# block 1

**src/rtl/demux4e_deser_pkg.sv**
```systemverilog
// Shared constants and FSM state type for the 1:4 enable demux / deserializer.
package demux4_pkg;

    localparam int LANES = 4;
    localparam int SEL_W = 2;

    typedef enum logic [1:0] {
        IDLE = 2'd0,
        FILL = 2'd1,
        FULL = 2'd2
    } st_t;

    // Round-robin pointer advance; wraps modulo LANES by width.
    function automatic logic [SEL_W-1:0] ptr_inc(input logic [SEL_W-1:0] p);
        logic [SEL_W-1:0] one;
        one = {{(SEL_W-1){1'b0}}, 1'b1};
        return p + one;
    endfunction

endpackage

```
**src/rtl/demux4e_deser_if.sv**
```systemverilog
// Sample-in / lane-out bundle for demux4e_deser.
// Optional parity output is present only when DEMUX4_PARITY_EN is defined.
interface demux4e_deser_if
    import demux4_pkg::*;
#(
    parameter int W = 1
);
    logic                 e;
    logic [W-1:0]         d;
    logic                 dv;
    logic                 rdy;
    logic                 mode;
    logic [SEL_W-1:0]     s;
    logic [LANES*W-1:0]   y;
    logic [LANES-1:0]     yv;
    logic                 fr;
    logic                 ack;
    logic [SEL_W-1:0]     ptr;
`ifdef DEMUX4_PARITY_EN
    logic                 par;

    modport master (
        output e, d, dv, mode, s, ack,
        input  rdy, y, yv, fr, ptr, par
    );
    modport slave (
        input  e, d, dv, mode, s, ack,
        output rdy, y, yv, fr, ptr, par
    );
`else
    modport master (
        output e, d, dv, mode, s, ack,
        input  rdy, y, yv, fr, ptr
    );
    modport slave (
        input  e, d, dv, mode, s, ack,
        output rdy, y, yv, fr, ptr
    );
`endif
endinterface

```
**src/rtl/demux4e_deser_dec2to4_e.sv**
```systemverilog
// Combinational 2:4 one-hot decoder with enable; all outputs low when en=0.
module dec2to4_e
    import demux4_pkg::*;
(
    input  logic             en,
    input  logic [SEL_W-1:0] a,
    output logic [LANES-1:0] o
);

    always_comb begin
        o = '0;
        if (en) begin
            o[a] = 1'b1;
        end
    end

endmodule

```
**src/rtl/demux4e_deser.sv**
```systemverilog
// Sequential 1:4 demux with enable: addressed lane writes or round-robin frame
// assembly with READY/ACK release. Parity output under DEMUX4_PARITY_EN.
//
// state | meaning
// IDLE  | frame mode waiting for lane 0 (also the resting state in addressed mode)
// FILL  | frame mode, lanes 1..3 being filled at ptr
// FULL  | frame held for consumer; input stalled until ack
module demux4e_deser
    import demux4_pkg::*;
#(
    parameter int W = 1
)(
    input  logic            clk,
    input  logic            rst_n,
    demux4e_deser_if.slave  bus
);

    st_t                state, state_nxt;
    logic [SEL_W-1:0]   ptr_q, ptr_nxt;
    logic [SEL_W-1:0]   lane_sel, lane_q;
    logic [LANES-1:0]   we, yv_c;
    logic [LANES*W-1:0] y_q, y_nxt;
    logic               rdy_c, acc, wr_q, fr_q;

    assign rdy_c    = (state != FULL);
    assign acc      = bus.e & bus.dv & rdy_c;
    assign lane_sel = bus.mode ? ptr_q : bus.s;

    dec2to4_e u_dec_we (
        .en (acc),
        .a  (lane_sel),
        .o  (we)
    );

    // Strobe is rebuilt from the registered write, so it lands with the new lane data.
    dec2to4_e u_dec_yv (
        .en (wr_q),
        .a  (lane_q),
        .o  (yv_c)
    );

    always_comb begin
        y_nxt = y_q;
        for (int k = 0; k < LANES; k++) begin
            if (we[k]) begin
                y_nxt[k*W +: W] = bus.d;
            end
        end
    end

    always_comb begin
        state_nxt = state;
        ptr_nxt   = ptr_q;
        if (!bus.mode) begin
            state_nxt = IDLE;
            ptr_nxt   = '0;
        end else begin
            case (state)
                IDLE: begin
                    if (acc) begin
                        ptr_nxt   = ptr_inc(ptr_q);
                        state_nxt = FILL;
                    end
                end
                FILL: begin
                    if (acc) begin
                        ptr_nxt = ptr_inc(ptr_q);
                        if (ptr_q == '1) begin
                            state_nxt = FULL;
                        end
                    end
                end
                FULL: begin
                    if (bus.ack) begin
                        state_nxt = IDLE;
                    end
                end
                default: begin
                    state_nxt = IDLE;
                    ptr_nxt   = '0;
                end
            endcase
        end
    end

    always_ff @(posedge clk or negedge rst_n) begin
        if (!rst_n) begin
            state  <= IDLE;
            ptr_q  <= '0;
            y_q    <= '0;
            wr_q   <= 1'b0;
            lane_q <= '0;
            fr_q   <= 1'b0;
        end else begin
            state  <= state_nxt;
            ptr_q  <= ptr_nxt;
            y_q    <= y_nxt;
            wr_q   <= acc;
            lane_q <= lane_sel;
            fr_q   <= (state_nxt == FULL);
        end
    end

`ifdef DEMUX4_PARITY_EN
    logic par_q;
    logic par_upd;

    // Frame mode refreshes parity only as the frame completes; addressed mode on every write.
    assign par_upd = bus.mode ? ((state_nxt == FULL) && (state != FULL)) : acc;

    always_ff @(posedge clk or negedge rst_n) begin
        if (!rst_n) begin
            par_q <= 1'b0;
        end else if (par_upd) begin
            par_q <= ^y_nxt;
        end
    end

    assign bus.par = par_q;
`endif

    assign bus.rdy = rdy_c;
    assign bus.y   = y_q;
    assign bus.yv  = yv_c;
    assign bus.fr  = fr_q;
    assign bus.ptr = ptr_q;

endmodule

```
**src/flat_wrapper.sv**
```systemverilog
// flat-port wrapper written by rule: the top's interface ports become plain ports
module demux4e_deser_flat import demux4_pkg::*;
#(
    parameter int W = 1
)
  (clk, rst_n, bus_e, bus_d, bus_dv, bus_mode, bus_s, bus_ack, bus_rdy, bus_y, bus_yv, bus_fr, bus_ptr);
  demux4e_deser_if #(.W(W)) bus_i ();
  input  logic clk;
  input  logic rst_n;
  input wire logic [$bits(bus_i.e)-1:0] bus_e;
  input wire logic [$bits(bus_i.d)-1:0] bus_d;
  input wire logic [$bits(bus_i.dv)-1:0] bus_dv;
  input wire logic [$bits(bus_i.mode)-1:0] bus_mode;
  input wire logic [$bits(bus_i.s)-1:0] bus_s;
  input wire logic [$bits(bus_i.ack)-1:0] bus_ack;
  output wire logic [$bits(bus_i.rdy)-1:0] bus_rdy;
  output wire logic [$bits(bus_i.y)-1:0] bus_y;
  output wire logic [$bits(bus_i.yv)-1:0] bus_yv;
  output wire logic [$bits(bus_i.fr)-1:0] bus_fr;
  output wire logic [$bits(bus_i.ptr)-1:0] bus_ptr;
  assign bus_i.e = bus_e;
  assign bus_i.d = bus_d;
  assign bus_i.dv = bus_dv;
  assign bus_i.mode = bus_mode;
  assign bus_i.s = bus_s;
  assign bus_i.ack = bus_ack;
  assign bus_rdy = bus_i.rdy;
  assign bus_y = bus_i.y;
  assign bus_yv = bus_i.yv;
  assign bus_fr = bus_i.fr;
  assign bus_ptr = bus_i.ptr;
  demux4e_deser #(.W(W)) u_core (.clk(clk), .rst_n(rst_n), .bus(bus_i));
endmodule
```
**config.mk**
```make
export PLATFORM = sky130hd
export DESIGN_NAME = demux4e_deser_flat
export DESIGN_NICKNAME = d
export VERILOG_FILES = /design/src/rtl/demux4e_deser_pkg.sv /design/src/rtl/demux4e_deser_if.sv /design/src/rtl/demux4e_deser_dec2to4_e.sv /design/src/rtl/demux4e_deser.sv /design/src/flat_wrapper.sv
export SDC_FILE = /design/constraint.sdc
export NUM_CORES = 1
export LEC_CHECK = 0
export CAP_MARGIN = 25
export CORE_MARGIN = 2
export CORE_UTILIZATION = 44
export CTS_BUF_LIST = sky130_fd_sc_hd__clkbuf_16
export DETAILED_ROUTE_END_ITERATION = 10
export PLACE_DENSITY_LB_ADDON = 0.15
export REMOVE_ABC_BUFFERS = 1
export SKIP_CTS_REPAIR_TIMING = 1
export SLEW_MARGIN = 30
export SYNTH_ARGS = -nofsm -noshare
export SYNTH_HDL_FRONTEND = slang
export SYNTH_HIERARCHICAL = 1
export SYNTH_SLANG_ARGS = --single-unit
```
**constraint.sdc**
```tcl
create_clock -name clk -period 3.89 [get_ports clk]
set_clock_uncertainty 0.1 [all_clocks]
set_input_delay 1.167 -clock clk [delete_from_list [all_inputs] [get_ports clk]]
set_output_delay 1.167 -clock clk [all_outputs]
set_load 0.05 [all_outputs]
```
Figure 1. Close-up of the layout (block 1).
Bar = 10 um. Region (8, 0) to (33, 25) um. Cells in gray, sequential cells in the stronger gray; small squares are vias.
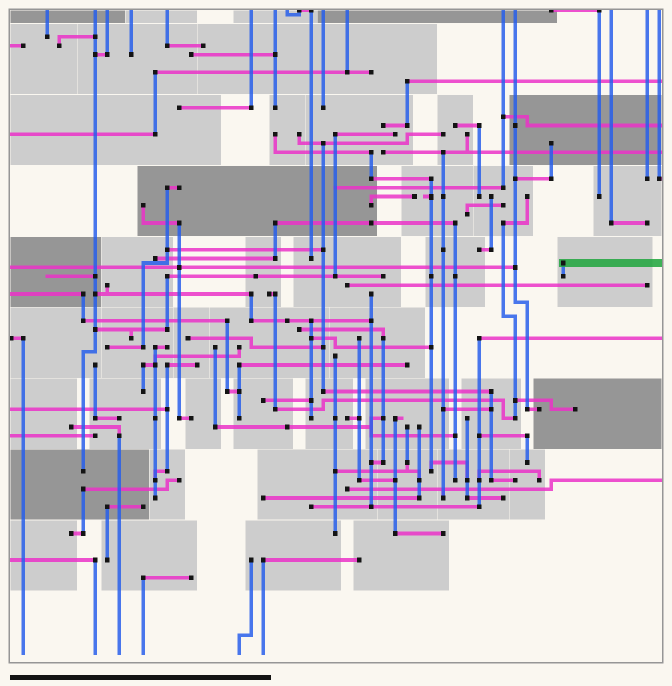
legend:
  magenta:
    layer: M1
  blue:
    layer: M2
  green:
    layer: M3
cells with their middle in the window: 40
most frequent: clkdlybuf4s50_1 (7), dfrtp_1 (4), mux2_2 (3)
sequential cells in the window: 4
netlist names of flops here include: u_core/bus.ptr (2)

Figure 2. Cell placement (block 1).
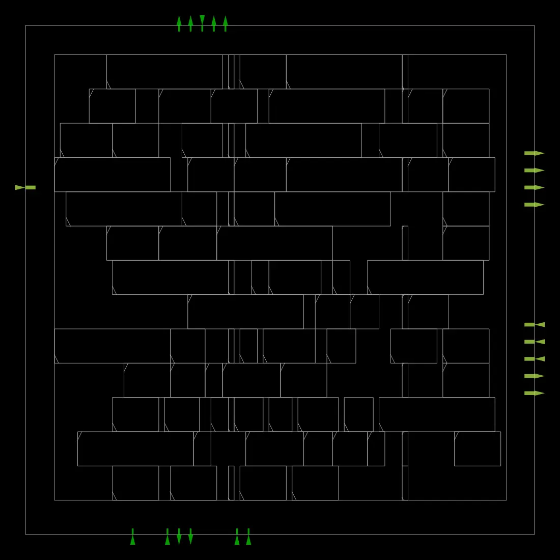
fin util: 69.4%
Well Taps: 15
registers: 12
Cell Count, Final, Fillers Out: 86

Figure 3. Gate-type map (block 1).
Bar = 10 um.
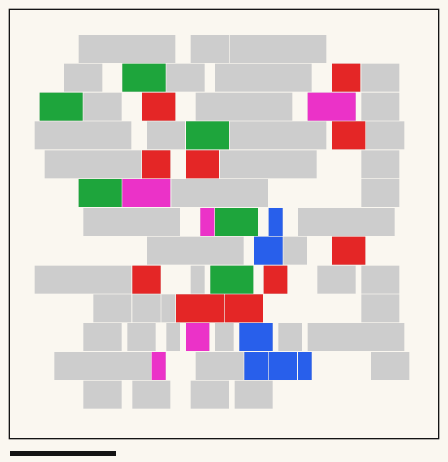
legend:
  green:
    family: mux cells
    cells: 6
  red:
    family: and/or cells
    cells: 10
  magenta:
    family: nor cells
    cells: 5
  blue:
    family: nand cells
    cells: 6
    where: bottom center

==> flow_summary.ini <==
; generated from flow reports
[logic_synthesis]
ys_top_cells_by_count = 12 x dfrtp_1, 6 x mux2_2, 4 x and3b_1
synth_area_sq_um = 583
synth_area_per_cell_sq_um = 12.4
ys_sh_simple_pct = 27.9
top_area_share_pct = 51.5
synthFlopType = dfrtp_1
synth.comb.largest_family = simple AND/OR/NAND/NOR gates
xor_area_share_pct = 0
yosys_warnings = 6

[worst_setup_path]
r2r-end = u_core/bus.y[0]$_DFFE_PN0P_
required_ns = 2.62
cp_num_cells = 3

[pwr]
p_leak_nw = 0.393
internal_power_mw = 0.321
seqPwrFrac_pct = 33.3

[place]
placed_cells = 82
place.detailed.hpwl_um = 869
preCtsSetupSlack_ns = 0.983
gp_congestion = 0.791

[routing]
met3WireLength_um = 54
viasPerCell = 5.15
vias = 443

[layout]
comb-cell-share_pct = 31.2
final-clk-cell-share_pct = 8.95

[min_path]
min_path_type = reg2reg

[grt]
antenna_found_initial = 0
grt_pass1_vias = 380
grt_max_degree = 13
grt_usage_pct = 16.4

[floorplanning]
die_h_um = 40.4

[clocking]
clock-sinks = 12

[status]
outcome = finished, final reports clean

[run]
cap_violations = 0

[final_timing]
setup_tns_ns = 0
fin_crit_sh_pct = 78.4
setup_viol = 0

# block 2

## config.mk

```make
export PLATFORM = sky130hd
export DESIGN_NAME = pipeline_hazard_controller
export DESIGN_NICKNAME = d
export VERILOG_FILES = /design/src/rtl/pipeline_pkg.sv /design/src/rtl/saturating_counter.sv /design/src/rtl/pipeline_hazard_controller.sv
export SDC_FILE = /design/constraint.sdc
export NUM_CORES = 1
export LEC_CHECK = 0
export ABC_AREA = 1
export CORE_MARGIN = 10
export CORE_UTILIZATION = 58
export CTS_CLUSTER_SIZE = 10
export DETAILED_ROUTE_END_ITERATION = 8
export PLACE_DENSITY = 0.87
export SLEW_MARGIN = 15
export SYNTH_ARGS = -nofsm -noshare
export SYNTH_HDL_FRONTEND = slang
export SYNTH_HIERARCHICAL = 1
export SYNTH_SLANG_ARGS = --single-unit
export TNS_END_PERCENT = 30
```

## constraint.sdc

```tcl
create_clock -name clk -period 5.3 [get_ports clk]
set_input_delay 0.795 -clock clk [delete_from_list [all_inputs] [get_ports clk]]
set_output_delay 0.795 -clock clk [all_outputs]
set_load 0.005 [all_outputs]
```

## src/rtl/pipeline_pkg.sv

```systemverilog
// Shared types for the 5-stage core's pipeline control.
// FSM state encoding and architectural register constants.
package pipeline_pkg;

  typedef enum logic [1:0] {
    RUN      = 2'd0,
    MEM_WAIT = 2'd1,
    TIMEOUT  = 2'd2
  } state_e;

  localparam logic [4:0] REG_X0 = 5'd0;

endpackage

```

## src/rtl/saturating_counter.sv

```systemverilog
// Up-counter that sticks at all-ones.
// Used for pipeline performance statistics.
module saturating_counter #(
  parameter int unsigned WIDTH = 32
) (
  input  logic             clk,
  input  logic             reset,
  input  logic             inc,
  output logic [WIDTH-1:0] count
);

  logic [WIDTH-1:0] count_q;
  logic [WIDTH-1:0] count_d;

  always_comb begin
    count_d = count_q;
    if (inc && (count_q != '1)) begin
      count_d = count_q + 1'b1;
    end
  end

  always_ff @(posedge clk or posedge reset) begin
    if (reset) begin
      count_q <= '0;
    end else begin
      count_q <= count_d;
    end
  end

  assign count = count_q;

endmodule

```

## src/rtl/pipeline_hazard_controller.sv

```systemverilog
// Stall/flush generation for the IF/ID, ID/EX, EX/MEM, MEM/WB registers
// and PC: load-use, EX redirects and multi-cycle data-memory waits.
module pipeline_hazard_controller
  import pipeline_pkg::*;
#(
  parameter int unsigned MAX_MEM_WAIT = 16,
  parameter int unsigned CNT_WIDTH    = 32
) (
  input  logic                 clk,
  input  logic                 reset,
  input  logic [4:0]           ID_Rs1,
  input  logic [4:0]           ID_Rs2,
  input  logic                 ID_UsesRs1,
  input  logic                 ID_UsesRs2,
  input  logic [4:0]           EX_Rd,
  input  logic                 EX_MemRead,
  input  logic                 EX_Redirect,
  input  logic                 MEM_MemRead,
  input  logic                 MEM_MemWrite,
  input  logic                 dmem_ready,
  output logic                 Pc_Stall,
  output logic                 IF_ID_Stall,
  output logic                 IF_ID_Flush,
  output logic                 ID_EX_Stall,
  output logic                 ID_EX_Flush,
  output logic                 EX_MEM_Stall,
  output logic                 MEM_WB_Flush,
  output logic                 Mem_Timeout,
  output logic [CNT_WIDTH-1:0] Stall_Count,
  output logic [CNT_WIDTH-1:0] Flush_Count
);

  localparam logic [7:0] WAIT_LAST = 8'(MAX_MEM_WAIT - 1);

  state_e     state_q, state_d;
  logic [7:0] wait_q, wait_d;

  logic mem_op;
  logic mem_busy;
  logic rs1_hit;
  logic rs2_hit;
  logic load_use;
  logic timed_out;
  logic hold;
  logic redir;
  logic lu_stall;

  assign mem_op    = MEM_MemRead | MEM_MemWrite;
  assign mem_busy  = mem_op & ~dmem_ready;
  assign rs1_hit   = ID_UsesRs1 & (ID_Rs1 == EX_Rd);
  assign rs2_hit   = ID_UsesRs2 & (ID_Rs2 == EX_Rd);
  assign load_use  = EX_MemRead & (EX_Rd != REG_X0)
                   & (rs1_hit | rs2_hit);
  assign timed_out = (state_q == TIMEOUT);

  // Mutually exclusive causes, already ordered by priority
  assign hold     = ~reset & (timed_out | mem_busy);
  assign redir    = ~reset & ~hold & EX_Redirect;
  assign lu_stall = ~reset & ~hold & ~EX_Redirect & load_use;

  always_comb begin
    state_d = state_q;
    wait_d  = wait_q;
    unique case (state_q)
      RUN: begin
        if (mem_busy) begin
          state_d = MEM_WAIT;
          wait_d  = 8'd1;
        end
      end
      MEM_WAIT: begin
        if (dmem_ready || !mem_op) begin
          state_d = RUN;
          wait_d  = 8'd0;
        end else if (wait_q == WAIT_LAST) begin
          state_d = TIMEOUT;
        end else begin
          wait_d = wait_q + 8'd1;
        end
      end
      TIMEOUT: begin
        state_d = TIMEOUT;
      end
      default: begin
        state_d = RUN;
        wait_d  = 8'd0;
      end
    endcase
  end

  always_ff @(posedge clk or posedge reset) begin
    if (reset) begin
      state_q <= RUN;
      wait_q  <= 8'd0;
    end else begin
      state_q <= state_d;
      wait_q  <= wait_d;
    end
  end

  always_comb begin
    Pc_Stall     = 1'b0;
    IF_ID_Stall  = 1'b0;
    IF_ID_Flush  = 1'b0;
    ID_EX_Stall  = 1'b0;
    ID_EX_Flush  = 1'b0;
    EX_MEM_Stall = 1'b0;
    MEM_WB_Flush = 1'b0;
    unique case (1'b1)
      hold: begin
        Pc_Stall     = 1'b1;
        IF_ID_Stall  = 1'b1;
        ID_EX_Stall  = 1'b1;
        EX_MEM_Stall = 1'b1;
        MEM_WB_Flush = 1'b1;
      end
      redir: begin
        IF_ID_Flush = 1'b1;
        ID_EX_Flush = 1'b1;
      end
      lu_stall: begin
        Pc_Stall    = 1'b1;
        IF_ID_Stall = 1'b1;
        ID_EX_Flush = 1'b1;
      end
      default: begin
        Pc_Stall = 1'b0;
      end
    endcase
  end

  assign Mem_Timeout = timed_out;

  saturating_counter #(
    .WIDTH(CNT_WIDTH)
  ) u_stall_cnt (
    .clk  (clk),
    .reset(reset),
    .inc  (Pc_Stall),
    .count(Stall_Count)
  );

  saturating_counter #(
    .WIDTH(CNT_WIDTH)
  ) u_flush_cnt (
    .clk  (clk),
    .reset(reset),
    .inc  (redir),
    .count(Flush_Count)
  );

endmodule

```

Figure 4. Clock wires, drivers and flops (block 2).
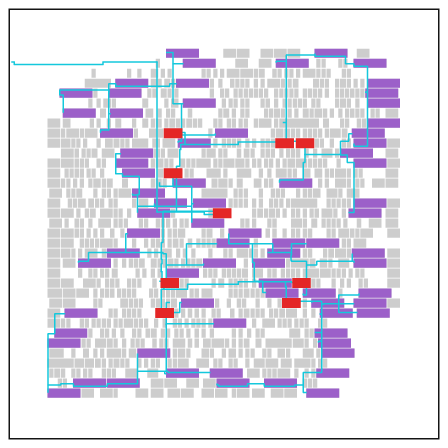
legend:
  cyan:
    item: clock wires
    length: 923 um
  purple:
    item: flip-flops
    count: 74
  red:
    item: clock-net drivers
    count: 9
flops lie: widely spread

==> flow_summary.ini <==
; generated from flow reports
[grt]
grt_use_met1_pct = 26.5
gr-max-usage-layer = met2

[layout]
clock_buffer_count = 11
inverters = 87
buffers = 99
logic_area_sq_um = 3070

[final_timing]
max_freq_ghz = 0.282
setup_tns_ns = 0
hold-worst-slack_ns = 0.497

[worst_setup_path]
end_kind = output pin
reg2reg_depth = 10
required_ns = 4.51
slowest_stage = clkdlybuf4s50_1
path_delay_family = buffers and inverters

[clocking]
path_clk_slew_ns = 0.08
clock_latency_ns = 0.35
cts_setup_buffers = 0

[pwr]
p_sw_share_pct = 25.6

[routing]
dr.pass1.iters = 7
drc = 0

[logic_synthesis]
ys_top_cells_by_count = 447 x nand2_1, 113 x nor2_1, 83 x inv_1, 74 x dfrtp_1, 40 x nand3_1
edf_count = 0
yosysSeqAreaShare_pct = 34.3
mux_share_pct = 0

[status]
outcome = finished, final reports clean
Figure 5. Cell placement (block 2).
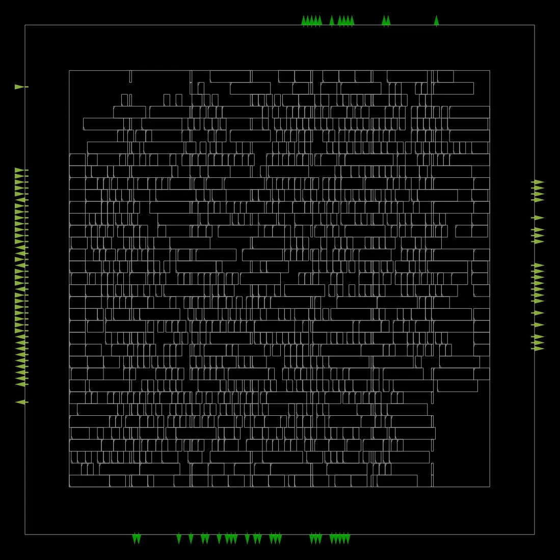
CORE AREA: 9150 sq um
Site Rows: 35
registers: 74
fin util: 71.6%


# block 3

Figure 6. Signal metal coverage by tile (block 3).
20 x 20 tiles, from black (low) to pale yellow (high), scaled to the fullest tile. Values are wire area over tile area, all layers added.
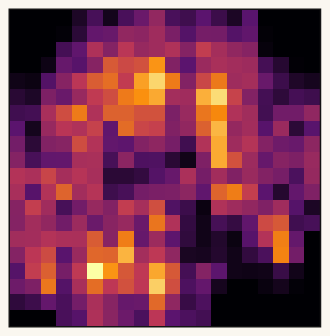
--- src/rtl/branch_resolve_ctrl.sv ---
// Decode-stage branch resolution sequencer: stalls F/D until operands are final, then
// emits a registered resolve pulse with the taken decision and next-fetch PC.
// Optional build macro BR_STATS_EN adds taken/not-taken/stall event counters.
module branch_resolve_ctrl #(
    parameter int MAX_WAIT = 15,
    parameter int WCNT_W   = 4
) (
    input  logic        clk,
    input  logic        reset,
    input  logic        br_valid,
    input  logic [2:0]  br_type,
    input  logic        rs_ready,
    input  logic        rt_ready,
    input  logic [31:0] rs_val,
    input  logic [31:0] rt_val,
    input  logic [31:0] pc_plus4,
    input  logic [15:0] imm16,
    input  logic        flush,
    output logic        stall,
    output logic        br_ack,
    output logic        resolve_valid,
    output logic        br_taken,
    output logic [31:0] redirect_pc,
    output logic        err_timeout,
`ifdef BR_STATS_EN
    output logic [15:0] cnt_taken,
    output logic [15:0] cnt_not_taken,
    output logic [15:0] cnt_stall,
`endif
    output logic [0:0]  dbg_state
);

    localparam logic [0:0] ST_IDLE = 1'b0;
    localparam logic [0:0] ST_WAIT = 1'b1;

    localparam logic [WCNT_W-1:0] CNT_SAT   = '1;
    localparam logic [WCNT_W-1:0] CNT_ONE   = WCNT_W'(1);
    localparam logic [WCNT_W-1:0] CNT_LIMIT = WCNT_W'(MAX_WAIT);

    // Handshake: br_valid is held by D until br_ack (or a flush drops it);
    // br_ack is the single accept point and triggers the resolve pulse on the next edge.
    logic [0:0]        r_state;
    logic [0:0]        w_state_nxt;
    logic [WCNT_W-1:0] r_cnt;
    logic [WCNT_W-1:0] w_cnt_nxt;
    logic              r_resolve_valid;
    logic              r_br_taken;
    logic [31:0]       r_redirect_pc;
    logic              r_err_timeout;

    logic        w_need_rt;
    logic        w_ready;
    logic        w_ack;
    logic        w_eq;
    logic        w_rs_lt_rt;
    logic        w_rt_lt_rs;
    logic        w_rs_zero;
    logic        w_cond;
    logic [31:0] w_target;

    assign w_need_rt = (br_type == 3'd0) || (br_type == 3'd1) ||
                       (br_type == 3'd6) || (br_type == 3'd7);
    assign w_ready   = rs_ready && (rt_ready || !w_need_rt);
    // Reset masks the combinational handshake so every output reads 0 while it is held.
    assign w_ack     = br_valid && w_ready && !flush && !reset;
    assign stall     = br_valid && !w_ready && !flush && !reset;
    assign br_ack    = w_ack;

    assign w_eq       = (rs_val == rt_val);
    assign w_rs_zero  = (rs_val == 32'd0);
    assign w_rs_lt_rt = (rs_val[31] && !rt_val[31]) ||
                        ((rs_val[31] == rt_val[31]) && (rs_val < rt_val));
    assign w_rt_lt_rs = (rt_val[31] && !rs_val[31]) ||
                        ((rs_val[31] == rt_val[31]) && (rt_val < rs_val));

    always_comb begin
        w_cond = 1'b0;
        case (br_type)
            3'd0:    w_cond = w_eq;
            3'd1:    w_cond = !w_eq;
            3'd2:    w_cond = !rs_val[31] && !w_rs_zero;
            3'd3:    w_cond = rs_val[31] || w_rs_zero;
            3'd4:    w_cond = rs_val[31];
            3'd5:    w_cond = !rs_val[31];
            3'd6:    w_cond = w_rt_lt_rs;
            3'd7:    w_cond = w_rs_lt_rt;
            default: w_cond = 1'b0;
        endcase
    end

    assign w_target = pc_plus4 + {{14{imm16[15]}}, imm16, 2'b00};

    always_comb begin
        w_state_nxt = r_state;
        w_cnt_nxt   = r_cnt;
        case (r_state)
            ST_IDLE: begin
                if (br_valid && !w_ready && !flush) begin
                    w_state_nxt = ST_WAIT;
                    w_cnt_nxt   = CNT_ONE;
                end
            end
            ST_WAIT: begin
                // Leaving WAIT covers ack, flush and D withdrawing the branch.
                if (flush || !br_valid || w_ready) begin
                    w_state_nxt = ST_IDLE;
                    w_cnt_nxt   = '0;
                end else if (r_cnt != CNT_SAT) begin
                    w_cnt_nxt = r_cnt + CNT_ONE;
                end
            end
            default: begin
                w_state_nxt = ST_IDLE;
                w_cnt_nxt   = '0;
            end
        endcase
    end

    always_ff @(posedge clk or posedge reset) begin
        if (reset) begin
            r_state         <= ST_IDLE;
            r_cnt           <= '0;
            r_resolve_valid <= 1'b0;
            r_br_taken      <= 1'b0;
            r_redirect_pc   <= 32'd0;
            r_err_timeout   <= 1'b0;
        end else begin
            r_state         <= w_state_nxt;
            r_cnt           <= w_cnt_nxt;
            r_resolve_valid <= w_ack;
            if (w_ack) begin
                r_br_taken    <= w_cond;
                r_redirect_pc <= w_cond ? w_target : (pc_plus4 + 32'd4);
            end
            if (w_cnt_nxt >= CNT_LIMIT) begin
                r_err_timeout <= 1'b1;
            end
        end
    end

    assign resolve_valid = r_resolve_valid;
    assign br_taken      = r_br_taken;
    assign redirect_pc   = r_redirect_pc;
    assign err_timeout   = r_err_timeout;
    assign dbg_state     = r_state;

`ifdef BR_STATS_EN
    logic [15:0] r_cnt_taken;
    logic [15:0] r_cnt_not_taken;
    logic [15:0] r_cnt_stall;

    always_ff @(posedge clk or posedge reset) begin
        if (reset) begin
            r_cnt_taken     <= 16'd0;
            r_cnt_not_taken <= 16'd0;
            r_cnt_stall     <= 16'd0;
        end else begin
            if (r_resolve_valid && r_br_taken) begin
                r_cnt_taken <= r_cnt_taken + 16'd1;
            end
            if (r_resolve_valid && !r_br_taken) begin
                r_cnt_not_taken <= r_cnt_not_taken + 16'd1;
            end
            if (stall) begin
                r_cnt_stall <= r_cnt_stall + 16'd1;
            end
        end
    end

    assign cnt_taken     = r_cnt_taken;
    assign cnt_not_taken = r_cnt_not_taken;
    assign cnt_stall     = r_cnt_stall;
`endif

endmodule

--- config.mk ---
export PLATFORM = sky130hd
export DESIGN_NAME = branch_resolve_ctrl
export DESIGN_NICKNAME = d
export VERILOG_FILES = /design/src/rtl/branch_resolve_ctrl.sv
export SDC_FILE = /design/constraint.sdc
export NUM_CORES = 1
export LEC_CHECK = 0
export ABC_CLOCK_PERIOD_IN_PS = 6800
export CAP_MARGIN = 30
export CORE_AREA = 3 3 97 99
export DETAILED_ROUTE_END_ITERATION = 16
export DIE_AREA = 0 0 100 102
export PLACE_DENSITY = 0.95
export SLEW_MARGIN = 25
export SYNTH_ARGS = -nofsm -noshare
export SYNTH_HDL_FRONTEND = slang
export SYNTH_SLANG_ARGS = --single-unit
--- constraint.sdc ---
create_clock -name clk -period 6.8 [get_ports clk]
set_input_delay 1.36 -clock clk [delete_from_list [all_inputs] [get_ports clk]]
set_output_delay 1.36 -clock clk [all_outputs]
set_load 0.005 [all_outputs]
==> flow_summary.ini <==
; generated from flow reports
[layout]
logic_area_sq_um = 2970
drive_gt1_share_pct = 5.18
lay_top_count = clkdlybuf4s50_1
largest_reg_flops = 32
flop_area_sq_um = 1000
design_area_sq_um = 6000
n_fill_cell = 646
comb-cell-share_pct = 49.5
inverters = 45

[min_path]
min_path_type = reg2reg

[final_timing]
finClkSkew_ns = 0.000270
grt_setup_unrepaired = false

[worst_setup_path]
worstPathArrival_ns = 6.57
crit_fanout = 16
critical_path.max_stage_delay_ns = 0.51

[routing]
met3WireLength_um = 545
wl_um = 12100

[logic_synthesis]
synth.comb.largest_family = AND-OR/OR-AND gates
top_area_share_pct = 23.9
yosys_warnings = 0

[pwr]
p_clk_share_pct = 18.8
vdd_drop_max_uv = 118
comb_power_share_pct = 49.1

[status]
outcome = finished, final reports clean

[clocking]
cts_made_buffers = 5

[grt]
globalRouteOverflowTotal = 0

[floorplanning]
rows = 34
## Picture notes: Figure 6
fullest tile: 0.59
nearly empty tiles: 13%
emptiest ninth of the die: lower right
tiles over half the peak: 19%


# block 4

Figure 7. Close-up of the layout (block 4).
Bar = 10 um. Region (94, 51) to (119, 76) um. Cells in gray, sequential cells in the stronger gray; small squares are vias.
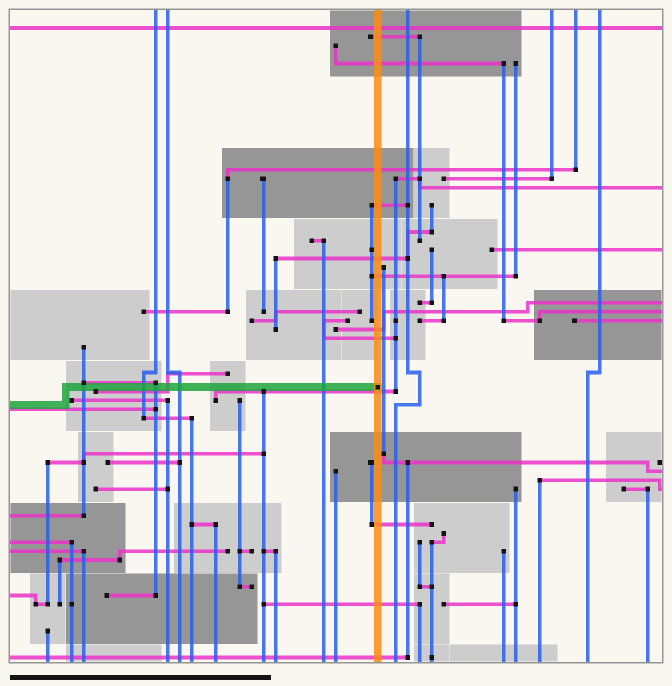
Figure 8. Gate-type map (block 4).
Bar = 50 um.
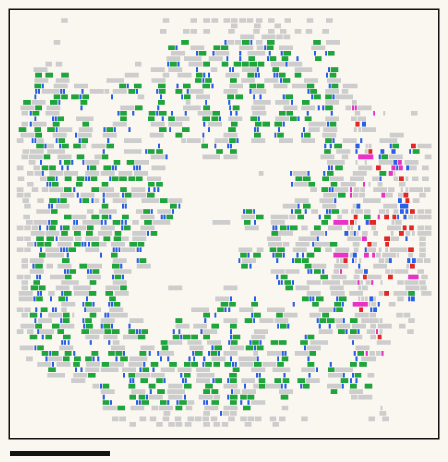
<file path="src/rtl/demux32_1to4_dispatch_pkg.sv">
// Shared constants for the 1-to-4 result dispatcher.
package demux32_1to4_dispatch_pkg;

  // Channel indices; bit k of out_valid/out_ready belongs to channel k.
  localparam int CH_A = 0;
  localparam int CH_B = 1;
  localparam int CH_C = 2;
  localparam int CH_D = 3;
  localparam int NUM_CH = 4;

  localparam int DEFAULT_WIDTH = 32;
  localparam int DEFAULT_DEPTH = 2;
  localparam int COUNT_W = 16;

endpackage

</file>
<file path="src/rtl/demux32_1to4_dispatch_fifo.sv">
// Per-destination synchronous FIFO. It has no bypass, and flush clears the
// occupancy but leaves storage intact.
module dispatch_fifo #(
  parameter int WIDTH = 32,
  parameter int DEPTH = 2
) (
  input  logic             clk_i,
  input  logic             rst_n_i,
  input  logic             push_i,
  input  logic             pop_i,
  input  logic             flush_i,
  input  logic [WIDTH-1:0] data_in_i,
  output logic [WIDTH-1:0] data_out_o,
  output logic             empty_o,
  output logic             full_o
);

  localparam int PW = $clog2(DEPTH);
  localparam int CW = PW + 1;

  logic [DEPTH-1:0][WIDTH-1:0] mem_q;
  logic [PW-1:0]               wr_ptr_q, rd_ptr_q;
  logic [CW-1:0]               count_q;
  logic                        do_push, do_pop;

  assign empty_o = (count_q == '0);
  assign full_o  = (count_q == CW'(DEPTH));

  // Pop only when a word is present. Push is also gated by full here, so a
  // bad caller cannot corrupt the FIFO. The top already gates push with in_ready.
  assign do_push = push_i && !full_o;
  assign do_pop  = pop_i && !empty_o;

  // Head word comes straight from the registered storage at the read pointer.
  assign data_out_o = mem_q[rd_ptr_q];

  // Storage, pointers and occupancy. Flush takes priority over push and pop.
  // DEPTH is a power of two, so the pointers wrap naturally.
  always_ff @(posedge clk_i) begin
    if (!rst_n_i) begin
      for (int i = 0; i < DEPTH; i++) mem_q[i] <= '0;
      wr_ptr_q <= '0;
      rd_ptr_q <= '0;
      count_q  <= '0;
    end else if (flush_i) begin
      wr_ptr_q <= '0;
      rd_ptr_q <= '0;
      count_q  <= '0;
    end else begin
      if (do_push) begin
        mem_q[wr_ptr_q] <= data_in_i;
        wr_ptr_q        <= wr_ptr_q + PW'(1);
      end
      if (do_pop) rd_ptr_q <= rd_ptr_q + PW'(1);
      case ({do_push, do_pop})
        2'b10:   count_q <= count_q + CW'(1);
        2'b01:   count_q <= count_q - CW'(1);
        default: count_q <= count_q;
      endcase
    end
  end

endmodule

</file>
<file path="src/rtl/demux32_1to4_dispatch.sv">
// Buffered 1-to-4 dispatcher. It routes each accepted word by in_sel into
// one of four FIFOs. Each FIFO drains independently.
module demux32_1to4_dispatch
  import demux32_1to4_dispatch_pkg::*;
#(
  parameter int WIDTH = DEFAULT_WIDTH,
  parameter int DEPTH = DEFAULT_DEPTH
) (
  input  logic               Clk,
  input  logic               Rst_n,
  input  logic [WIDTH-1:0]   in_data,
  input  logic [1:0]         in_sel,
  input  logic               in_valid,
  output logic               in_ready,
  input  logic               flush,
  output logic [WIDTH-1:0]   out_data_a,
  output logic [WIDTH-1:0]   out_data_b,
  output logic [WIDTH-1:0]   out_data_c,
  output logic [WIDTH-1:0]   out_data_d,
  output logic [NUM_CH-1:0]  out_valid,
  input  logic [NUM_CH-1:0]  out_ready,
  output logic [COUNT_W-1:0] accept_count
);

  logic [NUM_CH-1:0]            push_en, fifo_empty, fifo_full;
  logic [NUM_CH-1:0][WIDTH-1:0] fifo_dout;
  logic                         accept;
  logic [COUNT_W-1:0]           accept_count_q, accept_count_d;

  // in_ready looks only at the occupancy of the selected FIFO. It ignores
  // out_ready, so a full FIFO refuses a word even in a cycle when it pops.
  assign in_ready = !fifo_full[in_sel] && Rst_n && !flush;
  assign accept   = in_valid && in_ready;

  genvar k;
  generate
    for (k = 0; k < NUM_CH; k++) begin : g_ch
      assign push_en[k] = accept && (in_sel == 2'(k));

      dispatch_fifo #(.WIDTH(WIDTH), .DEPTH(DEPTH)) u_fifo (
        .clk_i      (Clk),
        .rst_n_i    (Rst_n),
        .push_i     (push_en[k]),
        .pop_i      (out_ready[k]),
        .flush_i    (flush),
        .data_in_i  (in_data),
        .data_out_o (fifo_dout[k]),
        .empty_o    (fifo_empty[k]),
        .full_o     (fifo_full[k])
      );
    end
  endgenerate

  assign out_valid  = ~fifo_empty;
  assign out_data_a = fifo_dout[CH_A];
  assign out_data_b = fifo_dout[CH_B];
  assign out_data_c = fifo_dout[CH_C];
  assign out_data_d = fifo_dout[CH_D];

  // Next value of the accepted-word counter. It wraps modulo 2^16.
  always_comb begin
    accept_count_d = accept_count_q;
    if (accept) accept_count_d = accept_count_q + COUNT_W'(1);
  end

  // The counter survives flush and is cleared only by reset.
  always_ff @(posedge Clk) begin
    if (!Rst_n) accept_count_q <= '0;
    else        accept_count_q <= accept_count_d;
  end

  assign accept_count = accept_count_q;

endmodule
</file>
<file path="config.mk">
export PLATFORM = sky130hd
export DESIGN_NAME = demux32_1to4_dispatch
export DESIGN_NICKNAME = d
export VERILOG_FILES = /design/src/rtl/demux32_1to4_dispatch_pkg.sv /design/src/rtl/demux32_1to4_dispatch_fifo.sv /design/src/rtl/demux32_1to4_dispatch.sv
export SDC_FILE = /design/constraint.sdc
export NUM_CORES = 1
export LEC_CHECK = 0
export CAP_MARGIN = 20
export CORE_MARGIN = 3
export CORE_UTILIZATION = 30
export CTS_CLUSTER_SIZE = 8
export DETAILED_ROUTE_END_ITERATION = 12
export SLEW_MARGIN = 20
export SYNTH_ARGS = -nofsm -noshare
export SYNTH_HDL_FRONTEND = slang
export SYNTH_HIERARCHICAL = 1
export SYNTH_SLANG_ARGS = --single-unit
export TNS_END_PERCENT = 5
</file>
<file path="constraint.sdc">
create_clock -name Clk -period 3.5 [get_ports Clk]
set_clock_uncertainty 0.05 [all_clocks]
set_input_delay 0.525 -clock Clk [delete_from_list [all_inputs] [get_ports Clk]]
set_output_delay 0.525 -clock Clk [all_outputs]
set_load 0.03 [all_outputs]
</file>
==> flow_summary.ini <==
; generated from flow reports
[worst_setup_path]
critPathKind = reg2out
end_kind = output pin
critical_path.max_stage_delay_ns = 0.72

[place]
place.detailed.hpwl_um = 24500
gp_congestion = 0.792

[grt]
grt_pass1_vias = 10100

[clocking]
cts.repair.resized = 0

[final_timing]
fin_crit_ns = 3.13
fin_crit_sh_pct = 89.4

[status]
outcome = finished, final reports clean

[layout]
flop_area_sq_um = 5770

[min_path]
min_path_type = reg2reg

[pwr]
pg_comb_mw = 0.344

[logic_synthesis]
ys_types = 45
yosys_warnings = 6

[routing]
met3WireLength_um = 2130

[run]
warnings = 30
About Figure 7:
legend:
  magenta:
    layer: M1
  green:
    layer: M3
  blue:
    layer: M2
  orange:
    layer: M4
netlist names of flops here include: g_ch.u_fifo/mem_q (6)
most frequent: nand2_1 (7), dfxtp_1 (6), mux2i_1 (4)
sequential cells in the window: 6
cells with their middle in the window: 21

About Figure 8:
legend:
  blue:
    family: nand cells
    cells: 423
    where: widely spread
  magenta:
    family: nor cells
    cells: 26
    where: middle right
  green:
    family: mux cells
    cells: 390
    where: widely spread
  red:
    family: and/or cells
    cells: 27
    where: middle right
most frequent logic cell in the layout: nand2_1
combinational share of cell area: 40.0%


# block 5

### config.mk
export PLATFORM = sky130hd
export DESIGN_NAME = uart_rx_frame_timer
export DESIGN_NICKNAME = d
export VERILOG_FILES = /design/src/rtl/uart_rx_frame_timer.sv
export SDC_FILE = /design/constraint.sdc
export NUM_CORES = 1
export LEC_CHECK = 0
export CAP_MARGIN = 20
export CELL_PAD_IN_SITES_DETAIL_PLACEMENT = 1
export CELL_PAD_IN_SITES_GLOBAL_PLACEMENT = 1
export CORE_UTILIZATION = 40
export CTS_BUF_LIST = sky130_fd_sc_hd__clkbuf_4 sky130_fd_sc_hd__clkbuf_8
export CTS_CLUSTER_SIZE = 28
export DETAILED_ROUTE_END_ITERATION = 7
export GPL_TIMING_DRIVEN = 0
export PLACE_DENSITY = 0.8
export SLEW_MARGIN = 30
export SYNTH_ARGS = -nofsm -noshare
export SYNTH_HDL_FRONTEND = slang
export SYNTH_SLANG_ARGS = --single-unit
### constraint.sdc
create_clock -name clk -period 3.05 [get_ports clk]
set_input_delay 0.4575 -clock clk [delete_from_list [all_inputs] [get_ports clk]]
set_output_delay 0.4575 -clock clk [all_outputs]
set_load 0.01 [all_outputs]
### src/rtl/uart_rx_frame_timer.sv
// UART RX oversampling timer: per-bit edge counter, per-frame bit counter,
// 3-sample majority vote and bit/frame boundary pulses.
module uart_rx_frame_timer #(
  parameter int PRESCALE_W = 6,
  parameter int BIT_CNT_W  = 4
) (
  input  logic                  clk,
  input  logic                  rst,
  input  logic                  cnt_en,
  input  logic [PRESCALE_W-1:0] prescale,
  input  logic [BIT_CNT_W-1:0]  frame_len,
  input  logic                  rx_in,
  output logic [PRESCALE_W-1:0] edge_cnt,
  output logic [BIT_CNT_W-1:0]  bit_cnt,
  output logic                  bit_valid,
  output logic                  sampled_bit,
  output logic                  bit_done,
  output logic                  frame_done,
  output logic                  active
);

  localparam logic [PRESCALE_W-1:0] P_ONE = 1;
  localparam logic [PRESCALE_W-1:0] P_MIN = 4;
  localparam logic [BIT_CNT_W-1:0]  L_ONE = 1;
  localparam logic [BIT_CNT_W-1:0]  L_MIN = 2;

  logic [PRESCALE_W-1:0] p_sh;
  logic [BIT_CNT_W-1:0]  l_sh;
  logic                  s0;
  logic                  s1;

  logic [PRESCALE_W-1:0] p_live;
  logic [PRESCALE_W-1:0] p_use;
  logic [PRESCALE_W-1:0] c_use;
  logic [BIT_CNT_W-1:0]  l_live;
  logic [BIT_CNT_W-1:0]  l_use;
  logic                  wrap_e;
  logic                  last_b;
  logic                  maj;

  // The capturing edge itself runs on the live (clamped) values.
  assign p_live = (prescale < P_MIN) ? P_MIN : prescale;
  assign l_live = (frame_len < L_MIN) ? L_MIN : frame_len;
  assign p_use  = active ? p_sh : p_live;
  assign l_use  = active ? l_sh : l_live;
  assign c_use  = p_use >> 1;
  assign wrap_e = (edge_cnt == p_use - P_ONE);
  assign last_b = (bit_cnt == l_use - L_ONE);
  assign maj    = (s0 & s1) | (s0 & rx_in) | (s1 & rx_in);

  always_ff @(posedge clk or negedge rst) begin
    if (!rst) begin
      p_sh        <= '0;
      l_sh        <= '0;
      s0          <= 1'b0;
      s1          <= 1'b0;
      edge_cnt    <= '0;
      bit_cnt     <= '0;
      bit_valid   <= 1'b0;
      sampled_bit <= 1'b0;
      bit_done    <= 1'b0;
      frame_done  <= 1'b0;
      active      <= 1'b0;
    end else if (!cnt_en) begin
      s0         <= 1'b0;
      s1         <= 1'b0;
      edge_cnt   <= '0;
      bit_cnt    <= '0;
      bit_valid  <= 1'b0;
      bit_done   <= 1'b0;
      frame_done <= 1'b0;
      active     <= 1'b0;
    end else begin
      active     <= 1'b1;
      bit_valid  <= 1'b0;
      bit_done   <= 1'b0;
      frame_done <= 1'b0;
      if (!active) begin
        p_sh <= p_live;
        l_sh <= l_live;
      end
      if (wrap_e) begin
        edge_cnt <= '0;
        bit_done <= 1'b1;
        if (last_b) begin
          bit_cnt    <= '0;
          frame_done <= 1'b1;
        end else begin
          bit_cnt <= bit_cnt + L_ONE;
        end
      end else begin
        edge_cnt <= edge_cnt + P_ONE;
      end
      if (edge_cnt == c_use - P_ONE)
        s0 <= rx_in;
      if (edge_cnt == c_use)
        s1 <= rx_in;
      if (edge_cnt == c_use + P_ONE) begin
        sampled_bit <= maj;
        bit_valid   <= 1'b1;
      end
    end
  end

endmodule

Figure 9. Close-up of the layout (block 5).
Bar = 10 um. Region (23, 9) to (48, 34) um. Cells in gray, sequential cells in the stronger gray; small squares are vias.
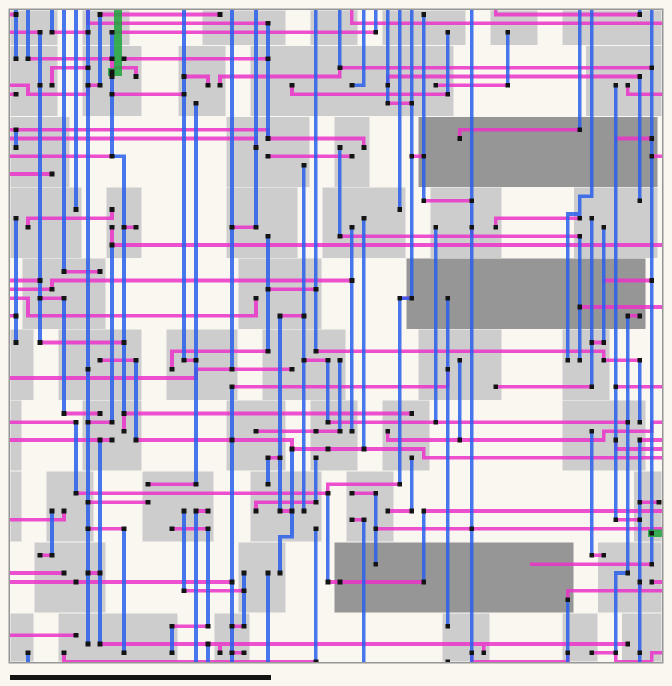
legend:
  magenta:
    layer: M1
  green:
    layer: M3
  blue:
    layer: M2
netlist names of flops here include: p_sh (3)
most frequent: xnor2_1 (9), a21oi_1 (4), dfrtp_1 (3)
cells with their middle in the window: 41
sequential cells in the window: 3

Figure 10. Signal metal coverage by tile (block 5).
14 x 14 tiles, from black (low) to pale yellow (high), scaled to the fullest tile. Values are wire area over tile area, all layers added.
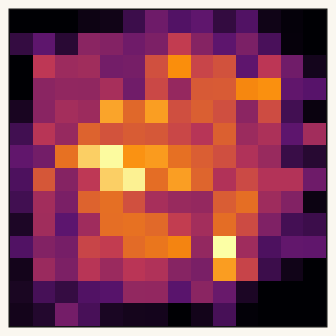
mean over tiles: 0.14
tiles over half the peak: 30%
fullest tile: 0.39

==> flow_summary.ini <==
; generated from flow reports
[status]
outcome = finished with violations
violations = design-rule violations

[floorplanning]
io_pins = 29
dieArea_sq_um = 4990

[worst_setup_path]
r2r-end = sampled_bit$_DFFE_PN0P_
critical_path.max_stage_delay_ns = 0.55
end_kind = flop
start_kind = input port
crit_fanout = 4

[grt]
grt_use_met1_pct = 27.8
grt_usage_pct = 20.4
grtUsageMet3_pct = 2.71

[pwr]
clock_power_mw = 0.219
fin_total_pwr_mw = 0.946
p_sw_share_pct = 33.9

[logic_synthesis]
xor_area_share_pct = 14.4
yosys_warnings = 0
fp_nets = 218
ys_sh_simple_pct = 20.4
synthCells = 198

[final_timing]
slew_violations = 0
setup_tns_ns = 0

[layout]
post-route-util_pct = 54.3
final-clk-cell-share_pct = 2.02
seq_cells = 27

[place]
dpl_cell_area_sq_um = 2220

[clocking]
cts.repair.resized = 4

[routing]
wl_met2_um = 2360
drc = 4

# block 6

Figure 11. Close-up of the layout (block 6).
Bar = 10 um. Region (44, 21) to (69, 46) um. Cells in gray, sequential cells in the stronger gray; small squares are vias.
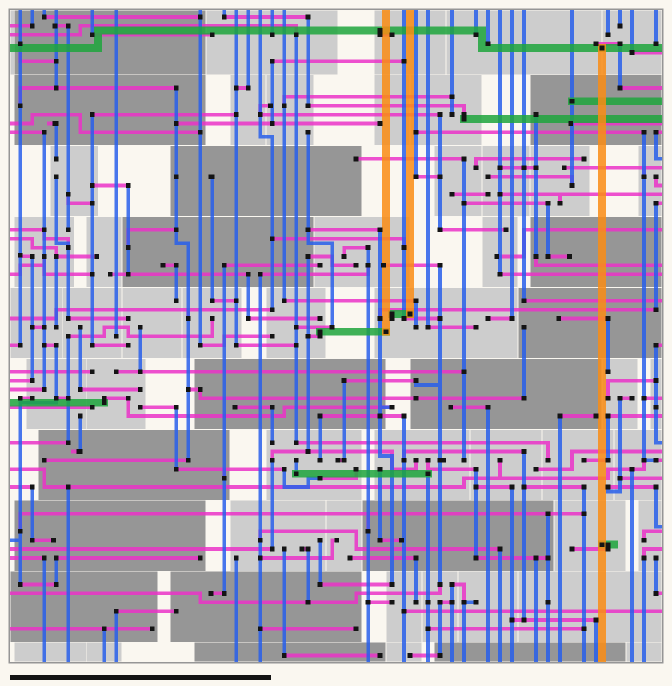
Figure 12. Cell placement (block 6).
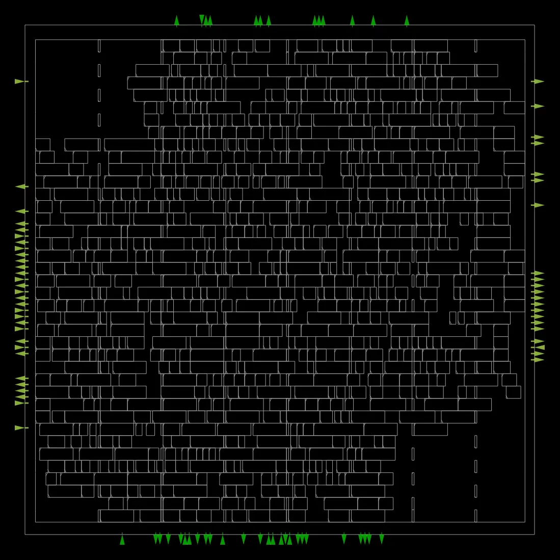
<file path="src/rtl/mole_round_ctrl.sv">
// Whack-a-mole round sequencer: spawns LFSR mole patterns, times the hit window,
// and hands the round's hit mask to the score counter for exactly one cycle.
module mole_round_ctrl #(
  parameter int                 N_MOLES      = 18,
  parameter int                 CNT_W        = 25,
  parameter int                 ROUND_CYCLES = 25000000,
  parameter int                 GAP_CYCLES   = 5000000,
  parameter int                 NUM_ROUNDS   = 30,
  parameter logic [N_MOLES-1:0] LFSR_SEED    = 18'h2A5F3
) (
  input  logic               clk,
  input  logic               reset,
  input  logic               start,
  input  logic [N_MOLES-1:0] switches,
  output logic [N_MOLES-1:0] led_moles,
  output logic [N_MOLES-1:0] hit_reg,
  output logic               score_en,
  output logic [4:0]         round_num,
  output logic [CNT_W-1:0]   time_left,
  output logic               busy,
  output logic               game_over
);

  typedef enum logic [2:0] {
    S_IDLE,
    S_SPAWN,
    S_ACTIVE,
    S_SCORE,
    S_GAP,
    S_DONE
  } state_t;

  localparam logic [CNT_W-1:0] ROUND_LOAD = CNT_W'(ROUND_CYCLES);
  localparam logic [CNT_W-1:0] GAP_LOAD   = CNT_W'(GAP_CYCLES);
  localparam logic [CNT_W-1:0] ONE        = CNT_W'(1);
  localparam logic [4:0]       LAST_ROUND = 5'(NUM_ROUNDS);

  state_t             state, next_state;
  logic [N_MOLES-1:0] lfsr, prev_switches, accum;
  logic [N_MOLES-1:0] rise, newhit, spawn_pattern;
  logic [CNT_W-1:0]   timer;
  logic               timer_last;

  logic [N_MOLES-1:0] led_d, hit_d;
  logic [CNT_W-1:0]   time_d;
  logic               score_d, busy_d, over_d;

  assign rise          = switches & ~prev_switches;
  assign newhit        = rise & led_moles;
  assign timer_last    = (timer == ONE);
  assign spawn_pattern = (lfsr == '0) ? N_MOLES'(1) : lfsr;

  // NOTE: reset is sampled on the clock edge only, so it sits inside the clocked branch.
  always_ff @(posedge clk) begin
    if (!reset) state <= S_IDLE;
    else        state <= next_state;
  end

  always_comb begin
    next_state = state;
    unique case (state)
      S_IDLE:   if (start) next_state = S_SPAWN;
      S_SPAWN:  next_state = S_ACTIVE;
      S_ACTIVE: if (timer_last) next_state = S_SCORE;
      S_SCORE:  next_state = S_GAP;
      S_GAP:    if (timer_last) next_state = (round_num == LAST_ROUND) ? S_DONE : S_SPAWN;
      S_DONE:   if (start) next_state = S_SPAWN;
      default:  next_state = S_IDLE;
    endcase
  end

  // NOTE: every signal gets a default before the case so no path leaves it unassigned (no latch).
  always_comb begin
    led_d  = '0;
    hit_d  = '0;
    time_d = '0;
    unique case (state)
      S_SPAWN: begin
        led_d  = spawn_pattern;
        time_d = ROUND_LOAD;
      end
      S_ACTIVE: begin
        if (timer_last) begin
          hit_d = accum | newhit;
        end else begin
          led_d  = led_moles & ~newhit;
          time_d = timer - ONE;
        end
      end
      default: ;
    endcase
    score_d = (next_state == S_SCORE);
    over_d  = (next_state == S_DONE);
    busy_d  = (next_state == S_SPAWN) || (next_state == S_ACTIVE) ||
              (next_state == S_SCORE) || (next_state == S_GAP);
  end

  // Feedback taps sit at bits 17 and 10 (x^18 + x^11 + 1).
  // NOTE: all state below uses non-blocking assignments so every register sees pre-edge values.
  always_ff @(posedge clk) begin
    if (!reset) begin
      lfsr          <= LFSR_SEED;
      prev_switches <= '0;
      accum         <= '0;
      timer         <= '0;
      round_num     <= '0;
    end else begin
      lfsr          <= (lfsr == '0) ? LFSR_SEED : {lfsr[N_MOLES-2:0], lfsr[17] ^ lfsr[10]};
      prev_switches <= switches;
      unique case (state)
        S_IDLE, S_DONE: if (start) round_num <= '0;
        S_SPAWN: begin
          accum <= '0;
          timer <= ROUND_LOAD;
        end
        S_ACTIVE: begin
          accum <= accum | newhit;
          timer <= timer - ONE;
        end
        S_SCORE: begin
          round_num <= round_num + 5'd1;
          timer     <= GAP_LOAD;
        end
        S_GAP:   timer <= timer - ONE;
        default: ;
      endcase
    end
  end

  always_ff @(posedge clk) begin
    if (!reset) begin
      led_moles <= '0;
      hit_reg   <= '0;
      score_en  <= 1'b0;
      time_left <= '0;
      busy      <= 1'b0;
      game_over <= 1'b0;
    end else begin
      led_moles <= led_d;
      hit_reg   <= hit_d;
      score_en  <= score_d;
      time_left <= time_d;
      busy      <= busy_d;
      game_over <= over_d;
    end
  end

endmodule

</file>
<file path="config.mk">
export PLATFORM = sky130hd
export DESIGN_NAME = mole_round_ctrl
export DESIGN_NICKNAME = d
export VERILOG_FILES = /design/src/rtl/mole_round_ctrl.sv
export SDC_FILE = /design/constraint.sdc
export NUM_CORES = 1
export LEC_CHECK = 0
export CORE_MARGIN = 2
export CORE_UTILIZATION = 50
export CTS_BUF_LIST = sky130_fd_sc_hd__clkbuf_4
export CTS_CLUSTER_SIZE = 14
export DETAILED_ROUTE_END_ITERATION = 7
export PLACE_DENSITY = 0.82
export SLEW_MARGIN = 15
export SYNTH_ARGS = -nofsm -noshare
export SYNTH_HDL_FRONTEND = slang
export SYNTH_SLANG_ARGS = --single-unit
</file>
<file path="constraint.sdc">
create_clock -name clk -period 1.9 [get_ports clk]
set_input_delay 0.38 -clock clk [delete_from_list [all_inputs] [get_ports clk]]
set_output_delay 0.38 -clock clk [all_outputs]
set_load 0.02 [all_outputs]
</file>
==> flow_summary.ini <==
; generated from flow reports
[status]
outcome = finished with violations
violations = negative setup slack

[layout]
buffers = 170
final-clk-cell-share_pct = 3.61
synthToLayoutAreaGrowth_pct = 34.3
comb-cell-share_pct = 34.5
logic_gate_count = 420
inverters = 26

[floorplanning]
initCoreUtil_pct = 51.1
die_w_um = 112

[pwr]
pg_comb_mw = 2.28
internal_power_mw = 5.24
vdd_drop_max_uv = 552
seqPwrFrac_pct = 45.1
clock_power_mw = 1.99
pwr_density_cell_nw_per_um2 = 992
p_leak_nw = 3.66

[grt]
gr-max-usage-layer = met2
grtUsageMet2_pct = 40.5
antenna_found_initial = 0
grt_pass1_wl_um = 24200

[logic_synthesis]
synth_chip_area_sq_um = 5840
synthFlopType = dfxtp_1
most_common_cell = dfxtp_1
synth_area_sq_um = 5840
synth_area_per_cell_sq_um = 9.23

[routing]
drc = 0
wl_met2_um = 7540

[place]
gp_congestion = 0.941

[final_timing]
fin_ws_ns = -0.0126
relSlewSlack_pct = 63.0
setup_viol = 1
hold_viol = 0
grt_setup_unrepaired = true

[worst_setup_path]
endpoint = timer[21]$_SDFFE_PN0P_
cp_num_cells = 6
critPathBufInv = 1
reg2reg_depth = 6

[clocking]
cts.repair.resized = 51
clock_latency_ns = 0.57

[min_path]
min_path_type = in2reg
Notes on Figure 11 above:
legend:
  green:
    layer: M3
  magenta:
    layer: M1
  orange:
    layer: M4
  blue:
    layer: M2
cells with their middle in the window: 50
sequential cells in the window: 14
netlist names of flops here include: lfsr (6), led_moles (4), timer (2)
most frequent: dfxtp_1 (14), nor2_1 (5), a32o_1 (4)

Notes on Figure 12 above:
Well Taps: 143
fin util: 68.6%
filler cell count in the final layout: 878
Cell Count, Final, Fillers Out: 942
Seq area share: 38.7%


# block 7

$ cat src/rtl/control_sequencer_if.sv
// control_sequencer_if -- bundle between the control sequencer and the datapath.
//   master : sequencer side; samples IR/mem_rdy/Stop, drives every control strobe,
//            alu_op and the debug step code.
//   slave  : datapath side; mirror image of master.
interface control_sequencer_if;
  logic [31:0] IR;       // instruction register, opcode in [31:27]
  logic        mem_rdy;  // current Read/Write completes this cycle
  logic        Stop;     // halt request, honoured only at T0

  logic PCout, PCin, IncPC, MARin, MDRin, MDRout, Read, Write, IRin, Yin;
  logic Zin, ZLOout, Cout, Gra, Grb, Grc, Rin, Rout, BAout, Run;
  logic [3:0]  alu_op;   // 0 ADD, 1 SUB, 2 AND, 3 OR
  logic [3:0]  step;     // RST=0, T0..T7=1..8, HALT=15

  modport master (
    input  IR, mem_rdy, Stop,
    output PCout, PCin, IncPC, MARin, MDRin, MDRout, Read, Write, IRin, Yin,
           Zin, ZLOout, Cout, Gra, Grb, Grc, Rin, Rout, BAout, Run, alu_op, step
  );

  modport slave (
    output IR, mem_rdy, Stop,
    input  PCout, PCin, IncPC, MARin, MDRin, MDRout, Read, Write, IRin, Yin,
           Zin, ZLOout, Cout, Gra, Grb, Grc, Rin, Rout, BAout, Run, alu_op, step
  );
endinterface

$ cat src/rtl/control_sequencer.sv
// control_sequencer -- Moore control unit stepping fetch (T0..T2) and execute
// (T3..T7) for ld/st/add/sub/and/or/addi/halt; other opcodes are NOPs.
//   Clock : rising-edge system clock
//   Clear : asynchronous active-low reset, forces RST (all outputs 0)
//   bus   : control_sequencer_if.master (IR/mem_rdy/Stop in, controls out)
module control_sequencer (
  input  logic                   Clock,
  input  logic                   Clear,
  control_sequencer_if.master    bus
);

  // Encodings double as the debug step code.
  typedef enum logic [3:0] {
    RST = 4'd0, T0 = 4'd1, T1 = 4'd2, T2 = 4'd3, T3 = 4'd4,
    T4  = 4'd5, T5 = 4'd6, T6 = 4'd7, T7 = 4'd8, HALT = 4'd15
  } state_t;

  typedef struct packed {
    logic PCout, PCin, IncPC, MARin, MDRin, MDRout, Read, Write, IRin, Yin;
    logic Zin, ZLOout, Cout, Gra, Grb, Grc, Rin, Rout, BAout, Run;
  } ctrl_t;

  localparam logic [4:0] OP_LD = 5'b00000, OP_ST = 5'b00010, OP_ADD = 5'b00011,
                         OP_SUB = 5'b00100, OP_AND = 5'b00101, OP_OR = 5'b00110,
                         OP_ADDI = 5'b01100, OP_HALT = 5'b11011;

  state_t     state, nxt;
  ctrl_t      c;
  logic [3:0] alu;

  logic [4:0] opc;
  logic       is_alu, is_addi, is_ld, is_st, is_ls, is_halt;
  logic [3:0] alu_sel;
  logic       unused_ir;

  assign opc       = bus.IR[31:27];
  assign unused_ir = ^bus.IR[26:0];
  assign is_alu    = (opc == OP_ADD) || (opc == OP_SUB) || (opc == OP_AND) || (opc == OP_OR);
  assign is_addi   = (opc == OP_ADDI);
  assign is_ld     = (opc == OP_LD);
  assign is_st     = (opc == OP_ST);
  assign is_ls     = is_ld || is_st;
  assign is_halt   = (opc == OP_HALT);

  always_comb begin
    case (opc)
      OP_SUB:  alu_sel = 4'd1;
      OP_AND:  alu_sel = 4'd2;
      OP_OR:   alu_sel = 4'd3;
      default: alu_sel = 4'd0;
    endcase
  end

  // State register
  always_ff @(posedge Clock or negedge Clear) begin
    if (!Clear) state <= RST;
    else        state <= nxt;
  end

  // Next-state
  always_comb begin
    nxt = state;
    case (state)
      RST:  nxt = T0;
      T0:   nxt = bus.Stop ? HALT : T1;
      T1:   nxt = bus.mem_rdy ? T2 : T1;
      T2:   nxt = T3;
      T3:   if (is_alu || is_addi || is_ls) nxt = T4;
            else if (is_halt)               nxt = HALT;
            else                            nxt = T0;
      T4:   nxt = T5;
      T5:   nxt = is_ls ? T6 : T0;
      T6:   if (is_ld)      nxt = bus.mem_rdy ? T7 : T6;
            else if (is_st) nxt = T7;
            else            nxt = T0;
      T7:   if (is_st)      nxt = bus.mem_rdy ? T0 : T7;
            else            nxt = T0;
      HALT: nxt = HALT;
      default: nxt = RST;
    endcase
  end

  // Outputs: purely state + IR, so an asynchronous Clear silences them at once.
  always_comb begin
    c   = '0;
    alu = 4'd0;
    case (state)
      T0: begin c.PCout = 1'b1; c.MARin = 1'b1; c.IncPC = 1'b1; c.Zin = 1'b1; end
      T1: begin c.ZLOout = 1'b1; c.PCin = 1'b1; c.Read = 1'b1; c.MDRin = 1'b1; end
      T2: begin c.MDRout = 1'b1; c.IRin = 1'b1; end
      T3: if (is_ls) begin
            c.Grb = 1'b1; c.BAout = 1'b1; c.Yin = 1'b1;
          end else if (is_alu || is_addi) begin
            c.Grb = 1'b1; c.Rout = 1'b1; c.Yin = 1'b1;
          end
      T4: if (is_alu) begin
            c.Grc = 1'b1; c.Rout = 1'b1; c.Zin = 1'b1; alu = alu_sel;
          end else if (is_addi || is_ls) begin
            c.Cout = 1'b1; c.Zin = 1'b1;   // alu stays ADD
          end
      T5: if (is_alu || is_addi) begin
            c.ZLOout = 1'b1; c.Gra = 1'b1; c.Rin = 1'b1;
          end else if (is_ls) begin
            c.ZLOout = 1'b1; c.MARin = 1'b1;
          end
      T6: if (is_ld) begin
            c.Read = 1'b1; c.MDRin = 1'b1;
          end else if (is_st) begin
            c.Gra = 1'b1; c.Rout = 1'b1; c.MDRin = 1'b1;
          end
      T7: if (is_ld) begin
            c.MDRout = 1'b1; c.Gra = 1'b1; c.Rin = 1'b1;
          end else if (is_st) begin
            c.Write = 1'b1;
          end
      default: ;
    endcase
    c.Run = (state != RST) && (state != HALT);
  end

  assign bus.PCout  = c.PCout;   assign bus.PCin   = c.PCin;
  assign bus.IncPC  = c.IncPC;   assign bus.MARin  = c.MARin;
  assign bus.MDRin  = c.MDRin;   assign bus.MDRout = c.MDRout;
  assign bus.Read   = c.Read;    assign bus.Write  = c.Write;
  assign bus.IRin   = c.IRin;    assign bus.Yin    = c.Yin;
  assign bus.Zin    = c.Zin;     assign bus.ZLOout = c.ZLOout;
  assign bus.Cout   = c.Cout;    assign bus.Gra    = c.Gra;
  assign bus.Grb    = c.Grb;     assign bus.Grc    = c.Grc;
  assign bus.Rin    = c.Rin;     assign bus.Rout   = c.Rout;
  assign bus.BAout  = c.BAout;   assign bus.Run    = c.Run;
  assign bus.alu_op = alu;
  assign bus.step   = state;

endmodule

$ cat src/flat_wrapper.sv
// flat-port wrapper written by rule: the top's interface ports become plain ports
module control_sequencer_flat 
  (Clock, Clear, bus_IR, bus_mem_rdy, bus_Stop, bus_PCout, bus_PCin, bus_IncPC, bus_MARin, bus_MDRin, bus_MDRout, bus_Read, bus_Write, bus_IRin, bus_Yin, bus_Zin, bus_ZLOout, bus_Cout, bus_Gra, bus_Grb, bus_Grc, bus_Rin, bus_Rout, bus_BAout, bus_Run, bus_alu_op, bus_step);
  control_sequencer_if bus_i ();
  input  logic Clock;
  input  logic Clear;
  input wire logic [$bits(bus_i.IR)-1:0] bus_IR;
  input wire logic [$bits(bus_i.mem_rdy)-1:0] bus_mem_rdy;
  input wire logic [$bits(bus_i.Stop)-1:0] bus_Stop;
  output wire logic [$bits(bus_i.PCout)-1:0] bus_PCout;
  output wire logic [$bits(bus_i.PCin)-1:0] bus_PCin;
  output wire logic [$bits(bus_i.IncPC)-1:0] bus_IncPC;
  output wire logic [$bits(bus_i.MARin)-1:0] bus_MARin;
  output wire logic [$bits(bus_i.MDRin)-1:0] bus_MDRin;
  output wire logic [$bits(bus_i.MDRout)-1:0] bus_MDRout;
  output wire logic [$bits(bus_i.Read)-1:0] bus_Read;
  output wire logic [$bits(bus_i.Write)-1:0] bus_Write;
  output wire logic [$bits(bus_i.IRin)-1:0] bus_IRin;
  output wire logic [$bits(bus_i.Yin)-1:0] bus_Yin;
  output wire logic [$bits(bus_i.Zin)-1:0] bus_Zin;
  output wire logic [$bits(bus_i.ZLOout)-1:0] bus_ZLOout;
  output wire logic [$bits(bus_i.Cout)-1:0] bus_Cout;
  output wire logic [$bits(bus_i.Gra)-1:0] bus_Gra;
  output wire logic [$bits(bus_i.Grb)-1:0] bus_Grb;
  output wire logic [$bits(bus_i.Grc)-1:0] bus_Grc;
  output wire logic [$bits(bus_i.Rin)-1:0] bus_Rin;
  output wire logic [$bits(bus_i.Rout)-1:0] bus_Rout;
  output wire logic [$bits(bus_i.BAout)-1:0] bus_BAout;
  output wire logic [$bits(bus_i.Run)-1:0] bus_Run;
  output wire logic [$bits(bus_i.alu_op)-1:0] bus_alu_op;
  output wire logic [$bits(bus_i.step)-1:0] bus_step;
  assign bus_i.IR = bus_IR;
  assign bus_i.mem_rdy = bus_mem_rdy;
  assign bus_i.Stop = bus_Stop;
  assign bus_PCout = bus_i.PCout;
  assign bus_PCin = bus_i.PCin;
  assign bus_IncPC = bus_i.IncPC;
  assign bus_MARin = bus_i.MARin;
  assign bus_MDRin = bus_i.MDRin;
  assign bus_MDRout = bus_i.MDRout;
  assign bus_Read = bus_i.Read;
  assign bus_Write = bus_i.Write;
  assign bus_IRin = bus_i.IRin;
  assign bus_Yin = bus_i.Yin;
  assign bus_Zin = bus_i.Zin;
  assign bus_ZLOout = bus_i.ZLOout;
  assign bus_Cout = bus_i.Cout;
  assign bus_Gra = bus_i.Gra;
  assign bus_Grb = bus_i.Grb;
  assign bus_Grc = bus_i.Grc;
  assign bus_Rin = bus_i.Rin;
  assign bus_Rout = bus_i.Rout;
  assign bus_BAout = bus_i.BAout;
  assign bus_Run = bus_i.Run;
  assign bus_alu_op = bus_i.alu_op;
  assign bus_step = bus_i.step;
  control_sequencer u_core (.Clock(Clock), .Clear(Clear), .bus(bus_i));
endmodule
$ cat config.mk
export PLATFORM = sky130hd
export DESIGN_NAME = control_sequencer_flat
export DESIGN_NICKNAME = d
export VERILOG_FILES = /design/src/rtl/control_sequencer_if.sv /design/src/rtl/control_sequencer.sv /design/src/flat_wrapper.sv
export SDC_FILE = /design/constraint.sdc
export NUM_CORES = 1
export LEC_CHECK = 0
export CORE_MARGIN = 2
export CORE_UTILIZATION = 34
export CTS_BUF_LIST = sky130_fd_sc_hd__clkbuf_8 sky130_fd_sc_hd__clkbuf_16
export DETAILED_ROUTE_END_ITERATION = 12
export PLACE_DENSITY = 0.87
export RECOVER_POWER = 100
export SYNTH_ARGS = -nofsm -noshare
export SYNTH_HDL_FRONTEND = slang
export SYNTH_SLANG_ARGS = --single-unit
$ cat constraint.sdc
create_clock -name Clock -period 7.1 [get_ports Clock]
set_input_delay 1.775 -clock Clock [delete_from_list [all_inputs] [get_ports Clock]]
set_output_delay 1.775 -clock Clock [all_outputs]
set_load 0.1 [all_outputs]
Figure 13. Close-up of the layout (block 7).
Bar = 10 um. Region (13, 3) to (38, 28) um. Cells in gray, sequential cells in the stronger gray; small squares are vias.
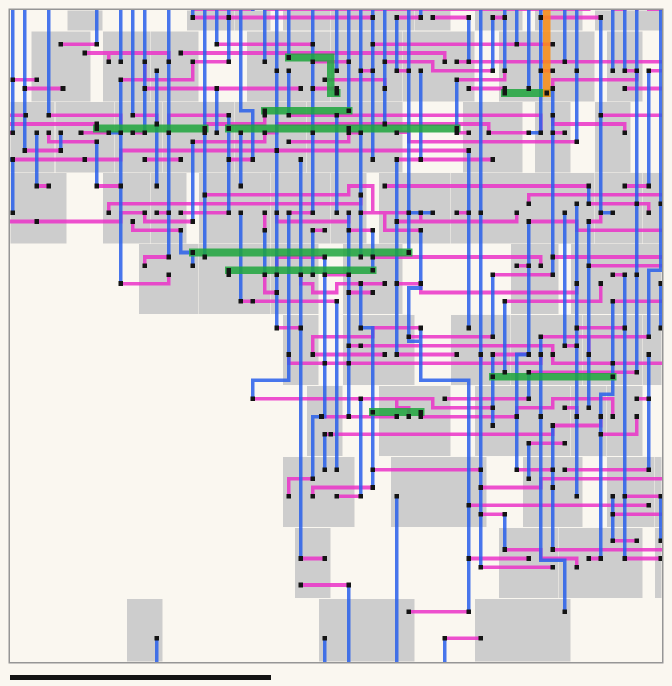
legend:
  orange:
    layer: M4
  green:
    layer: M3
  magenta:
    layer: M1
  blue:
    layer: M2
most frequent: nor2_1 (5), nand2_1 (4)
sequential cells in the window: 0
cells with their middle in the window: 54

==> flow_summary.ini <==
; generated from flow reports
[clocking]
cts_setup_buffers = 0
path_clk_slew_ns = 0.03

[layout]
post-route-util_pct = 49.2
clock_buffer_count = 3
fin_cells = 161
n_fill_cell = 215
seq_cells = 4
lay_top_count = clkbuf_1

[logic_synthesis]
async_reset_ff_share_pct = 100
yosys_warnings = 0
xor_area_share_pct = 1.21
ys_types = 42
ys_top_cells_by_count = 12 x nand2_1, 12 x nor2_1, 6 x clkbuf_1, 6 x o21ai_0
yosys-top-cells-area = dfrtp_1 14%, nand2_1 6.2%, nor2_1 6.2%

[worst_setup_path]
start_kind = input port
required_ns = 5.33
r2r-start = u_core.bus.step[2]$_DFF_PN0_
critical_path.max_stage_delay_ns = 0.87
crit_fanout = 9

[status]
outcome = finished, final reports clean

[grt]
grtUsageMet3_pct = 4.55
gr-max-usage-layer = met2
grt_use_met1_pct = 23.7

[final_timing]
fin_ws_ns = 0.813
hold_viol = 0

[routing]
drc = 0

[place]
io_buffers = 34
preCtsSetupSlack_ns = 1.49

[floorplanning]
io_pins = 64

[run]
cap_violations = 0

# block 8

Figure 14. Close-up of the layout (block 8).
Bar = 10 um. Region (23, 9) to (48, 34) um. Cells in gray, sequential cells in the stronger gray; small squares are vias.
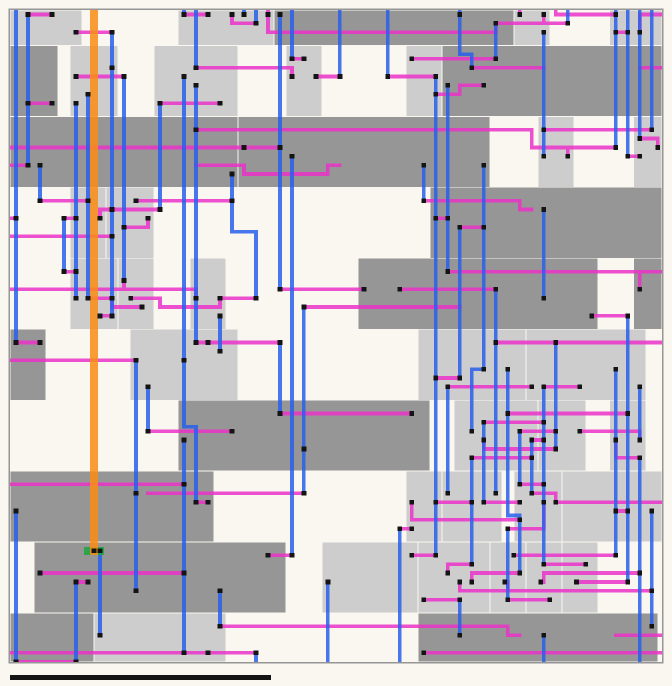
Figure 15. Clock wires, drivers and flops (block 8).
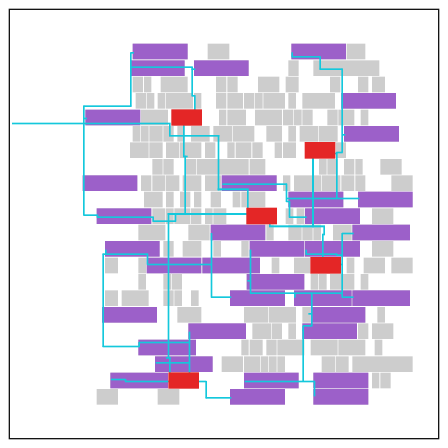
File: src/rtl/auto_nav_decider_pkg.sv
// Shared definitions for the autonomous navigation decider: FSM state
// encoding, turn-direction enum, default timing constants and the
// direction-priority helper.
// Build option: define AUTO_NAV_LEFT_HAND_EN to select the left-hand rule
// (left, front, right, back); otherwise the right-hand rule is used.
package auto_nav_decider_pkg;

  localparam int DEF_DEBOUNCE_CYCLES = 5;    // 10 ms at 500 Hz
  localparam int DEF_COOLDOWN_CYCLES = 250;  // 0.5 s at 500 Hz
  localparam int DEF_ACK_TIMEOUT     = 8;

  typedef enum logic [2:0] {
    ST_IDLE,
    ST_SETTLE,
    ST_FORWARD,
    ST_FIRE,
    ST_WAIT_ACK,
    ST_WAIT_TURN,
    ST_COOLDOWN
  } state_e;

  typedef enum logic [1:0] {
    DIR_NONE,
    DIR_LEFT,
    DIR_RIGHT,
    DIR_BACK
  } turn_dir_e;

  // Picks the turn from debounced "blocked" flags; DIR_NONE keeps driving straight.
  function automatic turn_dir_e pick_turn(input logic front_blk,
                                          input logic left_blk,
                                          input logic right_blk);
`ifdef AUTO_NAV_LEFT_HAND_EN
    if (!left_blk)       return DIR_LEFT;
    else if (!front_blk) return DIR_NONE;
    else if (!right_blk) return DIR_RIGHT;
    else                 return DIR_BACK;
`else
    if (!right_blk)      return DIR_RIGHT;
    else if (!front_blk) return DIR_NONE;
    else if (!left_blk)  return DIR_LEFT;
    else                 return DIR_BACK;
`endif
  endfunction

endpackage

File: src/rtl/auto_nav_decider_detector_debounce.sv
// detector_debounce: 2-flop synchronizer followed by a debouncer. The
// output follows the synchronized input only after DEBOUNCE_CYCLES
// consecutive samples that differ from the current output.
module detector_debounce
  import auto_nav_decider_pkg::*;
#(
  parameter int DEBOUNCE_CYCLES = DEF_DEBOUNCE_CYCLES
) (
  input  logic clk,
  input  logic rst_n,
  input  logic i_async,
  output logic o_level
);

  localparam int CW = (DEBOUNCE_CYCLES > 1) ? $clog2(DEBOUNCE_CYCLES + 1) : 1;
  localparam logic [CW-1:0] LAST = CW'(DEBOUNCE_CYCLES - 1);

  logic          r_sync1;
  logic          r_sync2;
  logic          r_level;
  logic [CW-1:0] r_cnt;

  // Synchronize the raw detector and accept a new level once it has held long enough.
  always_ff @(posedge clk or negedge rst_n) begin
    if (!rst_n) begin
      // NOTE: the synchronizer and debounced level reset to 1 so a detector
      // reads "blocked" until proven otherwise; a 0 reset would look like an
      // open path and could fire a turn straight out of reset.
      r_sync1 <= 1'b1;
      r_sync2 <= 1'b1;
      r_level <= 1'b1;
      r_cnt   <= '0;
    end else begin
      // NOTE: non-blocking assignments make r_sync2 take the old r_sync1,
      // giving a real two-stage chain; blocking ones would collapse it.
      r_sync1 <= i_async;
      r_sync2 <= r_sync1;
      if (r_sync2 == r_level) begin
        r_cnt <= '0;
      end else if (r_cnt == LAST) begin
        r_level <= r_sync2;
        r_cnt   <= '0;
      end else begin
        r_cnt <= r_cnt + CW'(1);
      end
    end
  end

  assign o_level = r_level;

endmodule

File: src/rtl/auto_nav_decider.sv
// auto_nav_decider: debounces three obstacle detectors and decides when to
// request a turn from the downstream turning stage, then waits for the
// turn to be acknowledged and completed, followed by a straight cooldown.
// Build option: AUTO_NAV_LEFT_HAND_EN selects the left-hand turn priority.
module auto_nav_decider
  import auto_nav_decider_pkg::*;
#(
  parameter int DEBOUNCE_CYCLES = DEF_DEBOUNCE_CYCLES,
  parameter int COOLDOWN_CYCLES = DEF_COOLDOWN_CYCLES,
  parameter int ACK_TIMEOUT     = DEF_ACK_TIMEOUT
) (
  input  logic clk,
  input  logic rst_n,
  input  logic enable,
  input  logic detect_front,
  input  logic detect_left,
  input  logic detect_right,
  input  logic is_turning,
  output logic trigger_turn_left,
  output logic trigger_turn_right,
  output logic trigger_turn_back,
  output logic move_forward,
  output logic ack_fault
);

  // One counter serves SETTLE, WAIT_ACK and COOLDOWN; it is cleared on every state entry.
  localparam int CNT_MAX_A = (COOLDOWN_CYCLES > DEBOUNCE_CYCLES + 2) ? COOLDOWN_CYCLES
                                                                     : DEBOUNCE_CYCLES + 2;
  localparam int CNT_MAX   = (CNT_MAX_A > ACK_TIMEOUT) ? CNT_MAX_A : ACK_TIMEOUT;
  localparam int CNT_W     = $clog2(CNT_MAX + 1);

  localparam logic [CNT_W-1:0] SETTLE_LAST = CNT_W'(DEBOUNCE_CYCLES + 1);
  localparam logic [CNT_W-1:0] ACK_LAST    = CNT_W'(ACK_TIMEOUT - 1);
  localparam logic [CNT_W-1:0] COOL_LAST   = CNT_W'(COOLDOWN_CYCLES - 1);

  logic             w_front;
  logic             w_left;
  logic             w_right;
  turn_dir_e        w_dir;

  state_e           r_state;
  logic [CNT_W-1:0] r_cnt;
  logic             r_trig_left;
  logic             r_trig_right;
  logic             r_trig_back;
  logic             r_move_fwd;
  logic             r_ack_fault;
  logic             r_enable_d;

  detector_debounce #(.DEBOUNCE_CYCLES(DEBOUNCE_CYCLES)) u_db_front (
    .clk(clk), .rst_n(rst_n), .i_async(detect_front), .o_level(w_front)
  );
  detector_debounce #(.DEBOUNCE_CYCLES(DEBOUNCE_CYCLES)) u_db_left (
    .clk(clk), .rst_n(rst_n), .i_async(detect_left), .o_level(w_left)
  );
  detector_debounce #(.DEBOUNCE_CYCLES(DEBOUNCE_CYCLES)) u_db_right (
    .clk(clk), .rst_n(rst_n), .i_async(detect_right), .o_level(w_right)
  );

  assign w_dir = pick_turn(w_front, w_left, w_right);

  // Decision FSM with registered outputs; each output is set on the edge that enters its state.
  always_ff @(posedge clk or negedge rst_n) begin
    if (!rst_n) begin
      r_state      <= ST_IDLE;
      r_cnt        <= '0;
      r_trig_left  <= 1'b0;
      r_trig_right <= 1'b0;
      r_trig_back  <= 1'b0;
      r_move_fwd   <= 1'b0;
      r_ack_fault  <= 1'b0;
      r_enable_d   <= 1'b0;
    end else begin
      r_enable_d   <= enable;
      // Triggers are single-cycle pulses: low unless raised on the FORWARD->FIRE edge.
      r_trig_left  <= 1'b0;
      r_trig_right <= 1'b0;
      r_trig_back  <= 1'b0;
      if (!enable) begin
        r_state    <= ST_IDLE;
        r_cnt      <= '0;
        r_move_fwd <= 1'b0;
      end else begin
        if (!r_enable_d) r_ack_fault <= 1'b0;
        case (r_state)
          ST_IDLE: begin
            r_state <= ST_SETTLE;
            r_cnt   <= '0;
          end
          ST_SETTLE: begin
            if (r_cnt == SETTLE_LAST) begin
              r_state    <= ST_FORWARD;
              r_cnt      <= '0;
              r_move_fwd <= 1'b1;
            end else begin
              r_cnt <= r_cnt + CNT_W'(1);
            end
          end
          ST_FORWARD: begin
            r_trig_left  <= (w_dir == DIR_LEFT);
            r_trig_right <= (w_dir == DIR_RIGHT);
            r_trig_back  <= (w_dir == DIR_BACK);
            r_move_fwd   <= (w_dir == DIR_NONE);
            if (w_dir != DIR_NONE) r_state <= ST_FIRE;
          end
          ST_FIRE: begin
            r_state <= ST_WAIT_ACK;
            r_cnt   <= '0;
          end
          ST_WAIT_ACK: begin
            if (is_turning) begin
              r_state <= ST_WAIT_TURN;
            end else if (r_cnt == ACK_LAST) begin
              r_ack_fault <= 1'b1;
              r_state     <= ST_FORWARD;
              r_cnt       <= '0;
              r_move_fwd  <= 1'b1;
            end else begin
              r_cnt <= r_cnt + CNT_W'(1);
            end
          end
          ST_WAIT_TURN: begin
            if (!is_turning) begin
              r_state    <= ST_COOLDOWN;
              r_cnt      <= '0;
              r_move_fwd <= 1'b1;
            end
          end
          ST_COOLDOWN: begin
            if (r_cnt == COOL_LAST) begin
              r_state <= ST_FORWARD;
              r_cnt   <= '0;
            end else begin
              r_cnt <= r_cnt + CNT_W'(1);
            end
          end
          default: begin
            r_state    <= ST_IDLE;
            r_cnt      <= '0;
            r_move_fwd <= 1'b0;
          end
        endcase
      end
    end
  end

  assign trigger_turn_left  = r_trig_left;
  assign trigger_turn_right = r_trig_right;
  assign trigger_turn_back  = r_trig_back;
  assign move_forward       = r_move_fwd;
  assign ack_fault          = r_ack_fault;

endmodule

File: config.mk
export PLATFORM = sky130hd
export DESIGN_NAME = auto_nav_decider
export DESIGN_NICKNAME = d
export VERILOG_FILES = /design/src/rtl/auto_nav_decider_pkg.sv /design/src/rtl/auto_nav_decider_detector_debounce.sv /design/src/rtl/auto_nav_decider.sv
export SDC_FILE = /design/constraint.sdc
export NUM_CORES = 1
export LEC_CHECK = 0
export ABC_AREA = 0
export CORE_MARGIN = 4
export CORE_UTILIZATION = 45
export CTS_CLUSTER_SIZE = 40
export DETAILED_ROUTE_END_ITERATION = 8
export GPL_TIMING_DRIVEN = 0
export PLACE_DENSITY = 0.72
export SETUP_SLACK_MARGIN = 0.02
export SLEW_MARGIN = 25
export SYNTH_ARGS = -nofsm -noshare
export SYNTH_HDL_FRONTEND = slang
export SYNTH_SLANG_ARGS = --single-unit
File: constraint.sdc
create_clock -name clk -period 2.2 [get_ports clk]
set_input_delay 0.44 -clock clk [delete_from_list [all_inputs] [get_ports clk]]
set_output_delay 0.44 -clock clk [all_outputs]
set_load 0.01 [all_outputs]
==> flow_summary.ini <==
; generated from flow reports
[layout]
seq_cells = 35
design_area_sq_um = 2090
drive_gt1_share_pct = 17.9
logic_area_sq_um = 791
dominant_cells = sequential cells
buf_share_pct = 8.67

[final_timing]
fin_crit_sh_pct = 88.4
hold_viol = 0
relSlewSlack_pct = 68.3
worst_slew_pin_slew_ns = 0.471
setup_viol = 0
finClkSkew_ns = 0.00665

[floorplanning]
die_h_um = 70.8
die_w_um = 70.8

[pwr]
vdd_drop_max_uv = 313
power_leader = sequential cells
p_leak_nw = 0.880
p_sw_share_pct = 33.4
fin_total_pwr_mw = 2.18
seqPwrFrac_pct = 41.0

[worst_setup_path]
r2r-end = r_cnt[5]$_DFFE_PN0P_
critPathBufInv = 2
cp_cell_sequence = inv_1 -> ha_1 -> nand4b_1 -> o31ai_1 -> o21ai_2 -> buf_4 -> a31oi_1 -> o22ai_1
r2r-start = r_cnt[1]$_DFFE_PN0P_
required_ns = 2.37
path_delay_family = AND-OR/OR-AND gates
start_kind = flop

[grt]
grt_use_met1_pct = 17.4

[clocking]
cts_tree = done
cts.repair.resized = 0

[logic_synthesis]
synth_area_per_cell_sq_um = 10.2
async_reset_ff_share_pct = 100
ys_types = 44
synth.comb.largest_family = simple AND/OR/NAND/NOR gates
edf_count = 0
top_area_share_pct = 36.6
aoi_share_pct = 13.7
yosys_warnings = 0
synthFlopType = dfrtp_1

[place]
gp_congestion = 0.871

[routing]
met3WireLength_um = 176
drtAntennaViolNets = 0

[status]
outcome = finished, final reports clean
About Figure 14:
legend:
  magenta:
    layer: M1
  green:
    layer: M3
  blue:
    layer: M2
  orange:
    layer: M4
netlist names of flops here include: u_db_front.r_cnt (2)
most frequent: dfstp_2 (5), inv_1 (4), dfrtp_1 (4)
sequential cells in the window: 9
cells with their middle in the window: 35

About Figure 15:
legend:
  cyan:
    item: clock wires
    length: 465 um
  red:
    item: clock-net drivers
    count: 5
  purple:
    item: flip-flops
    count: 35
routed clock nets: 6


# block 9

Figure 16. Close-up of the layout (block 9).
Bar = 10 um. Region (49, 25) to (74, 50) um. Cells in gray, sequential cells in the stronger gray; small squares are vias.
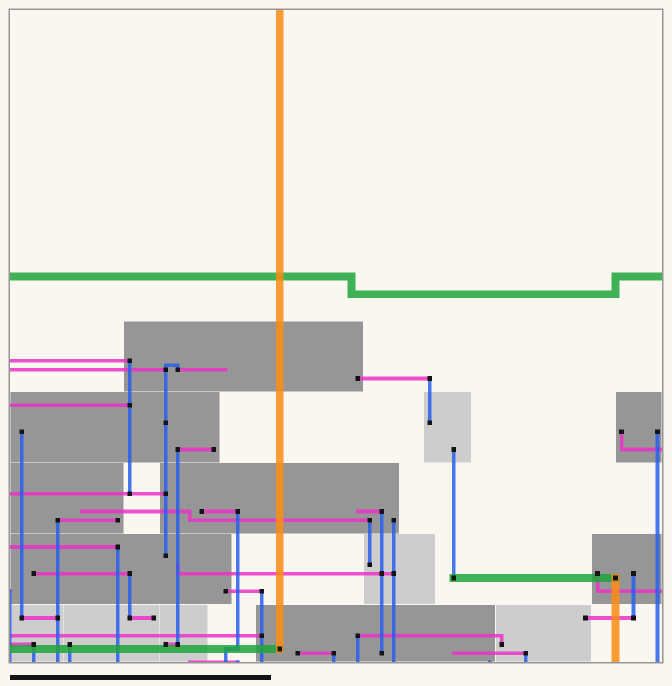
Figure 17. Gate-type map (block 9).
Bar = 20 um.
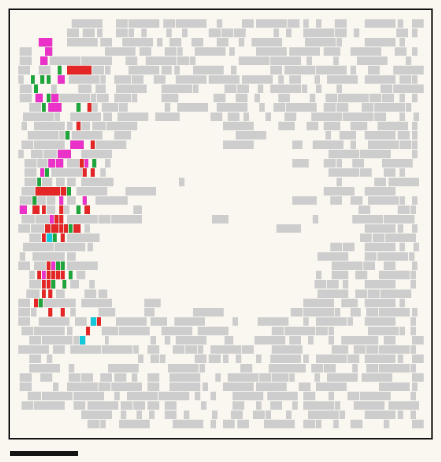
<file path="src/rtl/r_id_ex_hazard_if.sv">
// ID/EX pipeline bundle: ID-side inputs, EX-side registered outputs, hazard status.
// Optional o_bubble_cnt member exists only when R_ID_EX_HAZARD_STAT_EN is defined.
interface r_id_ex_hazard_if;
  logic [31:0] i_pc_plus4;
  logic [31:0] i_read_data1;
  logic [31:0] i_read_data2;
  logic [31:0] i_imm;
  logic [4:0]  i_rs;
  logic [4:0]  i_rt;
  logic [4:0]  i_rd;
  logic [1:0]  i_WB_control;
  logic [2:0]  i_MEM_control;
  logic [3:0]  i_EX_control;
  logic        i_flush;

  logic [31:0] o_pc_plus4;
  logic [31:0] o_read_data1;
  logic [31:0] o_read_data2;
  logic [31:0] o_imm;
  logic [4:0]  o_rs;
  logic [4:0]  o_rt;
  logic [4:0]  o_rd;
  logic [1:0]  o_WB_control;
  logic [2:0]  o_MEM_control;
  logic [3:0]  o_EX_control;
  logic [4:0]  o_write_reg;
  logic        o_stall;
  logic        o_valid;
`ifdef R_ID_EX_HAZARD_STAT_EN
  logic [15:0] o_bubble_cnt;
`endif

  modport master (
    output i_pc_plus4, i_read_data1, i_read_data2, i_imm, i_rs, i_rt, i_rd,
           i_WB_control, i_MEM_control, i_EX_control, i_flush,
    input  o_pc_plus4, o_read_data1, o_read_data2, o_imm, o_rs, o_rt, o_rd,
           o_WB_control, o_MEM_control, o_EX_control, o_write_reg, o_stall, o_valid
`ifdef R_ID_EX_HAZARD_STAT_EN
           , o_bubble_cnt
`endif
  );

  modport slave (
    input  i_pc_plus4, i_read_data1, i_read_data2, i_imm, i_rs, i_rt, i_rd,
           i_WB_control, i_MEM_control, i_EX_control, i_flush,
    output o_pc_plus4, o_read_data1, o_read_data2, o_imm, o_rs, o_rt, o_rd,
           o_WB_control, o_MEM_control, o_EX_control, o_write_reg, o_stall, o_valid
`ifdef R_ID_EX_HAZARD_STAT_EN
           , o_bubble_cnt
`endif
  );
endinterface

</file>
<file path="src/rtl/r_id_ex_hazard.sv">
// ID/EX pipeline register with load-use hazard detection and flush-to-bubble.
// Define R_ID_EX_HAZARD_STAT_EN to add the saturating o_bubble_cnt statistic.
module r_id_ex_hazard (
  input  logic             i_clk,
  input  logic             i_rst_n,
  r_id_ex_hazard_if.slave  bus
);

  logic [31:0] r_pc_plus4;
  logic [31:0] r_read_data1;
  logic [31:0] r_read_data2;
  logic [31:0] r_imm;
  logic [4:0]  r_rs;
  logic [4:0]  r_rt;
  logic [4:0]  r_rd;
  logic [4:0]  r_write_reg;
  logic [1:0]  r_wb_ctrl;
  logic [2:0]  r_mem_ctrl;
  logic [3:0]  r_ex_ctrl;
  logic        r_valid;

  logic        w_rt_match;
  logic        w_stall;
  logic        w_bubble;

  // A load in EX whose destination feeds the ID instruction must hold IF/ID; flush overrides.
  assign w_rt_match = (r_rt == bus.i_rs) | (r_rt == bus.i_rt);
  assign w_stall    = r_valid & r_mem_ctrl[1] & (r_rt != 5'd0) & w_rt_match & ~bus.i_flush;
  assign w_bubble   = w_stall | bus.i_flush;

  // Pipeline register: data always follows ID, control is zeroed when a bubble is inserted.
  always_ff @(posedge i_clk or negedge i_rst_n) begin
    if (!i_rst_n) begin
      r_pc_plus4   <= 32'd0;
      r_read_data1 <= 32'd0;
      r_read_data2 <= 32'd0;
      r_imm        <= 32'd0;
      r_rs         <= 5'd0;
      r_rt         <= 5'd0;
      r_rd         <= 5'd0;
      r_write_reg  <= 5'd0;
      r_wb_ctrl    <= 2'd0;
      r_mem_ctrl   <= 3'd0;
      r_ex_ctrl    <= 4'd0;
      r_valid      <= 1'b0;
    end else begin
      r_pc_plus4   <= bus.i_pc_plus4;
      r_read_data1 <= bus.i_read_data1;
      r_read_data2 <= bus.i_read_data2;
      r_imm        <= bus.i_imm;
      r_rs         <= bus.i_rs;
      r_rt         <= bus.i_rt;
      r_rd         <= bus.i_rd;
      r_write_reg  <= bus.i_EX_control[3] ? bus.i_rd : bus.i_rt;
      if (w_bubble) begin
        r_wb_ctrl  <= 2'd0;
        r_mem_ctrl <= 3'd0;
        r_ex_ctrl  <= 4'd0;
        r_valid    <= 1'b0;
      end else begin
        r_wb_ctrl  <= bus.i_WB_control;
        r_mem_ctrl <= bus.i_MEM_control;
        r_ex_ctrl  <= bus.i_EX_control;
        r_valid    <= 1'b1;
      end
    end
  end

  assign bus.o_pc_plus4    = r_pc_plus4;
  assign bus.o_read_data1  = r_read_data1;
  assign bus.o_read_data2  = r_read_data2;
  assign bus.o_imm         = r_imm;
  assign bus.o_rs          = r_rs;
  assign bus.o_rt          = r_rt;
  assign bus.o_rd          = r_rd;
  assign bus.o_write_reg   = r_write_reg;
  assign bus.o_WB_control  = r_wb_ctrl;
  assign bus.o_MEM_control = r_mem_ctrl;
  assign bus.o_EX_control  = r_ex_ctrl;
  assign bus.o_valid       = r_valid;
  assign bus.o_stall       = w_stall;

`ifdef R_ID_EX_HAZARD_STAT_EN
  logic [15:0] r_bubble_cnt;

  // Count every bubble edge (stall or flush), saturating at all-ones.
  always_ff @(posedge i_clk or negedge i_rst_n) begin
    if (!i_rst_n) begin
      r_bubble_cnt <= 16'd0;
    end else if (w_bubble && (r_bubble_cnt != 16'hFFFF)) begin
      r_bubble_cnt <= r_bubble_cnt + 16'd1;
    end else begin
      r_bubble_cnt <= r_bubble_cnt;
    end
  end

  assign bus.o_bubble_cnt = r_bubble_cnt;
`else
  // Statistics disabled: no counter state or port.
`endif

endmodule
</file>
<file path="src/flat_wrapper.sv">
// flat-port wrapper written by rule: the top's interface ports become plain ports
module r_id_ex_hazard_flat 
  (i_clk, i_rst_n, bus_i_pc_plus4, bus_i_read_data1, bus_i_read_data2, bus_i_imm, bus_i_rs, bus_i_rt, bus_i_rd, bus_i_WB_control, bus_i_MEM_control, bus_i_EX_control, bus_i_flush, bus_o_pc_plus4, bus_o_read_data1, bus_o_read_data2, bus_o_imm, bus_o_rs, bus_o_rt, bus_o_rd, bus_o_WB_control, bus_o_MEM_control, bus_o_EX_control, bus_o_write_reg, bus_o_stall, bus_o_valid);
  r_id_ex_hazard_if bus_i ();
  input  logic i_clk;
  input  logic i_rst_n;
  input wire logic [$bits(bus_i.i_pc_plus4)-1:0] bus_i_pc_plus4;
  input wire logic [$bits(bus_i.i_read_data1)-1:0] bus_i_read_data1;
  input wire logic [$bits(bus_i.i_read_data2)-1:0] bus_i_read_data2;
  input wire logic [$bits(bus_i.i_imm)-1:0] bus_i_imm;
  input wire logic [$bits(bus_i.i_rs)-1:0] bus_i_rs;
  input wire logic [$bits(bus_i.i_rt)-1:0] bus_i_rt;
  input wire logic [$bits(bus_i.i_rd)-1:0] bus_i_rd;
  input wire logic [$bits(bus_i.i_WB_control)-1:0] bus_i_WB_control;
  input wire logic [$bits(bus_i.i_MEM_control)-1:0] bus_i_MEM_control;
  input wire logic [$bits(bus_i.i_EX_control)-1:0] bus_i_EX_control;
  input wire logic [$bits(bus_i.i_flush)-1:0] bus_i_flush;
  output wire logic [$bits(bus_i.o_pc_plus4)-1:0] bus_o_pc_plus4;
  output wire logic [$bits(bus_i.o_read_data1)-1:0] bus_o_read_data1;
  output wire logic [$bits(bus_i.o_read_data2)-1:0] bus_o_read_data2;
  output wire logic [$bits(bus_i.o_imm)-1:0] bus_o_imm;
  output wire logic [$bits(bus_i.o_rs)-1:0] bus_o_rs;
  output wire logic [$bits(bus_i.o_rt)-1:0] bus_o_rt;
  output wire logic [$bits(bus_i.o_rd)-1:0] bus_o_rd;
  output wire logic [$bits(bus_i.o_WB_control)-1:0] bus_o_WB_control;
  output wire logic [$bits(bus_i.o_MEM_control)-1:0] bus_o_MEM_control;
  output wire logic [$bits(bus_i.o_EX_control)-1:0] bus_o_EX_control;
  output wire logic [$bits(bus_i.o_write_reg)-1:0] bus_o_write_reg;
  output wire logic [$bits(bus_i.o_stall)-1:0] bus_o_stall;
  output wire logic [$bits(bus_i.o_valid)-1:0] bus_o_valid;
  assign bus_i.i_pc_plus4 = bus_i_pc_plus4;
  assign bus_i.i_read_data1 = bus_i_read_data1;
  assign bus_i.i_read_data2 = bus_i_read_data2;
  assign bus_i.i_imm = bus_i_imm;
  assign bus_i.i_rs = bus_i_rs;
  assign bus_i.i_rt = bus_i_rt;
  assign bus_i.i_rd = bus_i_rd;
  assign bus_i.i_WB_control = bus_i_WB_control;
  assign bus_i.i_MEM_control = bus_i_MEM_control;
  assign bus_i.i_EX_control = bus_i_EX_control;
  assign bus_i.i_flush = bus_i_flush;
  assign bus_o_pc_plus4 = bus_i.o_pc_plus4;
  assign bus_o_read_data1 = bus_i.o_read_data1;
  assign bus_o_read_data2 = bus_i.o_read_data2;
  assign bus_o_imm = bus_i.o_imm;
  assign bus_o_rs = bus_i.o_rs;
  assign bus_o_rt = bus_i.o_rt;
  assign bus_o_rd = bus_i.o_rd;
  assign bus_o_WB_control = bus_i.o_WB_control;
  assign bus_o_MEM_control = bus_i.o_MEM_control;
  assign bus_o_EX_control = bus_i.o_EX_control;
  assign bus_o_write_reg = bus_i.o_write_reg;
  assign bus_o_stall = bus_i.o_stall;
  assign bus_o_valid = bus_i.o_valid;
  r_id_ex_hazard u_core (.i_clk(i_clk), .i_rst_n(i_rst_n), .bus(bus_i));
endmodule
</file>
<file path="config.mk">
export PLATFORM = sky130hd
export DESIGN_NAME = r_id_ex_hazard_flat
export DESIGN_NICKNAME = d
export VERILOG_FILES = /design/src/rtl/r_id_ex_hazard_if.sv /design/src/rtl/r_id_ex_hazard.sv /design/src/flat_wrapper.sv
export SDC_FILE = /design/constraint.sdc
export NUM_CORES = 1
export LEC_CHECK = 0
export ABC_AREA = 1
export CAP_MARGIN = 20
export CORE_AREA = 2 2 121 123
export CTS_BUF_LIST = sky130_fd_sc_hd__clkbuf_8
export CTS_CLUSTER_SIZE = 25
export DETAILED_ROUTE_END_ITERATION = 8
export DIE_AREA = 0 0 123 125
export HOLD_SLACK_MARGIN = 0.05
export PLACE_DENSITY = 0.73
export SYNTH_ARGS = -nofsm -noshare
export SYNTH_HDL_FRONTEND = slang
export SYNTH_SLANG_ARGS = --single-unit
</file>
<file path="constraint.sdc">
create_clock -name i_clk -period 1.28 [get_ports i_clk]
set_input_delay 0.192 -clock i_clk [delete_from_list [all_inputs] [get_ports i_clk]]
set_output_delay 0.192 -clock i_clk [all_outputs]
set_load 0.02 [all_outputs]
</file>
==> flow_summary.ini <==
; generated from flow reports
[final_timing]
slew_violations = 0
worst_slew_pin_slew_ns = 0.374
fin_ws_ns = -0.541
setup_viol = 12

[place]
preCtsSetupSlack_ns = -0.827

[routing]
wl_per_cell_um = 16.9
wl_met1_um = 4590

[status]
outcome = finished with violations
violations = negative setup slack

[pwr]
vdd_drop_max_uv = 670
p_leak_nw = 3.69
power_leader = sequential cells

[worst_setup_path]
critical_path.max_stage_delay_ns = 0.48
r2r-start = u_core.bus.o_rt[0]$_DFF_PN0_

[logic_synthesis]
ys_sh_adder_pct = 0
synth_area_sq_um = 4300
yosys_warnings = 0
fp_nets = 397

[clocking]
cts_root_buf = clkbuf_8
cts_setup_buffers = 3

[layout]
seq_share_pct = 52.1

[grt]
globalRouteOverflowTotal = 0
grt_pass1_vias = 3467
Notes on Figure 16 above:
legend:
  blue:
    layer: M2
  green:
    layer: M3
  magenta:
    layer: M1
  orange:
    layer: M4
most frequent: dfrtp_1 (5), clkdlybuf4s50_1 (3), buf_2 (2)
sequential cells in the window: 5
cells with their middle in the window: 11
netlist names of flops here include: u_core.bus.o_read_data1 (3), u_core.bus.o_read_data2 (2)

Notes on Figure 17 above:
legend:
  green:
    family: inv cells
    cells: 23
  cyan:
    family: aoi and oai cells
    cells: 3
  magenta:
    family: nor cells
    cells: 19
  red:
    family: nand cells
    cells: 37
    where: middle left


# block 10

Figure 18. Clock wires, drivers and flops (block 10).
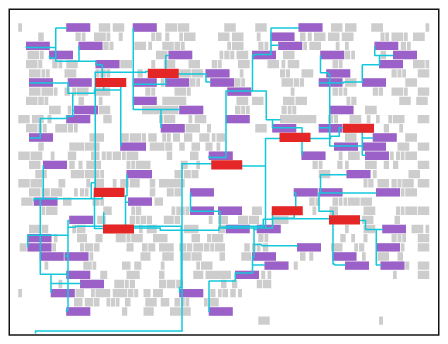
Figure 19. Close-up of the layout (block 10).
Bar = 10 um. Region (51, 16) to (76, 41) um. Cells in gray, sequential cells in the stronger gray; small squares are vias.
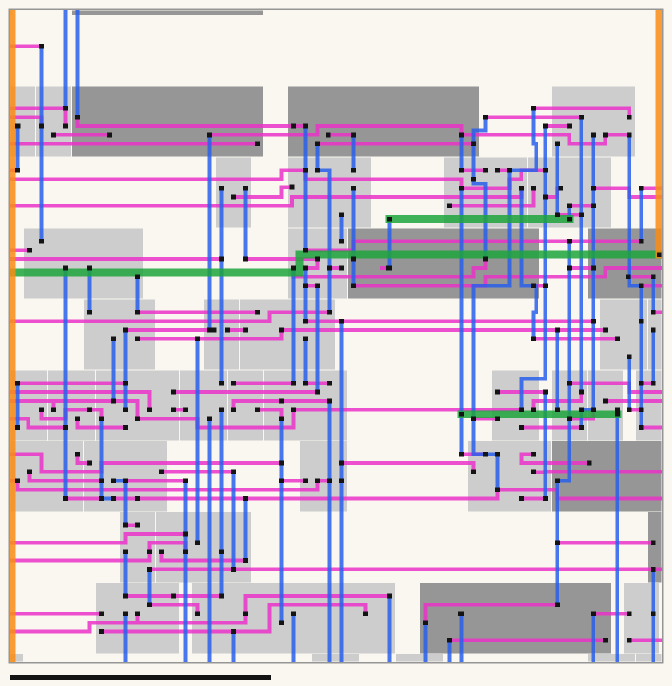
`src/rtl/dsp_pkg.sv`:
```
// -----------------------------------------------------------------------------
// dsp_pkg
//   Shared constants for the DSP48A1 MAC sequencer.
//   - OPMODE encodings driven onto the slice (X and Z multiplexer selects only;
//     upper nibble is always zero: add, no carry-in, no pre-adder).
//   - Sequencer state encoding.
// -----------------------------------------------------------------------------
package dsp_pkg;

    // OPMODE[1:0] selects X, OPMODE[3:2] selects Z.
    localparam logic [7:0] OPM_IDLE  = 8'h00;  // X=0, Z=0 (only seen while CEP is low)
    localparam logic [7:0] OPM_FIRST = 8'h01;  // X=M, Z=0 : start a fresh sum
    localparam logic [7:0] OPM_ACC   = 8'h09;  // X=M, Z=P : accumulate onto P

    typedef enum logic [1:0] {
        IDLE  = 2'd0,
        ACCUM = 2'd1,
        DRAIN = 2'd2,
        OUT   = 2'd3
    } state_e;

endpackage

```
`src/rtl/dsp_ctl_delay.sv`:
```
// -----------------------------------------------------------------------------
// dsp_ctl_delay
//   Fixed-depth shift register used to align control (issue strobe and OPMODE
//   tag) with the slice's internal operand pipeline.
// Ports:
//   clk_i   in   1      rising-edge clock
//   clr_ni  in   1      synchronous active-low clear of every stage
//   d_i     in   WIDTH  value entering the line
//   q_o     out  WIDTH  value leaving the line, DEPTH cycles later
// -----------------------------------------------------------------------------
module dsp_ctl_delay #(
    parameter int WIDTH = 9,
    parameter int DEPTH = 1
) (
    input  logic             clk_i,
    input  logic             clr_ni,
    input  logic [WIDTH-1:0] d_i,
    output logic [WIDTH-1:0] q_o
);

    logic [WIDTH-1:0] stage_q [DEPTH];

    always_ff @(posedge clk_i) begin
        if (!clr_ni) begin
            for (int i = 0; i < DEPTH; i++) begin
                stage_q[i] <= '0;
            end
        end else begin
            stage_q[0] <= d_i;
            for (int i = 1; i < DEPTH; i++) begin
                stage_q[i] <= stage_q[i-1];
            end
        end
    end

    assign q_o = stage_q[DEPTH-1];

endmodule

```
`src/rtl/dsp_mac_sequencer.sv`:
```
// -----------------------------------------------------------------------------
// dsp_mac_sequencer
//   Drives one DSP48A1-style slice (A1REG=1, B1REG=1, MREG=0, PREG=1,
//   OPMODEREG=0, CARRYINREG=0) to compute sum(A[i]*B[i]) over a burst and
//   returns the 48-bit result on a valid/ready output.
// Parameters:
//   LEN       operands per burst (1..65535); in_last ends a burst early
//   PIPE_LAT  rising edges from operand issue to P holding its sum (2..8)
// Ports:
//   CLK, RSTN               clock, synchronous active-low reset
//   in_valid/in_ready       operand handshake; in_a, in_b operands; in_last
//   dsp_a, dsp_b            operands to the slice (pass-through)
//   dsp_ceab                slice CEA/CEB, equal to the input handshake
//   dsp_cep, dsp_opmode     slice CEP and OPMODE, delayed issue strobe/tag
//   dsp_p, dsp_carryout     slice P and CARRYOUT
//   out_valid/out_ready     result handshake; out_data, out_ovf result
//   busy                    high whenever not IDLE
// -----------------------------------------------------------------------------
module dsp_mac_sequencer
    import dsp_pkg::*;
#(
    parameter int LEN      = 8,
    parameter int PIPE_LAT = 2
) (
    input  logic        CLK,
    input  logic        RSTN,
    input  logic        in_valid,
    output logic        in_ready,
    input  logic [17:0] in_a,
    input  logic [17:0] in_b,
    input  logic        in_last,
    output logic [17:0] dsp_a,
    output logic [17:0] dsp_b,
    output logic        dsp_ceab,
    output logic        dsp_cep,
    output logic [7:0]  dsp_opmode,
    input  logic [47:0] dsp_p,
    input  logic        dsp_carryout,
    output logic        out_valid,
    input  logic        out_ready,
    output logic [47:0] out_data,
    output logic        out_ovf,
    output logic        busy
);

    localparam logic [15:0] LEN_W      = 16'(LEN);
    localparam logic [3:0]  DRAIN_LAST = 4'(PIPE_LAT - 1);
    localparam int          DLY_DEPTH  = PIPE_LAT - 1;

    state_e      state_q, state_d;
    logic [15:0] cnt_q, cnt_d;
    logic [3:0]  dcnt_q, dcnt_d;
    logic        out_valid_q, out_valid_d;
    logic [47:0] out_data_q, out_data_d;
    logic        ovf_q, ovf_d;

    logic        issue;
    logic [7:0]  tag;
    logic [8:0]  dly_out;

    always_comb begin
        state_d     = state_q;
        cnt_d       = cnt_q;
        dcnt_d      = dcnt_q;
        out_valid_d = out_valid_q;
        out_data_d  = out_data_q;
        ovf_d       = ovf_q;
        in_ready    = 1'b0;
        issue       = 1'b0;
        tag         = OPM_IDLE;

        unique case (state_q)
            IDLE: begin
                in_ready = 1'b1;
                if (in_valid) begin
                    issue  = 1'b1;
                    tag    = OPM_FIRST;
                    ovf_d  = 1'b0;
                    cnt_d  = 16'd1;
                    dcnt_d = '0;
                    if (LEN_W == 16'd1 || in_last) begin
                        state_d = DRAIN;
                    end else begin
                        state_d = ACCUM;
                    end
                end
            end
            ACCUM: begin
                in_ready = 1'b1;
                if (in_valid) begin
                    issue = 1'b1;
                    tag   = OPM_ACC;
                    cnt_d = cnt_q + 16'd1;
                    // Count limit and in_last on the same operand collapse into one end.
                    if (cnt_d == LEN_W || in_last) begin
                        state_d = DRAIN;
                        dcnt_d  = '0;
                    end
                end
            end
            DRAIN: begin
                // Capture on the PIPE_LAT-th edge after the last issuing edge.
                if (dcnt_q == DRAIN_LAST) begin
                    out_data_d  = dsp_p;
                    out_valid_d = 1'b1;
                    state_d     = OUT;
                end else begin
                    dcnt_d = dcnt_q + 4'd1;
                end
            end
            OUT: begin
                if (out_ready) begin
                    out_valid_d = 1'b0;
                    state_d     = IDLE;
                end
            end
            default: state_d = IDLE;
        endcase

        // Evaluated after the burst-start clear so a carry in the same cycle still sticks.
        if (dsp_cep && dsp_carryout) begin
            ovf_d = 1'b1;
        end
    end

    always_ff @(posedge CLK) begin
        if (!RSTN) begin
            state_q     <= IDLE;
            cnt_q       <= '0;
            dcnt_q      <= '0;
            out_valid_q <= 1'b0;
            out_data_q  <= '0;
            ovf_q       <= 1'b0;
        end else begin
            state_q     <= state_d;
            cnt_q       <= cnt_d;
            dcnt_q      <= dcnt_d;
            out_valid_q <= out_valid_d;
            out_data_q  <= out_data_d;
            ovf_q       <= ovf_d;
        end
    end

    // {tag, issue} travel together so OPMODE lines up with CEP at the P register.
    dsp_ctl_delay #(
        .WIDTH (9),
        .DEPTH (DLY_DEPTH)
    ) u_ctl_delay (
        .clk_i  (CLK),
        .clr_ni (RSTN),
        .d_i    ({tag, issue}),
        .q_o    (dly_out)
    );

    assign dsp_a      = in_a;
    assign dsp_b      = in_b;
    assign dsp_ceab   = issue;
    assign dsp_cep    = dly_out[0];
    assign dsp_opmode = dly_out[0] ? dly_out[8:1] : OPM_IDLE;
    assign out_valid  = out_valid_q;
    assign out_data   = out_data_q;
    assign out_ovf    = ovf_q;
    assign busy       = (state_q != IDLE);

endmodule
```
`config.mk`:
```
export PLATFORM = sky130hd
export DESIGN_NAME = dsp_mac_sequencer
export DESIGN_NICKNAME = d
export VERILOG_FILES = /design/src/rtl/dsp_pkg.sv /design/src/rtl/dsp_ctl_delay.sv /design/src/rtl/dsp_mac_sequencer.sv
export SDC_FILE = /design/constraint.sdc
export NUM_CORES = 1
export LEC_CHECK = 0
export ABC_AREA = 0
export CORE_ASPECT_RATIO = 0.75
export CORE_MARGIN = 2
export CORE_UTILIZATION = 33
export DETAILED_ROUTE_END_ITERATION = 10
export PLACE_DENSITY_LB_ADDON = 0.12
export SYNTH_ARGS = -nofsm -noshare
export SYNTH_HDL_FRONTEND = slang
export SYNTH_SLANG_ARGS = --single-unit
```
`constraint.sdc`:
```
create_clock -name CLK -period 2.7 [get_ports CLK]
set_input_delay 0.54 -clock CLK [delete_from_list [all_inputs] [get_ports CLK]]
set_output_delay 0.54 -clock CLK [all_outputs]
set_load 0.01 [all_outputs]
```
==> flow_summary.ini <==
; generated from flow reports
[status]
outcome = finished, final reports clean

[worst_setup_path]
reg2reg_depth = 8
start_kind = flop
r2r-start = cnt_q[0]$_SDFFE_PN0P_
cp_cell_sequence = inv_1 -> ha_1 -> nor2_1 -> inv_1 -> nand2_2 -> inv_1 -> clkdlybuf4s50_1
critical_path.max_stage_delay_ns = 0.48

[logic_synthesis]
ys_sh_adder_pct = 3.34
synth_area_per_cell_sq_um = 7.81

[min_path]
min_path_type = reg2reg
holdPathStages = 2

[layout]
synthToLayoutAreaGrowth_pct = 32.9
drive_gt1_share_pct = 7.96
buffers = 116
n_antenna_cell = 0

[routing]
viasPerCell = 4.84
wl_per_cell_um = 13.8

[final_timing]
fin_crit_ns = 2.49
relSlewSlack_pct = 49.7
worst_slew_pin_slew_ns = 0.754

[run]
cap_violations = 0

[clocking]
path_clk_slew_ns = 0.06
cts_tree = done

[place]
preCtsSetupSlack_ns = 0.299
Notes on Figure 18 above:
legend:
  cyan:
    item: clock wires
    length: 1,100 um
  purple:
    item: flip-flops
    count: 75
  red:
    item: clock-net drivers
    count: 9
routed clock nets: 10
flops lie: widely spread

Notes on Figure 19 above:
legend:
  green:
    layer: M3
  blue:
    layer: M2
  magenta:
    layer: M1
  orange:
    layer: M4
cells with their middle in the window: 36
netlist names of flops here include: cnt_q (5)
most frequent: dfxtp_1 (5), nand2_1 (4)
sequential cells in the window: 5


# block 11

File: src/rtl/fir_pkg.sv
// Shared FIR definitions: tap delay line state encoding, default sample width
// and the helper that places a tap on the flat tap bus.
package fir_pkg;

    typedef enum logic [1:0] {
        EMPTY = 2'd0,
        FILL  = 2'd1,
        FULL  = 2'd2,
        FLUSH = 2'd3
    } tap_dl_state_e;

    localparam int SAMPLE_W_DEF = 16;

    // LSB position of tap k on a bus of w-bit taps (tap 0 at the bottom).
    function automatic int tap_lsb(input int k, input int w);
        return k * w;
    endfunction

endpackage

File: src/rtl/dflop_sr.sv
// W-bit enable flop with synchronous active-high reset; one stage of the
// tap delay line.
module dflop_sr #(
    parameter int W = 16
) (
    input  logic         clk_i,
    input  logic         rst_i,
    input  logic         en_i,
    input  logic [W-1:0] d_i,
    output logic [W-1:0] q_o
);

    logic [W-1:0] r_q;

    always_ff @(posedge clk_i) begin
        if (rst_i) begin
            r_q <= '0;
        end else if (en_i) begin
            r_q <= d_i;
        end
    end

    assign q_o = r_q;

endmodule

File: src/rtl/tap_delay_line.sv
// DEPTH-stage tapped sample history with valid/ready input, fill tracking and
// a full-window strobe. Define TAP_DELAY_LINE_FLUSH_EN to add the zero-flush.
module tap_delay_line
    import fir_pkg::*;
#(
    parameter int W     = SAMPLE_W_DEF,
    parameter int DEPTH = 8,
    parameter int CNT_W = $clog2(DEPTH + 1)
) (
    input  logic               clk_i,
    input  logic               rst_i,
    input  logic               en_i,
    input  logic               in_valid_i,
    output logic               in_ready_o,
    input  logic [W-1:0]       data_i,
`ifdef TAP_DELAY_LINE_FLUSH_EN
    input  logic               flush_i,
`endif
    output logic [DEPTH*W-1:0] taps_o,
    output logic [W-1:0]       data_o,
    output logic               out_valid_o,
    output logic [CNT_W-1:0]   fill_o,
    output logic               full_o
);

    localparam logic [CNT_W-1:0] DEPTH_C  = CNT_W'(DEPTH);
    localparam logic [CNT_W-1:0] DEPTH_M1 = CNT_W'(DEPTH - 1);
    localparam logic [CNT_W-1:0] ONE_C    = CNT_W'(1);

    tap_dl_state_e           r_state, w_state_nxt;
    logic [CNT_W-1:0]        r_fill, w_fill_nxt;
    logic [CNT_W-1:0]        r_fcnt, w_fcnt_nxt;
    logic                    r_out_valid;
    logic                    w_flush_req;
    logic                    w_ready;
    logic                    w_accept;
    logic                    w_shift;
    logic [W-1:0]            w_tap_d0;
    logic [DEPTH-1:0][W-1:0] w_taps;

`ifdef TAP_DELAY_LINE_FLUSH_EN
    // A flush request blocks the same-cycle sample before the state changes.
    assign w_flush_req = en_i && flush_i && (r_state != FLUSH);
    assign w_ready     = (r_state != FLUSH) && !flush_i;
`else
    assign w_flush_req = 1'b0;
    assign w_ready     = 1'b1;
`endif

    assign w_accept = en_i && in_valid_i && w_ready;
    assign w_shift  = w_accept || (en_i && (r_state == FLUSH));
    assign w_tap_d0 = (r_state == FLUSH) ? '0 : data_i;

    always_comb begin
        w_state_nxt = r_state;
        w_fill_nxt  = r_fill;
        w_fcnt_nxt  = r_fcnt;
        if (en_i) begin
            case (r_state)
                FLUSH: begin
                    if (r_fcnt == '0) begin
                        w_state_nxt = EMPTY;
                    end else begin
                        w_fcnt_nxt = r_fcnt - ONE_C;
                    end
                end
                default: begin
                    if (w_flush_req) begin
                        w_state_nxt = FLUSH;
                        w_fill_nxt  = '0;
                        w_fcnt_nxt  = DEPTH_M1;
                    end else if (w_accept) begin
                        if (r_fill != DEPTH_C) begin
                            w_fill_nxt = r_fill + ONE_C;
                        end
                        w_state_nxt = (w_fill_nxt == DEPTH_C) ? FULL : FILL;
                    end
                end
            endcase
        end
    end

    // The strobe is recomputed every edge so it always drops after one cycle.
    always_ff @(posedge clk_i) begin
        if (rst_i) begin
            r_state     <= EMPTY;
            r_fill      <= '0;
            r_fcnt      <= '0;
            r_out_valid <= 1'b0;
        end else begin
            r_state     <= w_state_nxt;
            r_fill      <= w_fill_nxt;
            r_fcnt      <= w_fcnt_nxt;
            r_out_valid <= w_accept && (r_fill >= DEPTH_M1);
        end
    end

    for (genvar k = 0; k < DEPTH; k++) begin : g_tap
        logic [W-1:0] w_stage_d;
        if (k == 0) begin : g_head
            assign w_stage_d = w_tap_d0;
        end else begin : g_body
            assign w_stage_d = w_taps[k-1];
        end
        dflop_sr #(.W(W)) u_stage (
            .clk_i (clk_i),
            .rst_i (rst_i),
            .en_i  (w_shift),
            .d_i   (w_stage_d),
            .q_o   (w_taps[k])
        );
        assign taps_o[tap_lsb(k, W) +: W] = w_taps[k];
    end

    assign data_o      = w_taps[DEPTH-1];
    assign in_ready_o  = w_ready;
    assign fill_o      = r_fill;
    assign full_o      = (r_fill == DEPTH_C);
    assign out_valid_o = r_out_valid;

endmodule

File: config.mk
export PLATFORM = sky130hd
export DESIGN_NAME = tap_delay_line
export DESIGN_NICKNAME = d
export VERILOG_FILES = /design/src/rtl/fir_pkg.sv /design/src/rtl/dflop_sr.sv /design/src/rtl/tap_delay_line.sv
export SDC_FILE = /design/constraint.sdc
export NUM_CORES = 1
export LEC_CHECK = 0
export ABC_AREA = 1
export CAP_MARGIN = 20
export CORE_UTILIZATION = 25
export DETAILED_ROUTE_END_ITERATION = 10
export PLACE_DENSITY = 0.5
export REMOVE_ABC_BUFFERS = 1
export SLEW_MARGIN = 20
export SYNTH_ARGS = -nofsm -noshare
export SYNTH_HDL_FRONTEND = slang
export SYNTH_HIERARCHICAL = 1
export SYNTH_SLANG_ARGS = --single-unit
export TNS_END_PERCENT = 5
File: constraint.sdc
create_clock -name clk_i -period 1.9 [get_ports clk_i]
set_input_delay 0.285 -clock clk_i [delete_from_list [all_inputs] [get_ports clk_i]]
set_output_delay 0.285 -clock clk_i [all_outputs]
set_load 0.03 [all_outputs]
==> flow_summary.ini <==
; generated from flow reports
[routing]
wl_met1_um = 6950
met3WireLength_um = 642
wl_met2_um = 6710
wl_per_cell_um = 9.98
vias = 5210
drtAntennaViolNets = 0

[worst_setup_path]
cp_num_cells = 2
cp-startpoint = fill_o[1]$_SDFFE_PP0P_

[layout]
final-clk-cell-share_pct = 7.29
dominant_cells = sequential cells
synthToLayoutAreaGrowth_pct = 41.5

[clocking]
path_clk_slew_ns = 0.07
cts_made_buffers = 17

[grt]
grtUsageMet2_pct = 20.0

[logic_synthesis]
yosys-top-cells-area = dfxtp_1 45%, nand2_1 17%, nor2_1 16%
synth_area_per_cell_sq_um = 6.57
mux_share_pct = 0
ys_types = 22

[min_path]
holdPathStages = 2

[pwr]
pwr_density_cell_nw_per_um2 = 947
fin_total_pwr_mw = 8.34
p_leak_nw = 3.92
vdd_drop_max_uv = 573

[status]
outcome = finished, final reports clean

[place]
dpl_cell_area_sq_um = 8170
Figure 20. Cell placement (block 11).
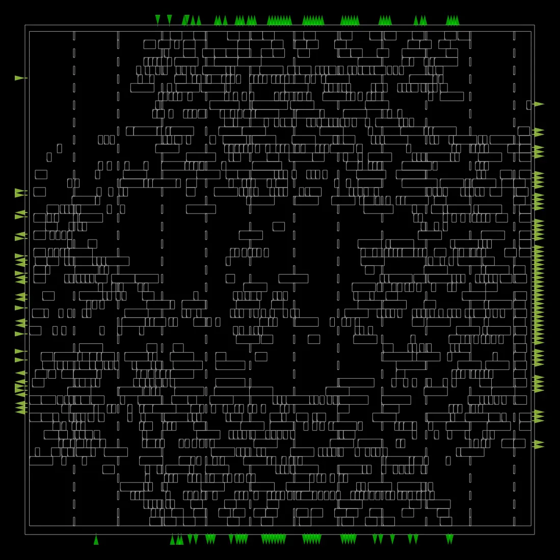
CORE AREA: 24,400 sq um
registers: 139
fin util: 36.1%
Well Taps: 324

Figure 21. Clock wires, drivers and flops (block 11).
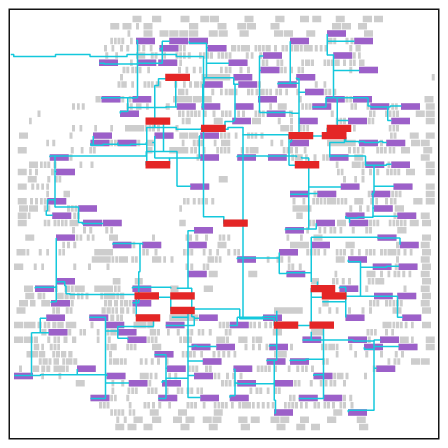
legend:
  red:
    item: clock-net drivers
    count: 17
  cyan:
    item: clock wires
    length: 2,090 um
  purple:
    item: flip-flops
    count: 139
flops lie: widely spread
Clock power frac: 43.2%
clock network power: 3.61 mW



==> screenshots <==
Clock wires, drivers and flops.
image #1
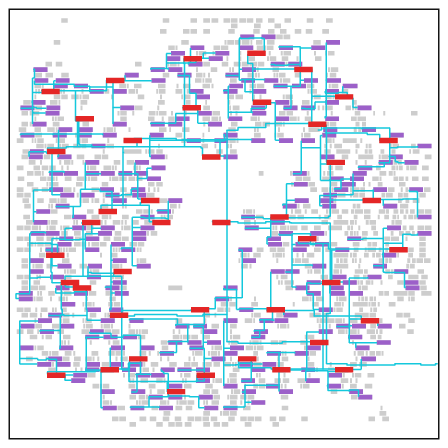
image #2
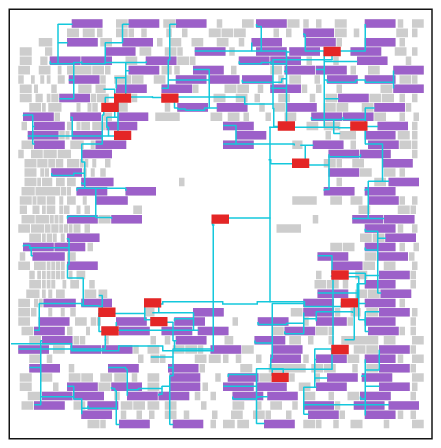
image #3
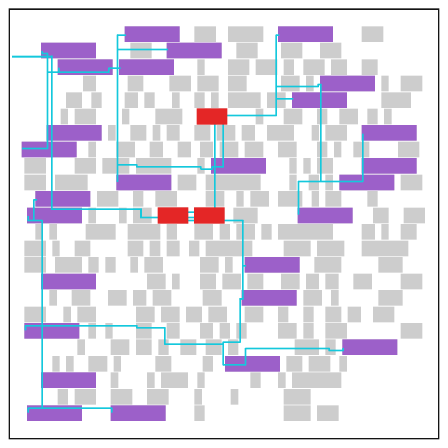
image #4
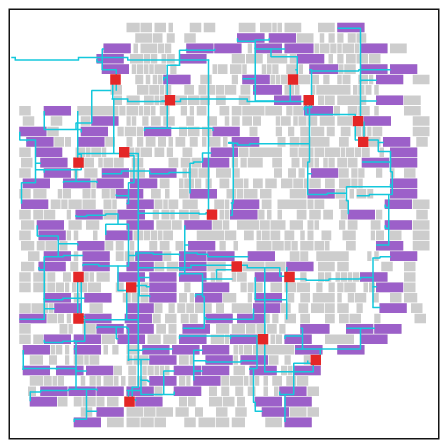
image #5
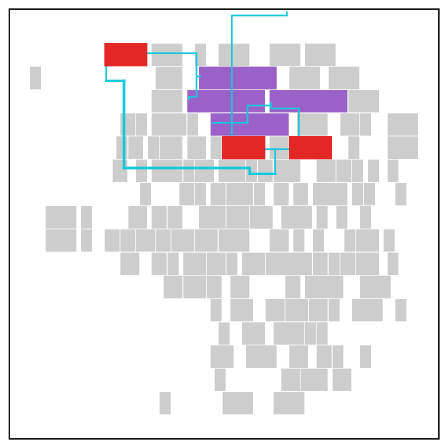
image #6
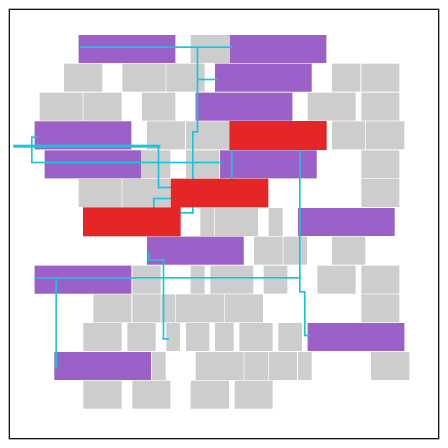
The one with the fewest sequential cells is image #5.
image #2 -> block 9
image #3 -> block 5
image #6 -> block 1
image #5 -> block 7
image #1 -> block 4
image #4 -> block 6

Key to image #3:
legend:
  red:
    item: clock-net drivers
    count: 3
  purple:
    item: flip-flops
    count: 27
  cyan:
    item: clock wires
    length: 404 um
routed clock nets: 4


==> layout pictures side by side <==
Close-up of the layout.
shot_01.png
Bar = 10 um. Region (46, 22) to (71, 47) um. Cells in gray, sequential cells in the stronger gray; small squares are vias.
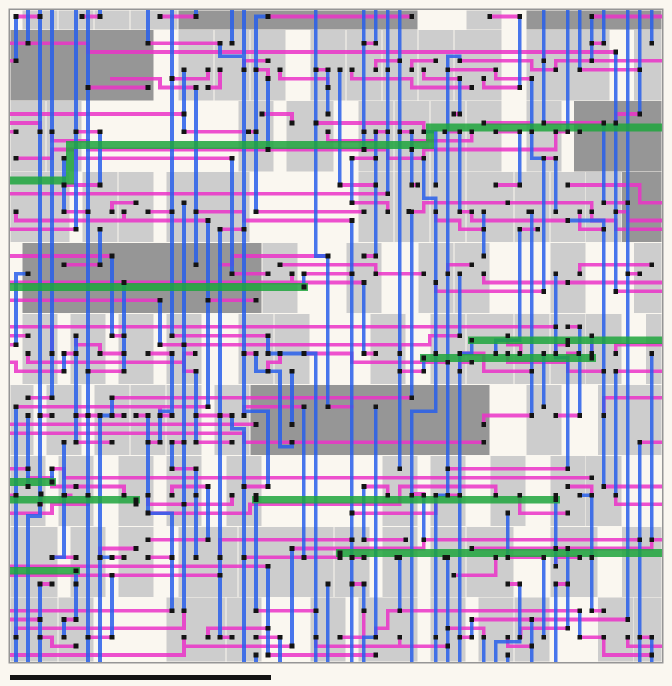
shot_02.png
Bar = 10 um. Region (38, 18) to (63, 43) um. Cells in gray, sequential cells in the stronger gray; small squares are vias.
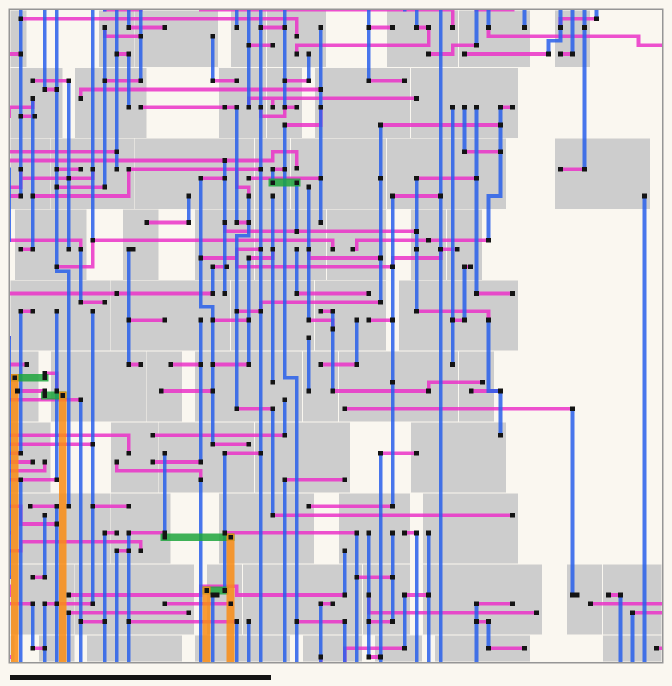
shot_03.png
Bar = 10 um. Region (67, 35) to (92, 60) um. Cells in gray, sequential cells in the stronger gray; small squares are vias.
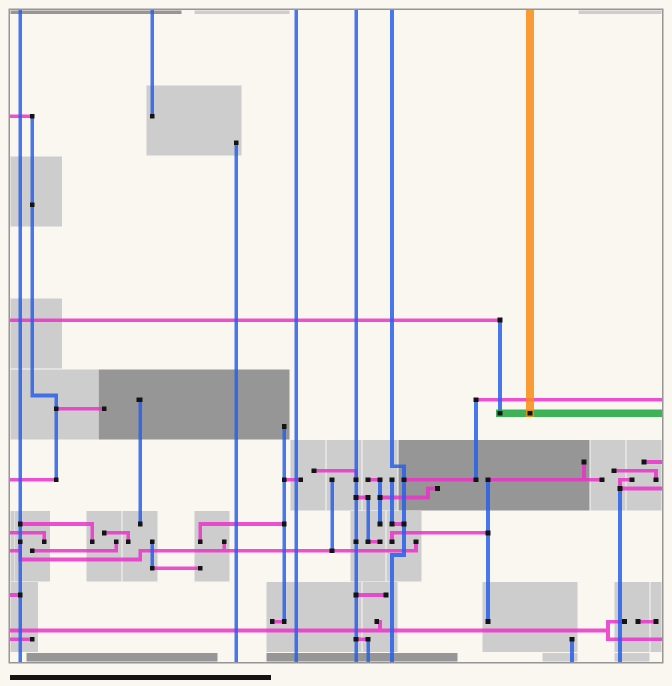
| from | picture |
|---|---|
| block 3 | shot_02.png |
| block 11 | shot_03.png |
| block 2 | shot_01.png |
The one with the smallest die is shot_02.png.
The one with the largest die is shot_03.png.

Key to shot_03.png:
legend:
  blue:
    layer: M2
  orange:
    layer: M4
  green:
    layer: M3
  magenta:
    layer: M1
netlist names of flops here include: g_tap.u_stage/q_o (2)
cells with their middle in the window: 18
sequential cells in the window: 2
most frequent: nand2_1 (5), nor2_1 (4), inv_1 (4)

No activity file was given, so power comes from the tool's default toggle rates.
